# ---- fifo_wr_arbiter ----
**fifo_wr_arbiter: wires at chosen ports, followed through buffers**

Scale: 3 px per um.
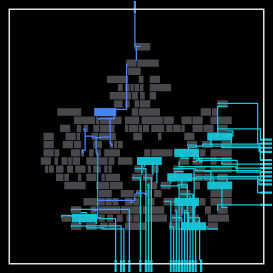

## src/rtl/fifo_wr_arbiter.sv

```systemverilog
// Round-robin, packet-aware write arbiter sharing one FIFO write port among
// NUM_REQ producers; a grant is held until last beat, MAX_BURST beats or abandonment.
`timescale 1ns/1ps

module fifo_wr_arbiter #(
    parameter int NUM_REQ   = 4,
    parameter int DATA_W    = 8,
    parameter int MAX_BURST = 16
) (
    input  logic                        clk,
    input  logic                        rstn,
    input  logic                        i_en,
    input  logic [NUM_REQ-1:0]          i_req,
    input  logic [NUM_REQ*DATA_W-1:0]   i_data,
    input  logic [NUM_REQ-1:0]          i_last,
    output logic [NUM_REQ-1:0]          o_ack,
    output logic [NUM_REQ-1:0]          o_grant,
    output logic [$clog2(NUM_REQ)-1:0]  o_grant_id,
    output logic                        o_busy,
    input  logic                        i_fifo_full,
    output logic                        o_fifo_wren,
    output logic [DATA_W-1:0]           o_fifo_wrdata
);

    localparam int IW = $clog2(NUM_REQ);
    localparam int BW = $clog2(MAX_BURST) + 1;

    localparam logic [0:0] ST_IDLE = 1'b0;
    localparam logic [0:0] ST_LOCK = 1'b1;

    logic [0:0]         state;
    logic [IW-1:0]      g;
    logic [IW-1:0]      rr_ptr;
    logic [BW-1:0]      bcnt;

    logic               pick_valid;
    logic [IW-1:0]      pick_idx;
    logic               locked;
    logic               xfer;
    logic               burst_end;
    logic               release_now;
    logic [NUM_REQ-1:0] g_onehot;

    // Modular add that also works when NUM_REQ is not a power of two.
    function automatic logic [IW-1:0] wrap_add(input logic [IW-1:0] base, input int off);
        int sum;
        sum = int'(base) + off;
        if (sum >= NUM_REQ)
            sum = sum - NUM_REQ;
        return IW'(sum);
    endfunction

    // Scan from the highest offset down so the requester nearest rr_ptr wins.
    always_comb begin
        // NOTE: defaults before the loop keep this purely combinational (no latch).
        pick_valid = 1'b0;
        pick_idx   = '0;
        for (int i = NUM_REQ - 1; i >= 0; i--) begin
            if (i_req[wrap_add(rr_ptr, i)]) begin
                pick_valid = 1'b1;
                pick_idx   = wrap_add(rr_ptr, i);
            end
        end
    end

    assign locked      = (state == ST_LOCK);
    assign g_onehot    = NUM_REQ'(1) << g;
    assign xfer        = rstn & i_en & locked & i_req[g] & ~i_fifo_full;
    assign burst_end   = (bcnt == BW'(MAX_BURST - 1));
    assign release_now = i_en & locked & ((xfer & (i_last[g] | burst_end)) | ~i_req[g]);

    // Write-side outputs are masked by rstn so nothing is written in a reset cycle.
    assign o_busy        = locked;
    assign o_grant       = locked ? g_onehot : '0;
    assign o_grant_id    = locked ? g : '0;
    assign o_ack         = xfer ? g_onehot : '0;
    assign o_fifo_wren   = xfer;
    assign o_fifo_wrdata = (rstn & locked) ? i_data[int'(g)*DATA_W +: DATA_W] : '0;

    always_ff @(posedge clk) begin
        // NOTE: all state uses non-blocking assignment so every register samples pre-edge values.
        if (!rstn) begin
            state  <= ST_IDLE;
            g      <= '0;
            rr_ptr <= '0;
            bcnt   <= '0;
        end else if (i_en) begin
            if (!locked) begin
                if (pick_valid) begin
                    state <= ST_LOCK;
                    g     <= pick_idx;
                    bcnt  <= '0;
                end
            end else if (release_now) begin
                state  <= ST_IDLE;
                rr_ptr <= wrap_add(g, 1);
                bcnt   <= '0;
            end else if (xfer) begin
                bcnt <= bcnt + 1'b1;
            end
        end
    end

endmodule

```

## config.mk

```make
export PLATFORM = sky130hd
export DESIGN_NAME = fifo_wr_arbiter
export DESIGN_NICKNAME = d
export VERILOG_FILES = /design/src/rtl/fifo_wr_arbiter.sv
export SDC_FILE = /design/constraint.sdc
export NUM_CORES = 1
export LEC_CHECK = 0
export CAP_MARGIN = 40
export CORE_MARGIN = 10
export CORE_UTILIZATION = 25
export DETAILED_ROUTE_END_ITERATION = 6
export PLACE_DENSITY = 0.69
export SYNTH_ARGS = -nofsm -noshare
export SYNTH_HDL_FRONTEND = slang
export SYNTH_SLANG_ARGS = --single-unit
```

## constraint.sdc

```tcl
create_clock -name clk -period 4.7 [get_ports clk]
set_clock_uncertainty 0.1 [all_clocks]
set_input_delay 1.41 -clock clk [delete_from_list [all_inputs] [get_ports clk]]
set_output_delay 1.41 -clock clk [all_outputs]
set_load 0.1 [all_outputs]
```

# ---- mem_port_arbiter ----
--- src/rtl/mem_port_arbiter.sv ---
// rtl/mem_port_arbiter.sv - shares one fixed-latency RAM between the IF and MEM pipeline stages
// Define ARB_RR_EN for round-robin on simultaneous requests; default is fixed MEM priority.
module mem_port_arbiter #(
  parameter int ADDR_W  = 32,
  parameter int DATA_W  = 32,
  parameter int MEM_LAT = 2
) (
  input  logic              clk,
  input  logic              rst,

  input  logic              if_req,
  input  logic [ADDR_W-1:0] if_addr,
  input  logic              if_flush,
  output logic              if_gnt,
  output logic              if_rvalid,
  output logic [DATA_W-1:0] if_rdata,
  output logic              if_stall,

  input  logic              mem_req,
  input  logic              mem_we,
  input  logic [ADDR_W-1:0] mem_addr,
  input  logic [DATA_W-1:0] mem_wdata,
  output logic              mem_gnt,
  output logic              mem_rvalid,
  output logic [DATA_W-1:0] mem_rdata,

  output logic              ram_en,
  output logic              ram_we,
  output logic [ADDR_W-1:0] ram_addr,
  output logic [DATA_W-1:0] ram_wdata,
  input  logic [DATA_W-1:0] ram_rdata
);

  localparam logic [1:0] S_IDLE = 2'd0;
  localparam logic [1:0] S_WAIT = 2'd1;
  localparam logic [1:0] S_RESP = 2'd2;

  localparam logic [3:0] LAT = 4'(MEM_LAT);

  logic [1:0] state;
  logic [3:0] lat_cnt;
  logic       win_mem;
  logic       win_we;
  logic       drop;
  logic       grant;
  logic       pick_mem;
  logic       in_resp;
  logic       capture;
  logic       unused_addr_lsb;

  assign unused_addr_lsb = ^{if_addr[1:0], mem_addr[1:0]};

`ifdef ARB_RR_EN
  logic last_if;

  // On a tie the port not served last wins; a lone requester always wins.
  assign pick_mem = mem_req & (~if_req | last_if);
`else
  assign pick_mem = mem_req;
`endif

  // Grants are decided in IDLE itself, so the grant cycle is the RAM enable cycle.
  assign grant   = ~rst & (state == S_IDLE) & (if_req | mem_req);
  assign in_resp = ~rst & (state == S_RESP);
  assign capture = (state == S_WAIT) & (lat_cnt == 4'd1);

  always_comb begin
    if_gnt    = grant & ~pick_mem;
    mem_gnt   = grant & pick_mem;
    ram_en    = grant;
    ram_we    = grant & pick_mem & mem_we;
    ram_addr  = '0;
    ram_wdata = '0;
    if (grant) begin
      if (pick_mem) begin
        ram_addr  = {2'b00, mem_addr[ADDR_W-1:2]};
        ram_wdata = mem_wdata;
      end else begin
        ram_addr  = {2'b00, if_addr[ADDR_W-1:2]};
      end
    end
  end

  assign if_rvalid  = in_resp & ~win_mem & ~drop;
  assign mem_rvalid = in_resp & win_mem;
  assign if_stall   = if_req & ~if_rvalid;

  always_ff @(posedge clk) begin
    if (rst) begin
      state     <= S_IDLE;
      lat_cnt   <= 4'd0;
      win_mem   <= 1'b0;
      win_we    <= 1'b0;
      drop      <= 1'b0;
      if_rdata  <= '0;
      mem_rdata <= '0;
`ifdef ARB_RR_EN
      last_if   <= 1'b1;
`endif
    end else begin
      case (state)
        S_IDLE: begin
          if (grant) begin
            win_mem <= pick_mem;
            win_we  <= pick_mem & mem_we;
            drop    <= ~pick_mem & if_flush;
            lat_cnt <= LAT;
            state   <= S_WAIT;
`ifdef ARB_RR_EN
            last_if <= ~pick_mem;
`endif
          end
        end
        S_WAIT: begin
          lat_cnt <= lat_cnt - 4'd1;
          if (~win_mem & if_flush)
            drop <= 1'b1;
          if (capture) begin
            state <= S_RESP;
            if (win_mem & ~win_we)
              mem_rdata <= ram_rdata;
            // A flush in the capture cycle itself still suppresses the update.
            if (~win_mem & ~drop & ~if_flush)
              if_rdata <= ram_rdata;
          end
        end
        S_RESP: begin
          state <= S_IDLE;
        end
        default: begin
          state <= S_IDLE;
        end
      endcase
    end
  end

endmodule

--- config.mk ---
export PLATFORM = sky130hd
export DESIGN_NAME = mem_port_arbiter
export DESIGN_NICKNAME = d
export VERILOG_FILES = /design/src/rtl/mem_port_arbiter.sv
export SDC_FILE = /design/constraint.sdc
export NUM_CORES = 1
export LEC_CHECK = 0
export ABC_AREA = 1
export CAP_MARGIN = 15
export CORE_UTILIZATION = 35
export DETAILED_ROUTE_END_ITERATION = 12
export PLACE_DENSITY_LB_ADDON = 0.15
export SETUP_SLACK_MARGIN = 0.4
export SYNTH_ARGS = -nofsm -noshare
export SYNTH_HDL_FRONTEND = slang
export SYNTH_SLANG_ARGS = --single-unit
--- constraint.sdc ---
create_clock -name clk -period 1.8 [get_ports clk]
set_input_delay 0.27 -clock clk [delete_from_list [all_inputs] [get_ports clk]]
set_output_delay 0.27 -clock clk [all_outputs]
set_load 0.02 [all_outputs]
# ---- cd_stat_accum ----
[config.mk]
export PLATFORM = sky130hd
export DESIGN_NAME = cd_stat_accum
export DESIGN_NICKNAME = d
export VERILOG_FILES = /design/src/rtl/rbm_pkg.sv /design/src/rtl/acc_mac_pipe.sv /design/src/rtl/cd_stat_accum.sv
export SDC_FILE = /design/constraint.sdc
export NUM_CORES = 2
export LEC_CHECK = 0
export CAP_MARGIN = 40
export CORE_UTILIZATION = 50
export CTS_CLUSTER_SIZE = 12
export DETAILED_ROUTE_END_ITERATION = 10
export PLACE_DENSITY = 0.67
export SYNTH_ARGS = -nofsm -noshare
export SYNTH_HDL_FRONTEND = slang
export SYNTH_HIERARCHICAL = 1
export SYNTH_SLANG_ARGS = --single-unit
[constraint.sdc]
create_clock -name clk -period 18.3 [get_ports clk]
set_clock_uncertainty 0.2 [all_clocks]
set_input_delay 5.49 -clock clk [delete_from_list [all_inputs] [get_ports clk]]
set_output_delay 5.49 -clock clk [all_outputs]
set_load 0.01 [all_outputs]
[src/rtl/rbm_pkg.sv]
// Shared fixed-point types, accumulator limits and FSM state codes for the
// RBM contrastive-divergence datapath.
package rbm_pkg;

   localparam int ACC_W      = 32;
   localparam int ACC_FRAC   = 23;
   localparam int PROD_SHIFT = 7;

   typedef logic signed [15:0]      q1_15_t;
   typedef logic signed [ACC_W-1:0] q7_23_t;
   typedef logic signed [31:0]      q2_30_t;

   localparam q7_23_t SAT_MAX = 32'sh7FFF_FFFF;
   localparam q7_23_t SAT_MIN = 32'sh8000_0000;

   typedef logic [2:0] state_t;
   localparam state_t S_IDLE   = 3'd0;
   localparam state_t S_CLEAR  = 3'd1;
   localparam state_t S_LOAD_V = 3'd2;
   localparam state_t S_SWEEP  = 3'd3;
   localparam state_t S_DRAIN  = 3'd4;
   localparam state_t S_DONE   = 3'd5;

   typedef struct packed {
      q7_23_t sum;
      logic   sat;
   } sat_res_t;

   // Overflow shows up as disagreement between the guard bit and the sign bit.
   function automatic sat_res_t sat_add(input q7_23_t a, input q7_23_t b);
      logic signed [ACC_W:0] s;
      sat_res_t r;
      s     = {a[ACC_W-1], a} + {b[ACC_W-1], b};
      r.sat = (s[ACC_W] != s[ACC_W-1]);
      if (!r.sat) r.sum = s[ACC_W-1:0];
      else        r.sum = s[ACC_W] ? SAT_MIN : SAT_MAX;
      return r;
   endfunction

endpackage

[src/rtl/acc_mac_pipe.sv]
// Two-stage multiply / saturating-accumulate pipe: stage 1 registers v*h,
// stage 2 adds the scaled product to the returned BRAM word and issues the write.
module acc_mac_pipe
   import rbm_pkg::*;
#(
   parameter int unsigned AW = 12
) (
   input  logic          clk,
   input  logic          rst,
   input  logic          in_valid,
   input  q1_15_t        v,
   input  q1_15_t        h,
   input  logic [AW-1:0] addr,
   input  logic          phase,
   input  q7_23_t        rd_data,
   output logic          pending,
   output logic [AW-1:0] wr_addr,
   output q7_23_t        wr_data,
   output logic [1:0]    wr_we,
   output logic          sat
);

   q2_30_t        prod_q;
   logic [AW-1:0] addr1_q;
   logic          phase1_q;
   logic          valid1_q;
   q7_23_t        inc;
   sat_res_t      res;

   assign inc     = prod_q >>> PROD_SHIFT;
   assign res     = sat_add(rd_data, inc);
   assign pending = valid1_q;

   always_ff @(posedge clk) begin
      if (rst) begin
         prod_q   <= '0;
         addr1_q  <= '0;
         phase1_q <= 1'b0;
         valid1_q <= 1'b0;
         wr_addr  <= '0;
         wr_data  <= '0;
         wr_we    <= 2'b00;
         sat      <= 1'b0;
      end else begin
         prod_q   <= q2_30_t'(v) * q2_30_t'(h);
         addr1_q  <= addr;
         phase1_q <= phase;
         valid1_q <= in_valid;
         wr_addr  <= addr1_q;
         wr_data  <= res.sum;
         wr_we    <= valid1_q ? (phase1_q ? 2'b10 : 2'b01) : 2'b00;
         sat      <= valid1_q & res.sat;
      end
   end

endmodule

[src/rtl/cd_stat_accum.sv]
// CD statistics accumulator: owns clear, v/h stream intake and address
// generation for the acc_pos/acc_neg read-modify-write sweep.
module cd_stat_accum
   import rbm_pkg::*;
#(
   parameter int unsigned I_TILE = 64,
   parameter int unsigned H_TILE = 64,
   parameter int unsigned AW     = $clog2(I_TILE * H_TILE)
) (
   input  logic          clk,
   input  logic          rst,
   input  logic          clear,
   input  logic          v_valid,
   output logic          v_ready,
   input  logic [15:0]   v_data,
   input  logic          v_phase,
   input  logic          h_valid,
   output logic          h_ready,
   input  logic [15:0]   h_data,
   input  logic          h_last,
   output logic [AW-1:0] acc_rd_addr,
   output logic          acc_rd_bank,
   input  logic [31:0]   acc_rd_data,
   output logic [AW-1:0] acc_wr_addr,
   output logic [31:0]   acc_wr_data,
   output logic [1:0]    acc_wr_we,
   output logic          busy,
   output logic          done,
   output logic          sat_flag
);

   localparam int unsigned IW = $clog2(I_TILE);
   localparam int unsigned HW = (H_TILE > 1) ? $clog2(H_TILE) : 1;

   state_t        state_q;
   logic [AW-1:0] k_q;
   logic [IW-1:0] vi_q;
   logic [IW-1:0] ri_q;
   logic [HW-1:0] hi_q;
   logic          row_active_q;
   q1_15_t        h_q;
   logic          hlast_q;
   logic          phase_q;
   logic          sat_flag_q;
   q1_15_t        v_rf [I_TILE];

   logic          mac_pending;
   logic [AW-1:0] mac_wr_addr;
   q7_23_t        mac_wr_data;
   logic [1:0]    mac_wr_we;
   logic          mac_sat;
   logic          clearing;

   assign acc_rd_addr = AW'(hi_q) * AW'(I_TILE) + AW'(ri_q);
   assign acc_rd_bank = phase_q;
   assign v_ready     = (state_q == S_LOAD_V);
   assign h_ready     = (state_q == S_SWEEP) && !row_active_q;
   assign busy        = (state_q != S_IDLE);
   assign done        = (state_q == S_DONE);
   assign sat_flag    = sat_flag_q;

   // Clear writes bypass the MAC pipe, which is always empty during CLEAR.
   assign clearing    = (state_q == S_CLEAR);
   assign acc_wr_addr = clearing ? k_q : mac_wr_addr;
   assign acc_wr_data = clearing ? 32'h0 : mac_wr_data;
   assign acc_wr_we   = clearing ? 2'b11 : mac_wr_we;

   always_ff @(posedge clk) begin
      if (rst) begin
         state_q      <= S_IDLE;
         k_q          <= '0;
         vi_q         <= '0;
         ri_q         <= '0;
         hi_q         <= '0;
         row_active_q <= 1'b0;
         h_q          <= '0;
         hlast_q      <= 1'b0;
         phase_q      <= 1'b0;
         sat_flag_q   <= 1'b0;
      end else begin
         case (state_q)
            S_IDLE: begin
               if (clear) begin
                  state_q    <= S_CLEAR;
                  k_q        <= '0;
                  sat_flag_q <= 1'b0;
               end else if (v_valid) begin
                  state_q <= S_LOAD_V;
               end
            end
            S_CLEAR: begin
               k_q <= k_q + 1'b1;
               if (k_q == AW'(I_TILE * H_TILE - 1)) state_q <= S_DONE;
            end
            S_LOAD_V: begin
               if (v_valid) begin
                  if (vi_q == '0) phase_q <= v_phase;
                  if (vi_q == IW'(I_TILE - 1)) begin
                     vi_q    <= '0;
                     hi_q    <= '0;
                     state_q <= S_SWEEP;
                  end else begin
                     vi_q <= vi_q + 1'b1;
                  end
               end
            end
            S_SWEEP: begin
               if (!row_active_q) begin
                  if (h_valid) begin
                     h_q          <= h_data;
                     hlast_q      <= h_last;
                     row_active_q <= 1'b1;
                     ri_q         <= '0;
                  end
               end else if (ri_q == IW'(I_TILE - 1)) begin
                  row_active_q <= 1'b0;
                  ri_q         <= '0;
                  if (hi_q == HW'(H_TILE - 1)) begin
                     hi_q    <= '0;
                     state_q <= hlast_q ? S_DRAIN : S_LOAD_V;
                  end else begin
                     hi_q <= hi_q + 1'b1;
                  end
               end else begin
                  ri_q <= ri_q + 1'b1;
               end
            end
            // Once stage 1 is empty the last write is on the bus this cycle.
            S_DRAIN: if (!mac_pending) state_q <= S_DONE;
            S_DONE:  state_q <= S_IDLE;
            default: state_q <= S_IDLE;
         endcase
         if (mac_sat) sat_flag_q <= 1'b1;
      end
   end

   always_ff @(posedge clk) begin
      if (state_q == S_LOAD_V && v_valid) v_rf[vi_q] <= v_data;
   end

   acc_mac_pipe #(
      .AW(AW)
   ) u_mac (
      .clk     (clk),
      .rst     (rst),
      .in_valid((state_q == S_SWEEP) && row_active_q),
      .v       (v_rf[ri_q]),
      .h       (h_q),
      .addr    (acc_rd_addr),
      .phase   (phase_q),
      .rd_data (acc_rd_data),
      .pending (mac_pending),
      .wr_addr (mac_wr_addr),
      .wr_data (mac_wr_data),
      .wr_we   (mac_wr_we),
      .sat     (mac_sat)
   );

endmodule

# ---- acc_cpu_mc ----
==> src/rtl/acc_cpu_mc.sv <==
// Multi-cycle register-file CPU: FETCH -> EXEC (-> MEM) -> FETCH; 2 cycles per ALU/branch op, 3+ for LD/ST.
// Stalls in FETCH without instr_valid and in MEM until mem_ack; HALT holds until RESET.
module acc_cpu_mc #(
    parameter  int DW   = 8,
    parameter  int NREG = 4,
    parameter  int AW   = 8,
    localparam int RW   = $clog2(NREG),
    localparam int SW   = $clog2(DW),
    localparam int IW   = 4 + 2*RW + DW
) (
    input  logic          CLK,
    input  logic          RESET,
    input  logic [IW-1:0] instr,
    input  logic          instr_valid,
    output logic          instr_ready,
    output logic [AW-1:0] pc,
    output logic          mem_req,
    output logic          mem_we,
    output logic [AW-1:0] mem_addr,
    output logic [DW-1:0] mem_wdata,
    input  logic [DW-1:0] mem_rdata,
    input  logic          mem_ack,
    output logic          zero,
    output logic          halted
);

    typedef enum logic [1:0] {S_FETCH, S_EXEC, S_MEM, S_HALT} state_t;

    localparam logic [3:0] OP_LDI = 4'd0;
    localparam logic [3:0] OP_ADD = 4'd1;
    localparam logic [3:0] OP_SUB = 4'd2;
    localparam logic [3:0] OP_AND = 4'd3;
    localparam logic [3:0] OP_OR  = 4'd4;
    localparam logic [3:0] OP_SRL = 4'd5;
    localparam logic [3:0] OP_SLL = 4'd6;
    localparam logic [3:0] OP_LD  = 4'd7;
    localparam logic [3:0] OP_ST  = 4'd8;
    localparam logic [3:0] OP_BZ  = 4'd9;
    localparam logic [3:0] OP_JMP = 4'd10;
    localparam logic [3:0] OP_HLT = 4'd15;

    localparam logic [DW-1:0] D_ONE = DW'(1);
    localparam logic [AW-1:0] A_ONE = AW'(1);

    state_t        state;
    logic [IW-1:0] ir;
    logic [DW-1:0] regs [NREG];

    logic [3:0]    op;
    logic [RW-1:0] rd, rs1, rs2;
    logic [DW-1:0] imm;
    logic [SW-1:0] sh;
    logic [DW-1:0] op_a, op_b, alu_res;

    assign op   = ir[IW-1 -: 4];
    assign rd   = ir[DW+2*RW-1 -: RW];
    assign rs1  = ir[DW+RW-1 -: RW];
    assign imm  = ir[DW-1:0];
    assign rs2  = imm[RW-1:0];
    assign sh   = imm[SW-1:0];
    assign op_a = regs[rs1];
    assign op_b = regs[rs2];

    always_comb begin
        alu_res = imm;
        case (op)
            OP_ADD:  alu_res = op_a + op_b;
            OP_SUB:  alu_res = op_a + (~op_b + D_ONE);
            OP_AND:  alu_res = op_a & op_b;
            OP_OR:   alu_res = op_a | op_b;
            OP_SRL:  alu_res = op_a >> sh;
            OP_SLL:  alu_res = op_a << sh;
            default: alu_res = imm;
        endcase
    end

    // Memory-side outputs come straight from IR and the register file; neither
    // changes while in MEM, so they stay stable until mem_ack.
    assign instr_ready = (state == S_FETCH);
    assign mem_req     = (state == S_MEM);
    assign halted      = (state == S_HALT);
    assign mem_we      = (op == OP_ST);
    assign mem_addr    = op_a[AW-1:0];
    assign mem_wdata   = regs[rd];

    always_ff @(posedge CLK or posedge RESET) begin
        if (RESET) begin
            state <= S_FETCH;
            ir    <= '0;
            pc    <= '0;
            zero  <= 1'b0;
            for (int i = 0; i < NREG; i++) regs[i] <= '0;
        end else begin
            case (state)
                S_FETCH: begin
                    if (instr_valid) begin
                        ir    <= instr;
                        state <= S_EXEC;
                    end
                end
                S_EXEC: begin
                    state <= S_FETCH;
                    pc    <= pc + A_ONE;
                    case (op)
                        OP_LDI: regs[rd] <= imm;
                        OP_ADD, OP_SUB, OP_AND, OP_OR, OP_SRL, OP_SLL: begin
                            regs[rd] <= alu_res;
                            zero     <= (alu_res == '0);
                        end
                        OP_LD, OP_ST: begin
                            state <= S_MEM;
                            pc    <= pc;
                        end
                        OP_BZ:  if (zero) pc <= imm[AW-1:0];
                        OP_JMP: pc <= imm[AW-1:0];
                        OP_HLT: begin
                            state <= S_HALT;
                            pc    <= pc;
                        end
                        default: ;
                    endcase
                end
                S_MEM: begin
                    if (mem_ack) begin
                        if (op == OP_LD) regs[rd] <= mem_rdata;
                        pc    <= pc + A_ONE;
                        state <= S_FETCH;
                    end
                end
                S_HALT: state <= S_HALT;
                default: state <= S_FETCH;
            endcase
        end
    end

endmodule

==> config.mk <==
export PLATFORM = sky130hd
export DESIGN_NAME = acc_cpu_mc
export DESIGN_NICKNAME = d
export VERILOG_FILES = /design/src/rtl/acc_cpu_mc.sv
export SDC_FILE = /design/constraint.sdc
export NUM_CORES = 1
export LEC_CHECK = 0
export ABC_CLOCK_PERIOD_IN_PS = 5470
export CELL_PAD_IN_SITES_DETAIL_PLACEMENT = 0
export CELL_PAD_IN_SITES_GLOBAL_PLACEMENT = 1
export CORE_AREA = 8 8 117 119
export CTS_CLUSTER_SIZE = 20
export DETAILED_ROUTE_END_ITERATION = 16
export DIE_AREA = 0 0 125 127
export PLACE_DENSITY = 0.77
export RECOVER_POWER = 50
export SLEW_MARGIN = 10
export SYNTH_ARGS = -nofsm -noshare
export SYNTH_HDL_FRONTEND = slang
export SYNTH_SLANG_ARGS = --single-unit
export TNS_END_PERCENT = 5
==> constraint.sdc <==
create_clock -name CLK -period 5.47 [get_ports CLK]
set_input_delay 1.3675 -clock CLK [delete_from_list [all_inputs] [get_ports CLK]]
set_output_delay 1.3675 -clock CLK [all_outputs]
set_load 0.01 [all_outputs]

==> layout pictures side by side <==
Routing congestion map.
image #1
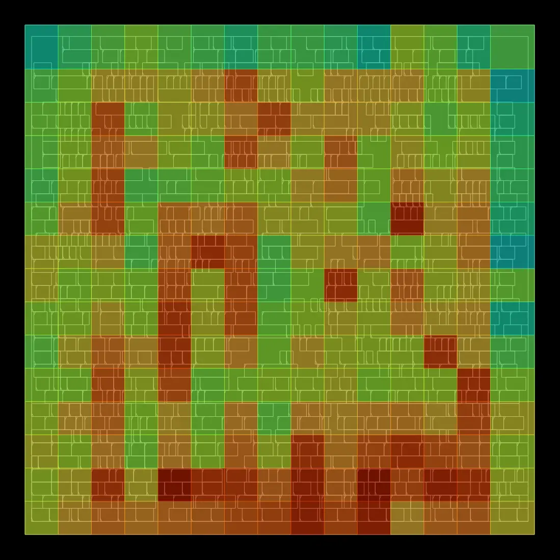
image #2
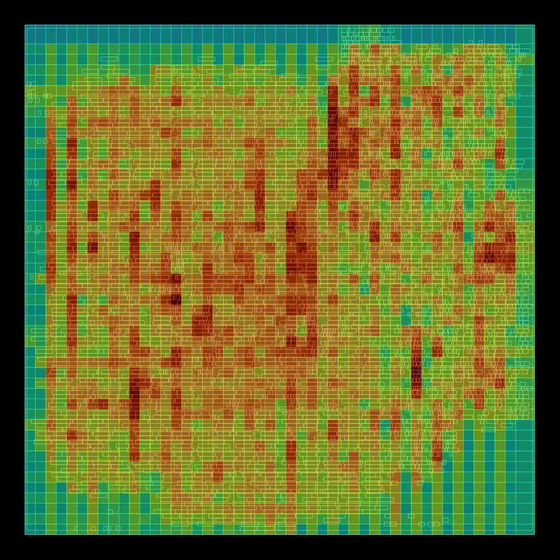
image #3
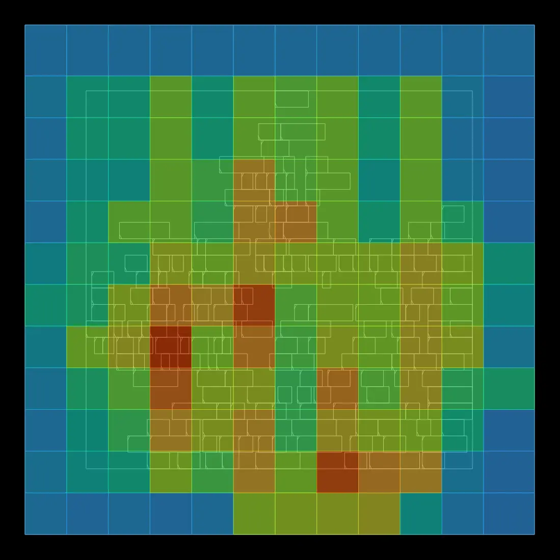
image #4
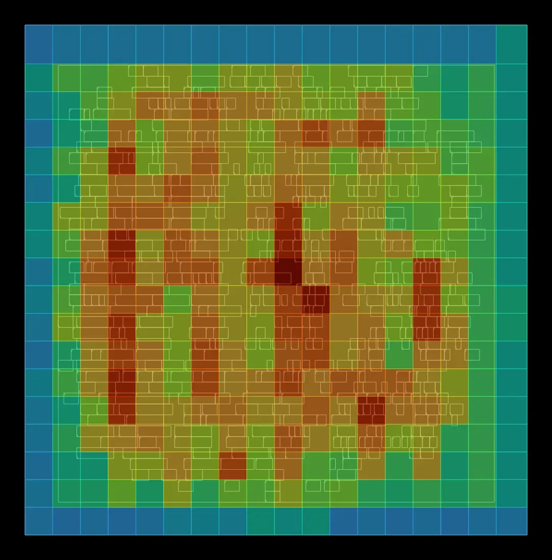
image #2: cd_stat_accum
image #3: fifo_wr_arbiter
image #4: acc_cpu_mc
image #1: mem_port_arbiter

**mem_port_arbiter: wires at chosen ports, followed through buffers**

Scale: 2 px per um.
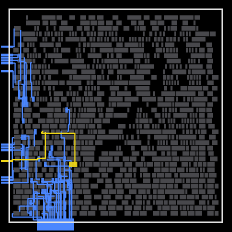
Key: ram_we = yellow [bits 1, direction output, edge west, end cells 1, buffers 1, wire 65.4 um]; mem_wdata = blue [bits 32, direction input, edge 20 south, 12 west, end cells 32, buffers 32, wire 922 um]
PortBufs: 262
Ports: 269

==> GITHUB_STEP_SUMMARY, mem_port_arbiter <==
### Flow metrics

| Metric | Value |
|---|---|
| Status | finished with violations |
| Failing checks | setup timing |
| Dpl cell area | ~6900 um^2 |
| Worst setup margin | -249 ps |
| Placed Cells incl. Taps | slightly above 1000 |
| Seq cells | between 70 and 80 |
| R2R depth | 9 |
| CP Data Arrival Time | 1780 ps |
| Combinational Area | about 2500 um^2 |
| Synth top cell by count | nand2_1 |
| RSZ-0062 raised after global routing | true |
| Layout Skew | around 7 ps |
| # setup viols final | about 62 |
| Hold Vio Cnt, Final | 0 |
| Placer's final routability congestion estimate | 0.800 |
| FA/HA/MAJ Cells, Area Fraction | 0.664% |
| GRT Total Usage | around a quarter |
| DP HPWL | just over 10000 um |
| Drt pass-1 iters | 4 |
| F_max | between 0.4 and 0.5 GHz |
| Distinct lib cells | 20 |
| MUX area fraction | 0% |
| Post-Synth XOR/XNOR Area | 0.232% |
| Ys cells | between 600 and 700 |
| Reg area | about 1500 um^2 |
| Iteration-0 DRC Markers | approximately 200 |
==> mem_port_arbiter: per-layer routing <==
layer | global-route usage, % | up-vias | wire length [um] | share of wire (%)
li1 | - | 2467 | - | -
met2 | 46.9 | 201 | 8130 | 52
met3 | 6.74 | 34 | 1140 | 7.3
met1 | 30.6 | 2253 | 5970 | 38
met4 | 8.83 | 0 | 414 | 2.6
met5 | 0 | - | 0 | 0
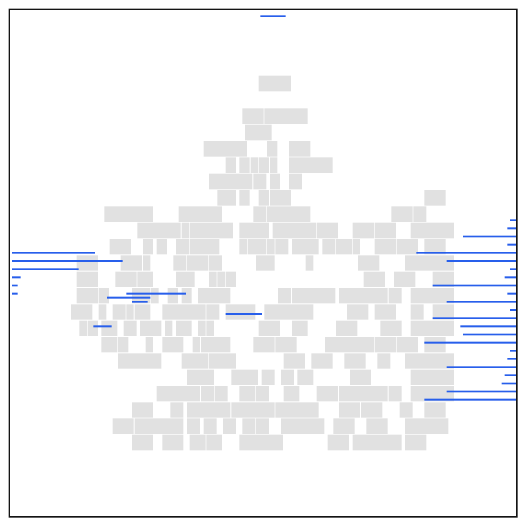
**Above:** fifo_wr_arbiter (met3 routing).
Scale: 6 px per um. Cells faint in the background.
The longest straight run is 18.2 um. The layer carries 233 um of wire. The wires run mostly horizontal.

Notes on 'wires at chosen ports, followed through buffers' of fifo_wr_arbiter above:
Key: i_data = cyan [bits 32, direction input, edge 19 south, 13 east, end cells 8, buffers 32, wire 950 um]; o_busy = blue [bits 1, direction output, edge north, end cells 1, buffers 2, wire 125 um]

==> GITHUB_STEP_SUMMARY, fifo_wr_arbiter <==
### Flow metrics

| Metric | Value |
|---|---|
| Combinational Area | around 760 um^2 |
| Leading cell kind | non-clock buffers |
| Status | complete, no violations |
| Wire length on met3 | around 230 um |
| Die height | about 84 um |
| Ports | between 60 and 70 |
| H-tree Lvls | 1 |
| Reg area | about 200 um^2 |
| Top-area cell share | between 10% and 20% |
| Slew Viols, Final | 0 |
| F_max | approximately 0.23 GHz |
| Final Util | ~47% |
| Syn-to-layout area delta | 82.5% |
| DRT Wirelength | roughly 3600 um |
| # clk buffers | 4 |
| Total number of vias | between 1000 and 1500 |
| Required time worst endpoint | about 3200 ps |
| Mean Syn Cell Area | 9.08 um^2 |
| Placer's final routability congestion estimate | roughly 0.77 |
| Data buffer area share | a little over 40% |
| Non-clock buffer count | between 60 and 70 |
fifo_wr_arbiter: cells by family (layout without fill, tap and decap cells):
group	count (synthesis)	count (layout)	synth area share [%]
and+or+nand+nor	45	45	24.7
AOI/OAI and AO/OA	23	23	15.6
muxes	16	16	26.4
adders and majority gates	6	6	7.25
DFF	10	10	19.3
buffers and inverters	14	77	6.77
fifo_wr_arbiter: flip-flops by register name (all words and copies together), names as in the netlist:
name    cells
o_busy      1
rr_ptr      2
g           2
bcnt        5
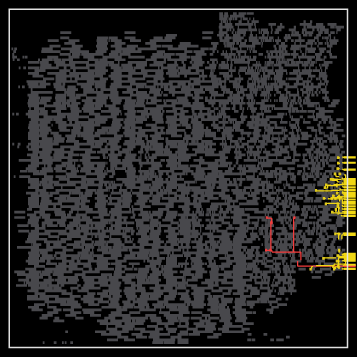
**Above:** cd_stat_accum (wires at chosen ports, followed through buffers).
Scale: 1 px per um.
Key: acc_wr_data = yellow [bits 32, direction output, edge east, end cells 32, buffers 32, wire 394 um]; h_valid = red [bits 1, direction input, edge east, end cells 5, buffers 1, wire 174 um]
PortBufs: 134
Ports: 135

==> GITHUB_STEP_SUMMARY, cd_stat_accum <==
### Flow metrics

| Metric | Value |
|---|---|
| Status | complete, no violations |
| Number of antenna diodes | 2 |
| Non-clock buffer count | 265 |
| Ys Warns | 6 |
| Worst slack at placement | 7620 ps |
| Dpl cell area | about 59000 um^2 |
| Mean Syn Cell Area | between 15 and 20 um^2 |
| Fill count | between 8000 and 9000 |
| Data buffer area share | between 3 and 4% |
| CTS Hold Bufs | 0 |
| Max FFs per register | between 1000 and 1500 |
| End of the worst hold path | u_mac/wr_we[0]$_SDFF_PP0_ |
| Largest stage delay, worst path | ~830 ps |
| Slew Viols, Final | 0 |
| Seq share, synth | about three fifths |
| WL met2 | 65900 um |
| Flop share of the area | 53.4% |
| Top-area cell share | 54.9% |
| Setup TNS | 0 ps |
| Synth Flop Type | edfxtp_1 |
| CP max FO | 89 |
| Clock buf/inv share | 5.72% |
| Required time worst endpoint | between 15000 and 20000 ps |
| Chip Area, Yosys | roughly 56000 um^2 |
| Fin crit period | around 11000 ps |
| Rel. slew slack | between 40% and 50% |
| Post-Synth XOR/XNOR Area | less than 1% |
## cd_stat_accum: critical path: cells and delay by family (launching register included)
| kind | cells | cell delay [ps] |
|---|---|---|
| AOI/OAI and AO/OA | 8 | 2600 |
| adders and majority gates | 7 | 3430 |
| buffers and inverters | 7 | 1760 |
| DFF | 1 | 830 |
| and+or+nand+nor | 4 | 1530 |
**acc_cpu_mc: clock wires, drivers and flops**

Scale: 3 px per um.
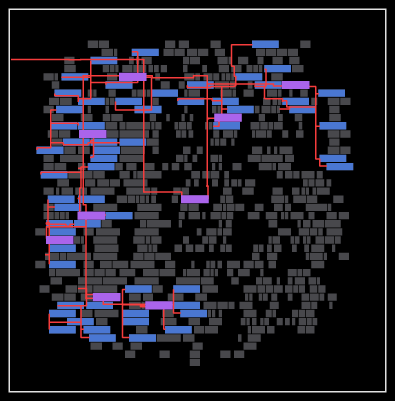
Key: clock drivers = purple [count 9]; flip-flops = blue [count 59]; clock wires = red [length 849 um]
There are 10 routed clock nets.

==> GITHUB_STEP_SUMMARY, acc_cpu_mc <==
### Flow metrics

| Metric | Value |
|---|---|
| Top Family by Delay on Critical Path | AND-OR/OR-AND gates |
| Synth Net Count | a little under 600 |
| Drt pass-1 iters | 5 |
| WL met2 | about 7500 um |
| Nets | slightly above 600 |
| Worst hold path class | flop to flop |
| CTS tree | done |
| Status | complete, no violations |
| Die W | between 100 and 150 um |
| Worst Setup SP | ir[8]$_DFFE_PP0P_ |
| Number of antenna diodes | 0 |
| Chip Area, Yosys | around 5300 um^2 |
| Distinct lib cells | 78 |
| Mean Syn Cell Area | about 10 um^2 |
[acc_cpu_mc: flip-flops by register name (all words and copies together) (netlist names)]
name	flops
ir	16
pc	8
regs	32
state	2
zero	1
[acc_cpu_mc: final cells by class]
cell class | count | area, um^2
clock buffer | 14 | 274
clock inverter | 1 | 7.51
fill | 1074 | 5600
inverter | 26 | 97.6
multi-input combinational | 405 | 3560
sequential | 59 | 1480
tap | 147 | 184
timing repair buffer | 64 | 613

# ---- mem_port_arbiter_flat ----
--- config.mk ---
export PLATFORM = sky130hd
export DESIGN_NAME = mem_port_arbiter_flat
export DESIGN_NICKNAME = d
export VERILOG_FILES = /design/src/rtl/mem_port_arbiter_if.sv /design/src/rtl/mem_port_arbiter.sv /design/src/flat_wrapper.sv
export SDC_FILE = /design/constraint.sdc
export NUM_CORES = 1
export LEC_CHECK = 0
export CORE_AREA = 2 2 260 262
export DETAILED_ROUTE_END_ITERATION = 10
export DIE_AREA = 0 0 262 264
export SLEW_MARGIN = 20
export SYNTH_ARGS = -nofsm -noshare
export SYNTH_HDL_FRONTEND = slang
export SYNTH_SLANG_ARGS = --single-unit
--- constraint.sdc ---
create_clock -name clk -period 2.7 [get_ports clk]
set_clock_uncertainty 0.1 [all_clocks]
set_input_delay 0.54 -clock clk [delete_from_list [all_inputs] [get_ports clk]]
set_output_delay 0.54 -clock clk [all_outputs]
set_load 0.02 [all_outputs]
--- src/rtl/mem_port_arbiter_if.sv ---
// -----------------------------------------------------------------------------
// mem_port_arbiter_if
// Memory-side bus of the shared single-port RAM.
//   mem_en        : access strobe for this cycle
//   mem_we        : 1 = write, 0 = read (meaningful while mem_en=1)
//   mem_addr_out  : word address
//   mem_data_out  : write data
//   mem_data_in   : read data, returned by the RAM one cycle after a read
// Modports:
//   master : the arbiter (drives the access, consumes read data)
//   slave  : the RAM (consumes the access, returns read data)
// -----------------------------------------------------------------------------
interface mem_port_arbiter_if #(
  parameter int AW = 10,
  parameter int DW = 64
);
  logic          mem_en;
  logic          mem_we;
  logic [AW-1:0] mem_addr_out;
  logic [DW-1:0] mem_data_out;
  logic [DW-1:0] mem_data_in;

  modport master (
    output mem_en,
    output mem_we,
    output mem_addr_out,
    output mem_data_out,
    input  mem_data_in
  );

  modport slave (
    input  mem_en,
    input  mem_we,
    input  mem_addr_out,
    input  mem_data_out,
    output mem_data_in
  );
endinterface

--- src/rtl/mem_port_arbiter.sv ---
// -----------------------------------------------------------------------------
// mem_port_arbiter
// Shares one single-port memory between NUM_CORES core requesters (round-robin)
// and a debug requester that owns the port exclusively while debug_on is high.
//
// Ports:
//   clk, reset            : clock, asynchronous active-low reset
//   core_req/we/addr/wdata: per-core request, held until core_gnt
//   core_gnt              : one-hot combinational grant
//   core_rvalid/core_rdata: one-hot read strobe and shared read data
//   debug_on              : debug ownership request
//   dbg_req/we/addr/wdata : debug request
//   dbg_gnt, dbg_rvalid   : debug grant and read strobe (data on core_rdata)
//   dbg_active            : high while the debug port owns the memory
//   mem                   : memory bus (mem_port_arbiter_if.master)
//   stat_grants/conflicts : statistics counters
//
// Optional feature macro: MEM_PORT_ARB_STATS_EN
//   defined   : stat_grants counts accepted requests, stat_conflicts counts
//               RUN cycles with two or more core requests (both wrap).
//   undefined : both outputs are tied to 0, no counter flops.
//
// Access timing (accepted in cycle t):
//   t+1 : mem_en=1 with registered we/addr/data of the winner
//   t+2 : rvalid for reads, core_rdata = mem_data_in
//
// States:
//   state    | meaning
//   ---------+-----------------------------------------------------------
//   ST_RUN   | cores arbitrated round-robin
//   ST_DRAIN | debug requested, no grants, waiting for pipeline to empty
//   ST_DEBUG | debug port owns the memory, dbg_gnt = dbg_req
// -----------------------------------------------------------------------------
module mem_port_arbiter #(
  parameter int NUM_CORES = 4,
  parameter int AW        = 10,
  parameter int DW        = 64
) (
  input  logic                    clk,
  input  logic                    reset,

  input  logic [NUM_CORES-1:0]    core_req,
  input  logic [NUM_CORES-1:0]    core_we,
  input  logic [NUM_CORES*AW-1:0] core_addr,
  input  logic [NUM_CORES*DW-1:0] core_wdata,
  output logic [NUM_CORES-1:0]    core_gnt,
  output logic [NUM_CORES-1:0]    core_rvalid,
  output logic [DW-1:0]           core_rdata,

  input  logic                    debug_on,
  input  logic                    dbg_req,
  input  logic                    dbg_we,
  input  logic [AW-1:0]           dbg_addr,
  input  logic [DW-1:0]           dbg_wdata,
  output logic                    dbg_gnt,
  output logic                    dbg_rvalid,
  output logic                    dbg_active,

  mem_port_arbiter_if.master      mem,

  output logic [31:0]             stat_grants,
  output logic [31:0]             stat_conflicts
);

  localparam int PW = $clog2(NUM_CORES);

  localparam logic [1:0] ST_RUN   = 2'd0;
  localparam logic [1:0] ST_DRAIN = 2'd1;
  localparam logic [1:0] ST_DEBUG = 2'd2;

  logic [1:0]           state;
  logic [1:0]           state_nxt;
  logic [PW-1:0]        rr_ptr;
  logic [PW-1:0]        rr_idx;
  logic [PW:0]          rr_cand;
  logic                 rr_found;
  logic                 run_ok;
  logic                 core_acc;
  logic                 dbg_acc;
  logic                 pipe_empty;

  logic                 sel_we;
  logic [AW-1:0]        sel_addr;
  logic [DW-1:0]        sel_wdata;

  logic                 s1_dbg;
  logic [PW-1:0]        s1_idx;
  logic [NUM_CORES-1:0] s1_oh;
  logic                 s1_rd;

  // ---------------------------------------------------------------------------
  // Round-robin search: candidate k is (rr_ptr + k) mod NUM_CORES; the first
  // candidate with its request set wins.
  // ---------------------------------------------------------------------------
  always_comb begin
    rr_found = 1'b0;
    rr_idx   = '0;
    rr_cand  = '0;
    for (int k = 0; k < NUM_CORES; k++) begin
      rr_cand = {1'b0, rr_ptr} + (PW+1)'(k);
      if (rr_cand >= (PW+1)'(NUM_CORES)) begin
        rr_cand = rr_cand - (PW+1)'(NUM_CORES);
      end
      for (int i = 0; i < NUM_CORES; i++) begin
        if (!rr_found && core_req[i] && (rr_cand == (PW+1)'(i))) begin
          rr_found = 1'b1;
          rr_idx   = PW'(i);
        end
      end
    end
  end

  // A rising debug_on suppresses core grants in the same cycle so the drain
  // never has to chase a freshly accepted access.
  assign run_ok   = (state == ST_RUN) && !debug_on;
  assign core_acc = run_ok && rr_found;
  assign dbg_acc  = (state == ST_DEBUG) && dbg_req;

  always_comb begin
    core_gnt = '0;
    for (int i = 0; i < NUM_CORES; i++) begin
      core_gnt[i] = core_acc && (rr_idx == PW'(i));
    end
  end

  assign dbg_gnt    = dbg_acc;
  assign dbg_active = (state == ST_DEBUG);

  // ---------------------------------------------------------------------------
  // Winner request mux
  // ---------------------------------------------------------------------------
  always_comb begin
    sel_we    = dbg_we;
    sel_addr  = dbg_addr;
    sel_wdata = dbg_wdata;
    if (state != ST_DEBUG) begin
      for (int i = 0; i < NUM_CORES; i++) begin
        if (rr_idx == PW'(i)) begin
          sel_we    = core_we[i];
          sel_addr  = core_addr[i*AW +: AW];
          sel_wdata = core_wdata[i*DW +: DW];
        end
      end
    end
  end

  // ---------------------------------------------------------------------------
  // Control FSM
  // ---------------------------------------------------------------------------
  // Stage 1 is the registered memory access, stage 2 the read strobe.
  assign pipe_empty = !mem.mem_en && !(|core_rvalid) && !dbg_rvalid;

  always_comb begin
    state_nxt = state;
    case (state)
      ST_RUN: begin
        if (debug_on) state_nxt = ST_DRAIN;
      end
      ST_DRAIN: begin
        if (!debug_on)       state_nxt = ST_RUN;
        else if (pipe_empty) state_nxt = ST_DEBUG;
      end
      ST_DEBUG: begin
        if (!debug_on) state_nxt = ST_RUN;
      end
      default: state_nxt = ST_RUN;
    endcase
  end

  always_ff @(posedge clk or negedge reset) begin
    if (!reset) begin
      state  <= ST_RUN;
      rr_ptr <= '0;
    end else begin
      state <= state_nxt;
      // rr_ptr is only touched by core grants, so it survives a debug session.
      if (core_acc) begin
        rr_ptr <= (rr_idx == PW'(NUM_CORES-1)) ? '0 : rr_idx + PW'(1);
      end
    end
  end

  // ---------------------------------------------------------------------------
  // Stage 1: registered memory access. Address and data hold while idle.
  // ---------------------------------------------------------------------------
  always_ff @(posedge clk or negedge reset) begin
    if (!reset) begin
      mem.mem_en       <= 1'b0;
      mem.mem_we       <= 1'b0;
      mem.mem_addr_out <= '0;
      mem.mem_data_out <= '0;
      s1_dbg           <= 1'b0;
      s1_idx           <= '0;
    end else begin
      mem.mem_en <= core_acc || dbg_acc;
      if (core_acc || dbg_acc) begin
        mem.mem_we       <= sel_we;
        mem.mem_addr_out <= sel_addr;
        mem.mem_data_out <= sel_wdata;
        s1_dbg           <= dbg_acc;
        s1_idx           <= rr_idx;
      end else begin
        mem.mem_we <= 1'b0;
      end
    end
  end

  // ---------------------------------------------------------------------------
  // Stage 2: read strobe. The RAM's own output register supplies the data in
  // the strobe cycle, so core_rdata is that register gated by the strobe
  // (reads 0 whenever no strobe is active, including out of reset).
  // ---------------------------------------------------------------------------
  assign s1_rd = mem.mem_en && !mem.mem_we;

  always_comb begin
    s1_oh = '0;
    for (int i = 0; i < NUM_CORES; i++) begin
      s1_oh[i] = (s1_idx == PW'(i));
    end
  end

  always_ff @(posedge clk or negedge reset) begin
    if (!reset) begin
      core_rvalid <= '0;
      dbg_rvalid  <= 1'b0;
    end else begin
      core_rvalid <= (s1_rd && !s1_dbg) ? s1_oh : '0;
      dbg_rvalid  <= s1_rd && s1_dbg;
    end
  end

  assign core_rdata = (|core_rvalid || dbg_rvalid) ? mem.mem_data_in : '0;

  // ---------------------------------------------------------------------------
  // Statistics
  // ---------------------------------------------------------------------------
`ifdef MEM_PORT_ARB_STATS_EN
  logic multi_req;

  // Clearing the lowest set bit leaves something only if two or more are set.
  assign multi_req = (core_req & (core_req - NUM_CORES'(1))) != '0;

  always_ff @(posedge clk or negedge reset) begin
    if (!reset) begin
      stat_grants    <= '0;
      stat_conflicts <= '0;
    end else begin
      if (core_acc || dbg_acc) begin
        stat_grants <= stat_grants + 32'd1;
      end
      if ((state == ST_RUN) && multi_req) begin
        stat_conflicts <= stat_conflicts + 32'd1;
      end
    end
  end
`else
  assign stat_grants    = '0;
  assign stat_conflicts = '0;
`endif

endmodule
--- src/flat_wrapper.sv ---
// flat-port wrapper written by rule: the top's interface ports become plain ports
module mem_port_arbiter_flat 
#(
  parameter int NUM_CORES = 4,
  parameter int AW        = 10,
  parameter int DW        = 64
)
  (clk, reset, core_req, core_we, core_addr, core_wdata, core_gnt, core_rvalid, core_rdata, debug_on, dbg_req, dbg_we, dbg_addr, dbg_wdata, dbg_gnt, dbg_rvalid, dbg_active, stat_grants, stat_conflicts, mem_mem_en, mem_mem_we, mem_mem_addr_out, mem_mem_data_out, mem_mem_data_in);
  mem_port_arbiter_if #(.AW(AW), .DW(DW)) mem_i ();
  input  logic clk;
  input  logic reset;
  input  logic [NUM_CORES-1:0] core_req;
  input  logic [NUM_CORES-1:0] core_we;
  input  logic [NUM_CORES*AW-1:0] core_addr;
  input  logic [NUM_CORES*DW-1:0] core_wdata;
  output logic [NUM_CORES-1:0] core_gnt;
  output logic [NUM_CORES-1:0] core_rvalid;
  output logic [DW-1:0] core_rdata;
  input  logic debug_on;
  input  logic dbg_req;
  input  logic dbg_we;
  input  logic [AW-1:0] dbg_addr;
  input  logic [DW-1:0] dbg_wdata;
  output logic dbg_gnt;
  output logic dbg_rvalid;
  output logic dbg_active;
  output logic [31:0] stat_grants;
  output logic [31:0] stat_conflicts;
  output wire logic [$bits(mem_i.mem_en)-1:0] mem_mem_en;
  output wire logic [$bits(mem_i.mem_we)-1:0] mem_mem_we;
  output wire logic [$bits(mem_i.mem_addr_out)-1:0] mem_mem_addr_out;
  output wire logic [$bits(mem_i.mem_data_out)-1:0] mem_mem_data_out;
  input wire logic [$bits(mem_i.mem_data_in)-1:0] mem_mem_data_in;
  assign mem_mem_en = mem_i.mem_en;
  assign mem_mem_we = mem_i.mem_we;
  assign mem_mem_addr_out = mem_i.mem_addr_out;
  assign mem_mem_data_out = mem_i.mem_data_out;
  assign mem_i.mem_data_in = mem_mem_data_in;
  mem_port_arbiter #(.NUM_CORES(NUM_CORES), .AW(AW), .DW(DW)) u_core (.clk(clk), .reset(reset), .core_req(core_req), .core_we(core_we), .core_addr(core_addr), .core_wdata(core_wdata), .core_gnt(core_gnt), .core_rvalid(core_rvalid), .core_rdata(core_rdata), .debug_on(debug_on), .dbg_req(dbg_req), .dbg_we(dbg_we), .dbg_addr(dbg_addr), .dbg_wdata(dbg_wdata), .dbg_gnt(dbg_gnt), .dbg_rvalid(dbg_rvalid), .dbg_active(dbg_active), .mem(mem_i), .stat_grants(stat_grants), .stat_conflicts(stat_conflicts));
endmodule
# ---- mc_control ----
**src/rtl/mc_control.sv**
```systemverilog
// Multi-cycle controller: sequences fetch/decode/execute/memory/writeback
// steps for a small MIPS-like ISA, with a memory timeout and retire count.
// Ports: clk, rst (async active-low); opcode/funct/alu_zero/mem_ready in;
// ir_load, pc_en, pc_src, RegWrite, MemRead, MemWrite, AluOp, RegDst,
// AluSrc, MemToReg strobes; trap/trap_cause fault; retired counter.
module mc_control #(
  parameter int unsigned MEM_TIMEOUT = 16
) (
  input  logic        clk,
  input  logic        rst,
  input  logic [5:0]  opcode,
  input  logic [5:0]  funct,
  input  logic        alu_zero,
  input  logic        mem_ready,
  output logic        ir_load,
  output logic        pc_en,
  output logic [1:0]  pc_src,
  output logic        RegWrite,
  output logic        MemRead,
  output logic        MemWrite,
  output logic        AluOp,
  output logic        RegDst,
  output logic        AluSrc,
  output logic        MemToReg,
  output logic        trap,
  output logic [1:0]  trap_cause,
  output logic [31:0] retired
);

  typedef enum logic [3:0] {
    S_IDLE,
    S_FETCH,
    S_DECODE,
    S_EXEC_R,
    S_EXEC_I,
    S_WB_ALU,
    S_MEM_ADDR,
    S_MEM_RD,
    S_MEM_WB,
    S_MEM_WR,
    S_BRANCH,
    S_JUMP,
    S_TRAP
  } state_t;

  // Last wait value still allowed; one more idle cycle is a timeout.
  localparam logic [7:0] WAIT_LAST = 8'(MEM_TIMEOUT - 1);

  state_t      state_q, state_d;
  logic        sub_q, sub_d;
  logic        is_r_q, is_r_d;
  logic        is_lw_q, is_lw_d;
  logic [7:0]  wait_q, wait_d;
  logic [1:0]  cause_q, cause_d;
  logic [31:0] retired_q;
  logic        retire;

  logic dec_add, dec_sub, dec_addi;
  logic dec_lw, dec_sw, dec_beq, dec_j;

  assign dec_add  = (opcode == 6'h00) && (funct == 6'h20);
  assign dec_sub  = (opcode == 6'h00) && (funct == 6'h22);
  assign dec_addi = (opcode == 6'h08);
  assign dec_lw   = (opcode == 6'h23);
  assign dec_sw   = (opcode == 6'h2B);
  assign dec_beq  = (opcode == 6'h04);
  assign dec_j    = (opcode == 6'h02);

  always_ff @(posedge clk or negedge rst) begin
    if (!rst) begin
      state_q   <= S_IDLE;
      sub_q     <= 1'b0;
      is_r_q    <= 1'b0;
      is_lw_q   <= 1'b0;
      wait_q    <= 8'd0;
      cause_q   <= 2'b00;
      retired_q <= 32'd0;
    end else begin
      state_q <= state_d;
      sub_q   <= sub_d;
      is_r_q  <= is_r_d;
      is_lw_q <= is_lw_d;
      wait_q  <= wait_d;
      cause_q <= cause_d;
      if (retire)
        retired_q <= retired_q + 32'd1;
    end
  end

  always_comb begin
    state_d = state_q;
    sub_d   = sub_q;
    is_r_d  = is_r_q;
    is_lw_d = is_lw_q;
    wait_d  = wait_q;
    cause_d = cause_q;
    retire  = 1'b0;
    unique case (state_q)
      S_IDLE:   state_d = S_FETCH;
      S_FETCH:  state_d = S_DECODE;
      S_DECODE: begin
        sub_d   = 1'b0;
        is_r_d  = 1'b0;
        is_lw_d = 1'b0;
        unique case (1'b1)
          dec_add: begin
            state_d = S_EXEC_R;
            is_r_d  = 1'b1;
          end
          dec_sub: begin
            state_d = S_EXEC_R;
            is_r_d  = 1'b1;
            sub_d   = 1'b1;
          end
          dec_addi: state_d = S_EXEC_I;
          dec_lw: begin
            state_d = S_MEM_ADDR;
            is_lw_d = 1'b1;
          end
          dec_sw:  state_d = S_MEM_ADDR;
          dec_beq: state_d = S_BRANCH;
          dec_j:   state_d = S_JUMP;
          default: begin
            state_d = S_TRAP;
            cause_d = 2'b01;
          end
        endcase
      end
      S_EXEC_R: state_d = S_WB_ALU;
      S_EXEC_I: state_d = S_WB_ALU;
      S_WB_ALU: begin
        retire  = 1'b1;
        state_d = S_FETCH;
      end
      S_MEM_ADDR: begin
        wait_d  = 8'd0;
        state_d = is_lw_q ? S_MEM_RD : S_MEM_WR;
      end
      S_MEM_RD, S_MEM_WR: begin
        if (mem_ready) begin
          if (state_q == S_MEM_RD) begin
            state_d = S_MEM_WB;
          end else begin
            retire  = 1'b1;
            state_d = S_FETCH;
          end
        end else begin
          wait_d = wait_q + 8'd1;
          if (wait_q == WAIT_LAST) begin
            state_d = S_TRAP;
            cause_d = 2'b10;
          end
        end
      end
      S_MEM_WB: begin
        retire  = 1'b1;
        state_d = S_FETCH;
      end
      S_BRANCH, S_JUMP: begin
        retire  = 1'b1;
        state_d = S_FETCH;
      end
      S_TRAP:  state_d = S_TRAP;
      default: state_d = S_IDLE;
    endcase
  end

  always_comb begin
    ir_load  = 1'b0;
    pc_en    = 1'b0;
    pc_src   = 2'b00;
    RegWrite = 1'b0;
    MemRead  = 1'b0;
    MemWrite = 1'b0;
    AluOp    = 1'b0;
    RegDst   = 1'b0;
    AluSrc   = 1'b0;
    MemToReg = 1'b0;
    trap     = 1'b0;
    unique case (state_q)
      S_FETCH: begin
        ir_load = 1'b1;
        pc_en   = 1'b1;
      end
      S_EXEC_R: begin
        RegDst = 1'b1;
        AluOp  = sub_q;
      end
      S_EXEC_I: AluSrc = 1'b1;
      S_WB_ALU: begin
        RegWrite = 1'b1;
        MemToReg = 1'b1;
        RegDst   = is_r_q;
        AluSrc   = !is_r_q;
        AluOp    = is_r_q && sub_q;
      end
      S_MEM_ADDR: AluSrc = 1'b1;
      S_MEM_RD: begin
        MemRead = 1'b1;
        AluSrc  = 1'b1;
      end
      S_MEM_WB: begin
        RegWrite = 1'b1;
        AluSrc   = 1'b1;
      end
      S_MEM_WR: begin
        MemWrite = 1'b1;
        AluSrc   = 1'b1;
      end
      S_BRANCH: begin
        AluOp  = 1'b1;
        pc_src = 2'b01;
        pc_en  = alu_zero;
      end
      S_JUMP: begin
        pc_en  = 1'b1;
        pc_src = 2'b10;
      end
      S_TRAP:  trap = 1'b1;
      default: ;
    endcase
  end

  assign trap_cause = cause_q;
  assign retired    = retired_q;

endmodule

```
**config.mk**
```make
export PLATFORM = sky130hd
export DESIGN_NAME = mc_control
export DESIGN_NICKNAME = d
export VERILOG_FILES = /design/src/rtl/mc_control.sv
export SDC_FILE = /design/constraint.sdc
export NUM_CORES = 1
export LEC_CHECK = 0
export CORE_AREA = 5 5 102 104
export CTS_BUF_LIST = sky130_fd_sc_hd__clkbuf_8 sky130_fd_sc_hd__clkbuf_16
export DETAILED_ROUTE_END_ITERATION = 10
export DIE_AREA = 0 0 107 109
export DONT_BUFFER_PORTS = 1
export PLACE_DENSITY = 0.44
export SETUP_SLACK_MARGIN = 0.5
export SYNTH_ARGS = -nofsm -noshare
export SYNTH_HDL_FRONTEND = slang
export SYNTH_SLANG_ARGS = --single-unit
```
**constraint.sdc**
```tcl
create_clock -name clk -period 3 [get_ports clk]
set_input_delay 0.6 -clock clk [delete_from_list [all_inputs] [get_ports clk]]
set_output_delay 0.6 -clock clk [all_outputs]
set_load 0.01 [all_outputs]
```
# ---- irq_pending_latch ----
[src/rtl/irq_pending_latch.sv]
// Interrupt front end: sync, edge detect, sticky pending, mask, frozen request to encoder.
// Optional IRQ_OVERFLOW_EN adds ovf/ovf_clr to flag repeat events on already-pending lines.
module irq_pending_latch #(
    parameter int SYNC_STAGES = 2
) (
    input  logic       clk,
    input  logic       rst_n,
    input  logic [7:0] irq_in,
    input  logic       mask_we,
    input  logic [7:0] mask_wdata,
    input  logic       ack,
    input  logic [2:0] ack_code,
    output logic [7:0] req_vec,
    output logic       req_valid,
    output logic [7:0] pending,
    output logic [7:0] mask
`ifdef IRQ_OVERFLOW_EN
    ,
    output logic [7:0] ovf,
    input  logic       ovf_clr
`endif
);

    typedef enum logic [1:0] {
        IDLE,
        PRESENT,
        CLEAR
    } state_e;

    state_e state_q, state_d;

    logic [SYNC_STAGES-1:0][7:0] sync_q;
    logic [7:0] hist_q;
    logic [7:0] pend_q, pend_d;
    logic [7:0] mask_q, mask_d;
    logic [7:0] req_q, req_d;
    logic       valid_q, valid_d;
    logic [7:0] rise;
    logic [7:0] clr;
    logic [7:0] ack_oh;

    assign rise   = sync_q[SYNC_STAGES-1] & ~hist_q;
    assign ack_oh = 8'b1 << ack_code;

    always_comb begin
        state_d = state_q;
        req_d   = req_q;
        valid_d = valid_q;
        clr     = 8'h00;
        unique case (state_q)
            IDLE: begin
                if (|(pend_q & ~mask_q)) begin
                    state_d = PRESENT;
                    req_d   = pend_q & ~mask_q;
                    valid_d = 1'b1;
                end
            end
            PRESENT: begin
                if (ack) begin
                    clr     = ack_oh & req_q;
                    state_d = CLEAR;
                    req_d   = 8'h00;
                    valid_d = 1'b0;
                end
            end
            CLEAR: begin
                state_d = IDLE;
            end
            default: begin
                state_d = IDLE;
                req_d   = 8'h00;
                valid_d = 1'b0;
            end
        endcase
    end

    // A fresh rise outranks a same-cycle clear so no event is lost.
    assign pend_d = (pend_q & ~clr) | rise;
    assign mask_d = mask_we ? mask_wdata : mask_q;

    always_ff @(posedge clk or negedge rst_n) begin
        if (!rst_n) begin
            sync_q  <= '0;
            hist_q  <= 8'h00;
            pend_q  <= 8'h00;
            mask_q  <= 8'h00;
            req_q   <= 8'h00;
            valid_q <= 1'b0;
            state_q <= IDLE;
        end else begin
            sync_q  <= {sync_q[SYNC_STAGES-2:0], irq_in};
            hist_q  <= sync_q[SYNC_STAGES-1];
            pend_q  <= pend_d;
            mask_q  <= mask_d;
            req_q   <= req_d;
            valid_q <= valid_d;
            state_q <= state_d;
        end
    end

`ifdef IRQ_OVERFLOW_EN
    logic [7:0] ovf_q, ovf_d;

    assign ovf_d = (ovf_clr ? 8'h00 : ovf_q) | (rise & pend_q & ~clr);

    always_ff @(posedge clk or negedge rst_n) begin
        if (!rst_n) begin
            ovf_q <= 8'h00;
        end else begin
            ovf_q <= ovf_d;
        end
    end

    assign ovf = ovf_q;
`endif

    assign req_vec   = req_q;
    assign req_valid = valid_q;
    assign pending   = pend_q;
    assign mask      = mask_q;

endmodule

[config.mk]
export PLATFORM = sky130hd
export DESIGN_NAME = irq_pending_latch
export DESIGN_NICKNAME = d
export VERILOG_FILES = /design/src/rtl/irq_pending_latch.sv
export SDC_FILE = /design/constraint.sdc
export NUM_CORES = 1
export LEC_CHECK = 0
export CAP_MARGIN = 20
export CORE_UTILIZATION = 40
export DETAILED_ROUTE_END_ITERATION = 12
export PLACE_DENSITY = 0.71
export SKIP_CTS_REPAIR_TIMING = 1
export SYNTH_ARGS = -nofsm -noshare
export SYNTH_HDL_FRONTEND = slang
export SYNTH_SLANG_ARGS = --single-unit
[constraint.sdc]
create_clock -name clk -period 2.05 [get_ports clk]
set_clock_uncertainty 0.2 [all_clocks]
set_input_delay 0.41 -clock clk [delete_from_list [all_inputs] [get_ports clk]]
set_output_delay 0.41 -clock clk [all_outputs]
set_load 0.02 [all_outputs]
# ---- fetch_sequencer_flat ----
--- src/rtl/fetch_sequencer_pkg.sv ---
// Shared types and constants for the instruction fetch sequencer.
// Holds the reset PC default, word alignment mask, FSM encoding and queue entry layout.
package fetch_sequencer_pkg;

    localparam logic [31:0] RESET_PC_DEFAULT = 32'h0000_0000;
    localparam logic [31:0] WORD_ALIGN_MASK  = 32'hFFFF_FFFC;

    typedef enum logic [1:0] {
        IDLE = 2'd0,
        REQ  = 2'd1,
        WAIT = 2'd2
    } fetch_state_t;

    typedef struct packed {
        logic [31:0] pc;
        logic [31:0] instr;
    } fetch_entry_t;

    function automatic logic [31:0] word_align(input logic [31:0] addr);
        return addr & WORD_ALIGN_MASK;
    endfunction

endpackage

--- src/rtl/fetch_sequencer_if.sv ---
// Fetch-side bus: PCAdder loop, instruction memory handshake, redirect and decode queue head.
// master = fetch_sequencer, slave = surrounding pipeline / memory.
interface fetch_sequencer_if;

    logic [31:0] PCResult;
    logic [31:0] PCAddResult;
    logic        Redirect;
    logic [31:0] RedirectPC;
    logic        IMemReq;
    logic [31:0] IMemAddr;
    logic        IMemReady;
    logic        IMemRespValid;
    logic [31:0] IMemRespData;
    logic        InstrValid;
    logic [31:0] Instruction;
    logic [31:0] InstrPC;
    logic        DecodeReady;

    modport master (
        output PCResult, IMemReq, IMemAddr, InstrValid, Instruction, InstrPC,
        input  PCAddResult, Redirect, RedirectPC, IMemReady, IMemRespValid,
               IMemRespData, DecodeReady
    );

    modport slave (
        input  PCResult, IMemReq, IMemAddr, InstrValid, Instruction, InstrPC,
        output PCAddResult, Redirect, RedirectPC, IMemReady, IMemRespValid,
               IMemRespData, DecodeReady
    );

endinterface

--- src/rtl/fetch_sequencer_fetch_queue.sv ---
// Small FIFO of {pc, instr} pairs feeding decode; head is read combinationally.
// When empty the head output holds the last entry that left the queue.
module fetch_queue
    import fetch_sequencer_pkg::*;
#(
    parameter int DEPTH = 2,
    localparam int PW   = $clog2(DEPTH),
    localparam int CW   = PW + 1
) (
    input  logic         i_clk,
    input  logic         i_rst,
    input  logic         i_push,
    input  fetch_entry_t i_push_data,
    input  logic         i_pop,
    input  logic         i_flush,
    output fetch_entry_t o_head,
    output logic         o_valid,
    output logic [CW-1:0] o_count
);

    fetch_entry_t  r_mem [DEPTH];
    fetch_entry_t  r_last;
    logic [PW-1:0] r_rd_ptr;
    logic [PW-1:0] r_wr_ptr;
    logic [CW-1:0] r_count;

    logic w_valid;
    logic w_full;
    logic w_do_push;
    logic w_do_pop;

    assign w_valid   = (r_count != '0);
    assign w_full    = (r_count == CW'(DEPTH));
    assign w_do_pop  = i_pop && w_valid && !i_flush;
    assign w_do_push = i_push && !i_flush && (!w_full || w_do_pop);

    // NOTE: the storage array has no reset; entries are only visible behind r_count.
    always_ff @(posedge i_clk) begin
        if (w_do_push) begin
            r_mem[r_wr_ptr] <= i_push_data;
        end
    end

    // NOTE: sequential state uses non-blocking assignments so every register samples pre-edge values.
    always_ff @(posedge i_clk or posedge i_rst) begin
        if (i_rst) begin
            r_rd_ptr <= '0;
            r_wr_ptr <= '0;
            r_count  <= '0;
            r_last   <= '0;
        end else if (i_flush) begin
            r_rd_ptr <= r_wr_ptr;
            r_count  <= '0;
            if (w_valid) begin
                r_last <= r_mem[r_rd_ptr];
            end
        end else begin
            if (w_do_push) begin
                r_wr_ptr <= r_wr_ptr + PW'(1);
            end
            if (w_do_pop) begin
                r_rd_ptr <= r_rd_ptr + PW'(1);
                r_last   <= r_mem[r_rd_ptr];
            end
            unique case ({w_do_push, w_do_pop})
                2'b10:   r_count <= r_count + CW'(1);
                2'b01:   r_count <= r_count - CW'(1);
                default: r_count <= r_count;
            endcase
        end
    end

    assign o_valid = w_valid;
    assign o_head  = w_valid ? r_mem[r_rd_ptr] : r_last;
    assign o_count = r_count;

endmodule

--- src/rtl/fetch_sequencer.sv ---
// Instruction fetch sequencer: owns the PC, issues one outstanding word fetch at a time,
// buffers responses for decode and squashes in-flight/queued work on redirect.
module fetch_sequencer
    import fetch_sequencer_pkg::*;
#(
    parameter logic [31:0] RESET_PC = RESET_PC_DEFAULT,
    parameter int          QDEPTH   = 2
) (
    input  logic               Clk,
    input  logic               Reset,
    fetch_sequencer_if.master  bus
);

    localparam int CW = $clog2(QDEPTH) + 1;

    fetch_state_t r_state;
    fetch_state_t w_state_next;
    logic [31:0]  r_pc;
    logic [31:0]  w_pc_next;
    logic [31:0]  r_req_pc;
    logic [31:0]  w_req_pc_next;
    logic         r_discard;
    logic         w_discard_next;

    logic         w_req;
    logic         w_push;
    logic         w_pop;
    logic [CW-1:0] w_count;
    fetch_entry_t w_head;
    fetch_entry_t w_push_entry;
    logic         w_head_valid;

    always_ff @(posedge Clk or posedge Reset) begin
        if (Reset) begin
            r_state   <= IDLE;
            r_pc      <= word_align(RESET_PC);
            r_req_pc  <= '0;
            r_discard <= 1'b0;
        end else begin
            r_state   <= w_state_next;
            r_pc      <= w_pc_next;
            r_req_pc  <= w_req_pc_next;
            r_discard <= w_discard_next;
        end
    end

    // NOTE: every output of this block gets a default first, so no path can infer a latch.
    always_comb begin
        w_state_next   = r_state;
        w_pc_next      = r_pc;
        w_req_pc_next  = r_req_pc;
        w_discard_next = r_discard;
        w_req          = 1'b0;
        w_push         = 1'b0;

        unique case (r_state)
            IDLE: begin
                w_state_next = REQ;
            end
            REQ: begin
                // Nothing is outstanding in REQ, so a free queue slot is the only gate.
                w_req = (w_count < CW'(QDEPTH));
                if (w_req && bus.IMemReady) begin
                    w_req_pc_next  = r_pc;
                    w_pc_next      = word_align(bus.PCAddResult);
                    w_discard_next = bus.Redirect;
                    w_state_next   = WAIT;
                end
            end
            WAIT: begin
                if (bus.IMemRespValid) begin
                    w_push         = !r_discard && !bus.Redirect;
                    w_discard_next = 1'b0;
                    w_state_next   = REQ;
                end else if (bus.Redirect) begin
                    w_discard_next = 1'b1;
                end
            end
            default: begin
                w_state_next = IDLE;
            end
        endcase

        if (bus.Redirect) begin
            w_pc_next = word_align(bus.RedirectPC);
        end
    end

    assign w_pop        = w_head_valid && bus.DecodeReady;
    assign w_push_entry = '{pc: r_req_pc, instr: bus.IMemRespData};

    fetch_queue #(
        .DEPTH (QDEPTH)
    ) u_queue (
        .i_clk       (Clk),
        .i_rst       (Reset),
        .i_push      (w_push),
        .i_push_data (w_push_entry),
        .i_pop       (w_pop),
        .i_flush     (bus.Redirect),
        .o_head      (w_head),
        .o_valid     (w_head_valid),
        .o_count     (w_count)
    );

    assign bus.PCResult    = r_pc;
    assign bus.IMemReq     = w_req;
    assign bus.IMemAddr    = word_align(r_pc);
    assign bus.InstrValid  = w_head_valid;
    assign bus.Instruction = w_head.instr;
    assign bus.InstrPC     = w_head.pc;

endmodule

--- src/flat_wrapper.sv ---
// flat-port wrapper written by rule: the top's interface ports become plain ports
module fetch_sequencer_flat import fetch_sequencer_pkg::*;
#(
    parameter logic [31:0] RESET_PC = RESET_PC_DEFAULT,
    parameter int          QDEPTH   = 2
)
  (Clk, Reset, bus_PCResult, bus_IMemReq, bus_IMemAddr, bus_InstrValid, bus_Instruction, bus_InstrPC, bus_PCAddResult, bus_Redirect, bus_RedirectPC, bus_IMemReady, bus_IMemRespValid, bus_IMemRespData, bus_DecodeReady);
  fetch_sequencer_if bus_i ();
  input  logic Clk;
  input  logic Reset;
  output wire logic [$bits(bus_i.PCResult)-1:0] bus_PCResult;
  output wire logic [$bits(bus_i.IMemReq)-1:0] bus_IMemReq;
  output wire logic [$bits(bus_i.IMemAddr)-1:0] bus_IMemAddr;
  output wire logic [$bits(bus_i.InstrValid)-1:0] bus_InstrValid;
  output wire logic [$bits(bus_i.Instruction)-1:0] bus_Instruction;
  output wire logic [$bits(bus_i.InstrPC)-1:0] bus_InstrPC;
  input wire logic [$bits(bus_i.PCAddResult)-1:0] bus_PCAddResult;
  input wire logic [$bits(bus_i.Redirect)-1:0] bus_Redirect;
  input wire logic [$bits(bus_i.RedirectPC)-1:0] bus_RedirectPC;
  input wire logic [$bits(bus_i.IMemReady)-1:0] bus_IMemReady;
  input wire logic [$bits(bus_i.IMemRespValid)-1:0] bus_IMemRespValid;
  input wire logic [$bits(bus_i.IMemRespData)-1:0] bus_IMemRespData;
  input wire logic [$bits(bus_i.DecodeReady)-1:0] bus_DecodeReady;
  assign bus_PCResult = bus_i.PCResult;
  assign bus_IMemReq = bus_i.IMemReq;
  assign bus_IMemAddr = bus_i.IMemAddr;
  assign bus_InstrValid = bus_i.InstrValid;
  assign bus_Instruction = bus_i.Instruction;
  assign bus_InstrPC = bus_i.InstrPC;
  assign bus_i.PCAddResult = bus_PCAddResult;
  assign bus_i.Redirect = bus_Redirect;
  assign bus_i.RedirectPC = bus_RedirectPC;
  assign bus_i.IMemReady = bus_IMemReady;
  assign bus_i.IMemRespValid = bus_IMemRespValid;
  assign bus_i.IMemRespData = bus_IMemRespData;
  assign bus_i.DecodeReady = bus_DecodeReady;
  fetch_sequencer #(.RESET_PC(RESET_PC), .QDEPTH(QDEPTH)) u_core (.Clk(Clk), .Reset(Reset), .bus(bus_i));
endmodule
--- config.mk ---
export PLATFORM = sky130hd
export DESIGN_NAME = fetch_sequencer_flat
export DESIGN_NICKNAME = d
export VERILOG_FILES = /design/src/rtl/fetch_sequencer_pkg.sv /design/src/rtl/fetch_sequencer_if.sv /design/src/rtl/fetch_sequencer_fetch_queue.sv /design/src/rtl/fetch_sequencer.sv /design/src/flat_wrapper.sv
export SDC_FILE = /design/constraint.sdc
export NUM_CORES = 1
export LEC_CHECK = 0
export CAP_MARGIN = 20
export CORE_UTILIZATION = 51
export CTS_BUF_LIST = sky130_fd_sc_hd__clkbuf_16
export CTS_CLUSTER_SIZE = 20
export DETAILED_ROUTE_END_ITERATION = 6
export GPL_TIMING_DRIVEN = 0
export PLACE_DENSITY = 0.9
export SETUP_SLACK_MARGIN = 0.02
export SYNTH_ARGS = -nofsm -noshare
export SYNTH_HDL_FRONTEND = slang
export SYNTH_HIERARCHICAL = 1
export SYNTH_SLANG_ARGS = --single-unit
--- constraint.sdc ---
create_clock -name Clk -period 6.9 [get_ports Clk]
set_input_delay 0.69 -clock Clk [delete_from_list [all_inputs] [get_ports Clk]]
set_output_delay 0.69 -clock Clk [all_outputs]
set_load 0.03 [all_outputs]
**irq_pending_latch: clock wires, drivers and flops**

Scale: 6 px per um.
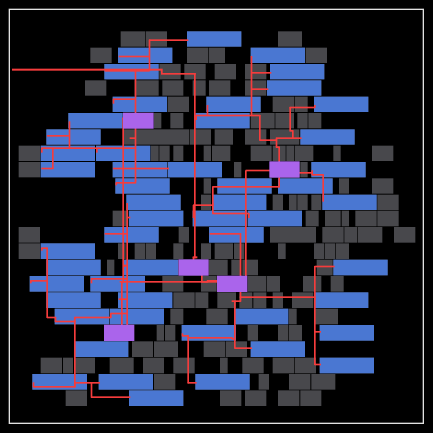
Key: clock wires = red [length 523 um]; clock drivers = purple [count 5]; flip-flops = blue [count 51]
There are 6 routed clock nets.
clk ins delay skew pair: 300 ps
Clock Power: 0.723 mW
Clock power frac: 30.8%

==> GITHUB_STEP_SUMMARY, irq_pending_latch <==
### Flow metrics

| Metric | Value |
|---|---|
| Die height | about 69 um |
| Cycle use final | between 90% and 100% |
| Reg clk slew, reported paths | 90 ps |
| Cell type with the largest total area | dfrtp_1 |
| Seq. pwr | about 1.2 mW |
| Gr busiest metal | met2 |
| Buffers & Inverters on Critical Path | 1 |
| Synthesized instance count | around 130 |
| Flop share of the area | between 50% and 60% |
| Status | complete, no violations |
| Hold Vio Cnt, Final | 0 |
| Startpoint types | flop |
| Mean Syn Cell Area | around 14 um^2 |
| Setup TNS | 0 ps |
| # clk buffers | 6 |
| Distinct lib cells | 24 |
| Worst hold path class | flop to flop |
| Worst slack at placement | -89.2 ps |
| Synth Register Bits | 51 |
| Fp util | between 40 and 50% |
| Data buffer area share | slightly above 20% |
| Top logic cell by instance count in the layout | dfrtp_1 |
| VDD IR max | roughly 0.63 mV |
| CTS buffer count | 5 |
| Seq share, synth | a little under three quarters |
| CP endpoint kind | primary output |
| Top Family by Delay on Critical Path | buffers and inverters |
| Wire length on met3 | around 150 um |
| Fin crit period | slightly below 2000 ps |
## irq_pending_latch: worst register-to-register path, delay by kind of cell (launching register included)
family	cells	cell delay (ps)
compound gates	2	590
flops	1	450
simple gates	1	410
## irq_pending_latch: flip-flops by register name, indices dropped and copies added (netlist names)
register and flops:
hist_q 8, mask 8, pending 8, req_valid 1
req_vec 8, state_q 2, sync_q 16
## irq_pending_latch: cells by family after synthesis
| kind of cell | synth area share [%] |
|---|---|
| DFF | 71.6 |
| and+or+nand+nor | 9.76 |
| AOI/OAI and AO/OA | 10.3 |
| buffers and inverters | 2.74 |
| muxes | 5.61 |
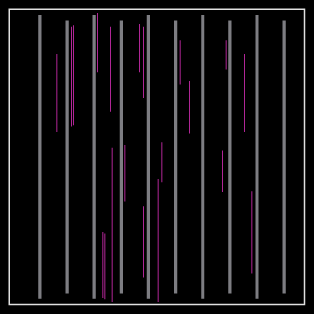
**Above:** fetch_sequencer_flat (M4 wires).
Scale: 2 px per um. Supply wires on this layer in grey.
The layer holds 2.9% of the routed length. The wires run mostly vertical. The layer carries 717 um of wire.
total number of vias: 7275
DRT Wirelength: 24700 um

==> GITHUB_STEP_SUMMARY, fetch_sequencer_flat <==
### Flow metrics

| Metric | Value |
|---|---|
| VDD IR max | around 0.20 mV |
| Ports | 232 |
| Kind of critical path | input port to flop |
| Worst hold path class | flop to flop |
| Status | complete, no violations |
| Placer's final routability congestion estimate | around 0.80 |
| Overflow after GRT | 0 |
| Non-filler cells, final | 1374 |
| Setup TNS | 0 ps |
| FF-to-FF End | u_core/u_queue/r_mem[1][9]$_DFFE_PP_ |
| Placed Cells incl. Taps | roughly 1300 |
| Least-Margin Pin Slew | 923 ps |
| CP Data Arrival Time | 3680 ps |
| Met3 GRT Util | roughly 3% |
| Required time worst endpoint | around 7100 ps |
==> fetch_sequencer_flat: kinds of logic (layout without fill, tap and decap cells) <==
kind of cell,after synthesis,in the layout,share of synthesized area [%]
DFF,259,259,66.5
buffers and inverters,87,362,6.29
other,1,8,0.0350
AOI/OAI and AO/OA,169,169,8.06
xor gates and xnor gates,3,3,0.245
and+or+nand+nor,177,177,6.68
muxes,126,126,12.2
==> fetch_sequencer_flat: critical path: stages <==
cell and delay, ps:
clkdlybuf4s50_1 530, clkbuf_1 280, nor4b_1 860, nor3b_1 440
and2_4 550, buf_12 290
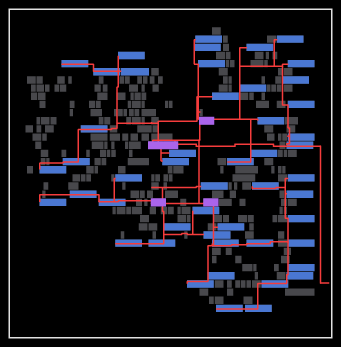
**Above:** mc_control (clock wires, drivers and flops).
Scale: 3 px per um.
Key: clock wires = red [length 740 um]; flip-flops = blue [count 49]; clock drivers = purple [count 5]
There are 6 routed clock nets.

==> GITHUB_STEP_SUMMARY, mc_control <==
### Flow metrics

| Metric | Value |
|---|---|
| CP max FO | 13 |
| Ports | roughly 62 |
| Largest net degree at the start of global routing | approximately 50 |
| Status | complete, no violations |
| Overflow after GRT | 0 |
| Worst slack at placement | between 600 and 700 ps |
| Slew Viols, Final | 0 |
| WL met2 | ~2900 um |
| Fill count | around 1000 |
| DRC viols | 0 |
| Vias in the first global route | approximately 2000 |
| Highest routed metal layer | met4 |
| F_max | approximately 0.43 GHz |
| FF-to-FF End | state_q[0]$_DFFE_PN0P_ |
| Share of total power in sequential cells | a little under half |
| CTS max path bufs | 2 |
| Sw Ratio | ~41% |
| Synth Register Bits | around 50 |
| Top logic cell by instance count in the layout | dfrtp_1 |
| MUX area fraction | under 10% |
| Root Buffer | clkbuf_8 |
| DP HPWL | between 4000 and 5000 um |
| Post-Synth XOR/XNOR Area | approximately an eighth |
| Antenna-violating nets left | 0 |
| GR Layer Usage met1 | about an eighth |
| Top Family by Delay on Critical Path | flip-flops |
| Iteration-0 DRC Markers | ~76 |
mc_control: cell type report:
class | instances | share of cell area [%]
inverters | 5 | 0.630
flip-flops and latches | 49 | 41.2
well taps | 114 | 4.79
clock buffers | 5 | 2.31
clock inverters | 3 | 0.630
multi-input cells | 217 | 48.7
repair buffers | 4 | 1.68
mc_control: stage by stage:
stage,cells,area [um^2],utilization (%)
final,397,2980,31.5
after global routing,397,2980,31.5
after CTS,397,2970,31.4
after detailed placement,388,2850,30.1
after global placement,388,2850,30.1
after floorplan,281,2740,-
**mem_port_arbiter_flat: local utilization**

Scale: 1.5 px per um. 26 x 26 tiles, from dark blue (low) to red (high), 0 to 100% covered.
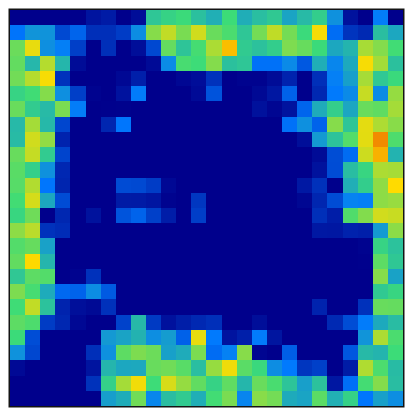
0.70% of the tiles are over 75% full. The emptiest ninth of the die: centre. 44% of the tiles are nearly empty. The densest ninth of the die: north-east. The mean over all tiles is 21%. The fullest tile reaches 84%.
Core Footprint: 66600 um^2
fp util: 11.5%

==> GITHUB_STEP_SUMMARY, mem_port_arbiter_flat <==
### Flow metrics

| Metric | Value |
|---|---|
| Flip-flops with a built-in enable | 0 |
| Status | finished with violations |
| Post-CTS sizing | 236 |
| Worst setup margin | -38.7 ps |
| Log Warnings | 29 |
| Initial antenna violation count | 20 |
| # setup viols final | 23 |
| Antenna-violating nets left | 0 |
| Tot Pwr | 15.8 mW |
| Vias in the first global route | a little over 10000 |
| Post-CTS Setup Inserts | 9 |
| Synth Register Bits | 88 |
| AO/OA Area Share | 36.6% |
| R2R depth | 16 |
| Failing checks | setup timing |
| MUX area fraction | 10.1% |
| DR vias/cell | approximately 4.2 |
| Dpl cell area | 14900 um^2 |
| Distinct lib cells | 39 |
| Seq share, synth | approximately 29% |
| Combinational power | roughly 12 mW |
| CTS Hold Bufs | 0 |
==> mem_port_arbiter_flat: layout make-up <==
cell class                 count  area [um^2]  area share, %
multi-input combinational    786         4970           32.0
sequential                    88         2210           14.2
tap                          873         1090           7.03
timing repair buffer         682         6910           44.5
inverter                      13         50.0          0.322
antenna                        7         17.5          0.113
clock inverter                 6         53.8          0.346
clock buffer                  10          239           1.54
==> mem_port_arbiter_flat: metal layers <==
metal  GRT usage, %  vias to the layer above
met5              0                        -
met4           5.68                        2
met3           3.95                      100
met2           24.3                      591
met1           16.2                     4864
li1               -                     4759

==> screenshots <==
Wires at chosen ports, followed through buffers.
shot_01.png
Scale: 1 px per um.
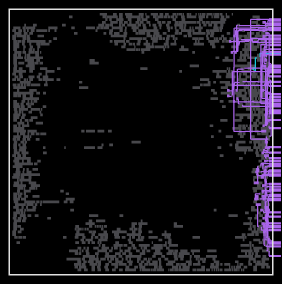
shot_02.png
Scale: 2 px per um.
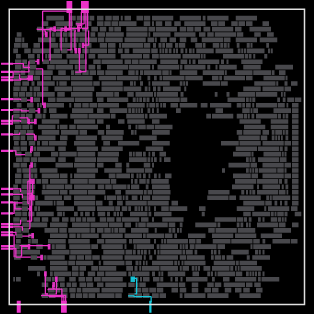
shot_03.png
Scale: 4 px per um.
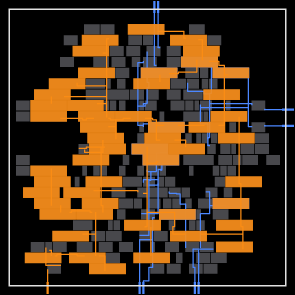
shot_04.png
Scale: 2 px per um.
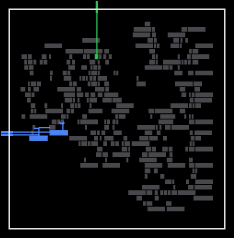
shot_03.png: irq_pending_latch
shot_02.png: fetch_sequencer_flat
shot_04.png: mc_control
shot_01.png: mem_port_arbiter_flat

Key to shot_03.png:
Key: rst_n = orange [bits 1, direction input, edge south, end cells 51, buffers 4, wire 329 um]; req_vec = blue [bits 8, direction output, edge 4 south, 2 north, 2 east, end cells 8, buffers 8, wire 327 um]



==> notes/layouts.md <==
Pictures saved along the way, in no particular order.

Clock wires, drivers and flops.
(a)
Scale: 1.5 px per um.
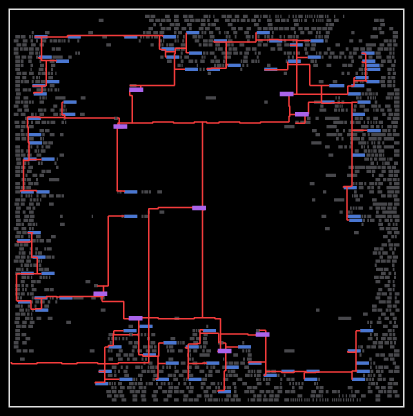
(b)
Scale: 2 px per um.
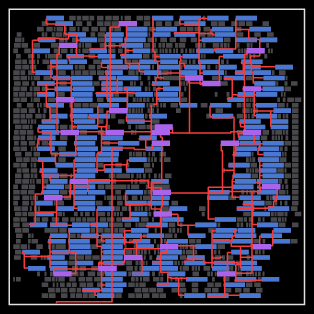
(c)
Scale: 1 px per um.
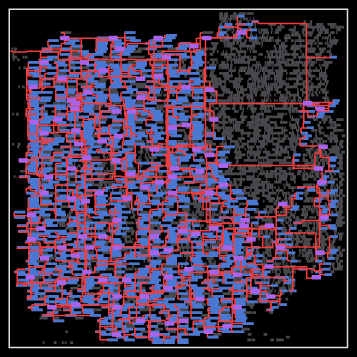
(d)
Scale: 4 px per um.
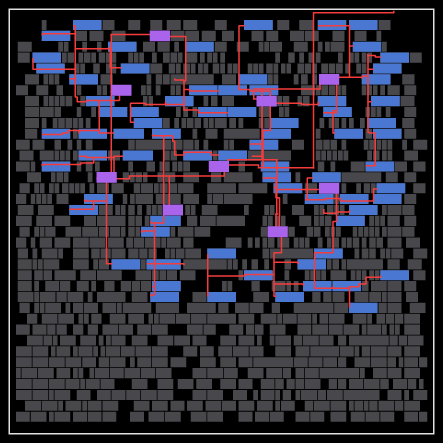
(e)
Scale: 4 px per um.
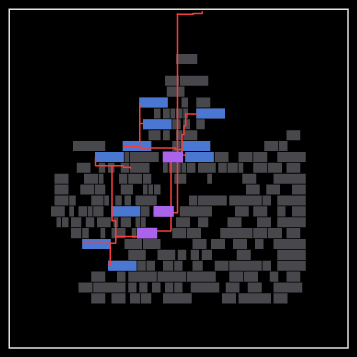
The one with the largest die is (c).
The one with the smallest die is (e).
(c) is cd_stat_accum.
(d) is mem_port_arbiter.
(e) is fifo_wr_arbiter.
(b) is fetch_sequencer_flat.
(a) is mem_port_arbiter_flat.

Key to (e):
Key: clock wires = red [length 190 um]; flip-flops = blue [count 10]; clock drivers = purple [count 3]
There are 4 routed clock nets.


==> layout pictures side by side <==
Local utilization.
picture 1
Scale: 1 px per um. 34 x 34 tiles, from dark blue (low) to red (high), 0 to 100% covered.
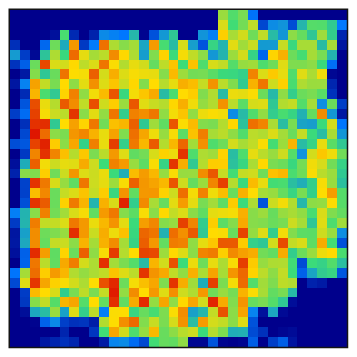
picture 2
Scale: 3 px per um. 11 x 11 tiles, from dark blue (low) to red (high), 0 to 100% covered.
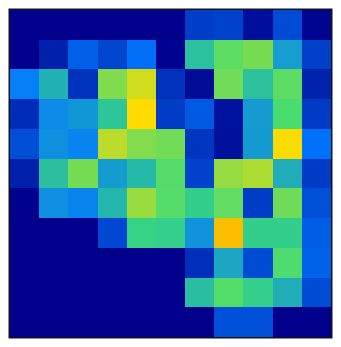
picture 3
Scale: 3 px per um. 12 x 13 tiles, from dark blue (low) to red (high), 0 to 100% covered.
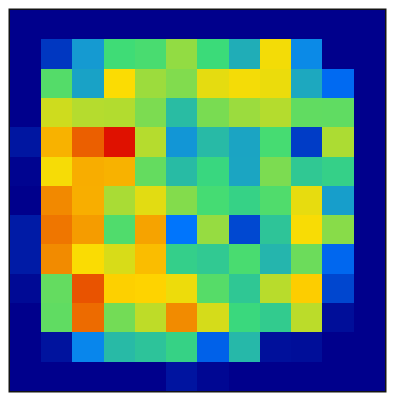
picture 4
Scale: 6 px per um. 7 x 7 tiles, from dark blue (low) to red (high), 0 to 100% covered.
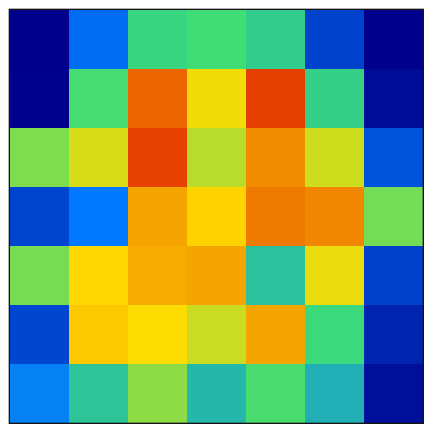
picture 5
Scale: 4 px per um. 11 x 11 tiles, from dark blue (low) to red (high), 0 to 100% covered.
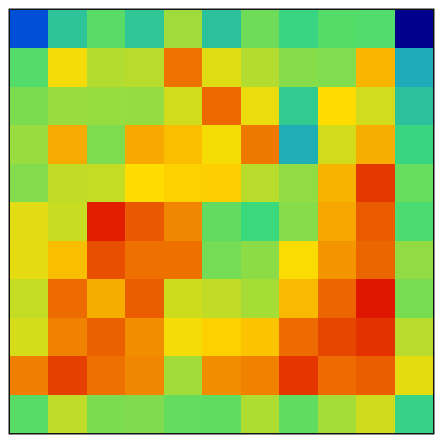
picture 6
Scale: 2 px per um. 15 x 15 tiles, from dark blue (low) to red (high), 0 to 100% covered.
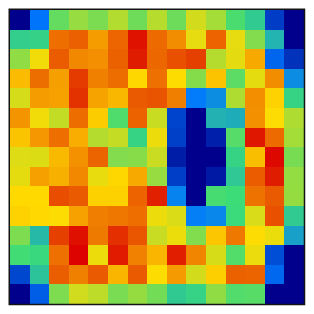
| picture | from |
|---|---|
| picture 5 | mem_port_arbiter |
| picture 4 | irq_pending_latch |
| picture 1 | cd_stat_accum |
| picture 3 | acc_cpu_mc |
| picture 6 | fetch_sequencer_flat |
| picture 2 | mc_control |
Of these, largest die: picture 1

Key to picture 6:
44% of the tiles are over 75% full. The fullest tile reaches 100%. 6.2% of the tiles are nearly empty.

Power is estimated from default activity; no workload was simulated.
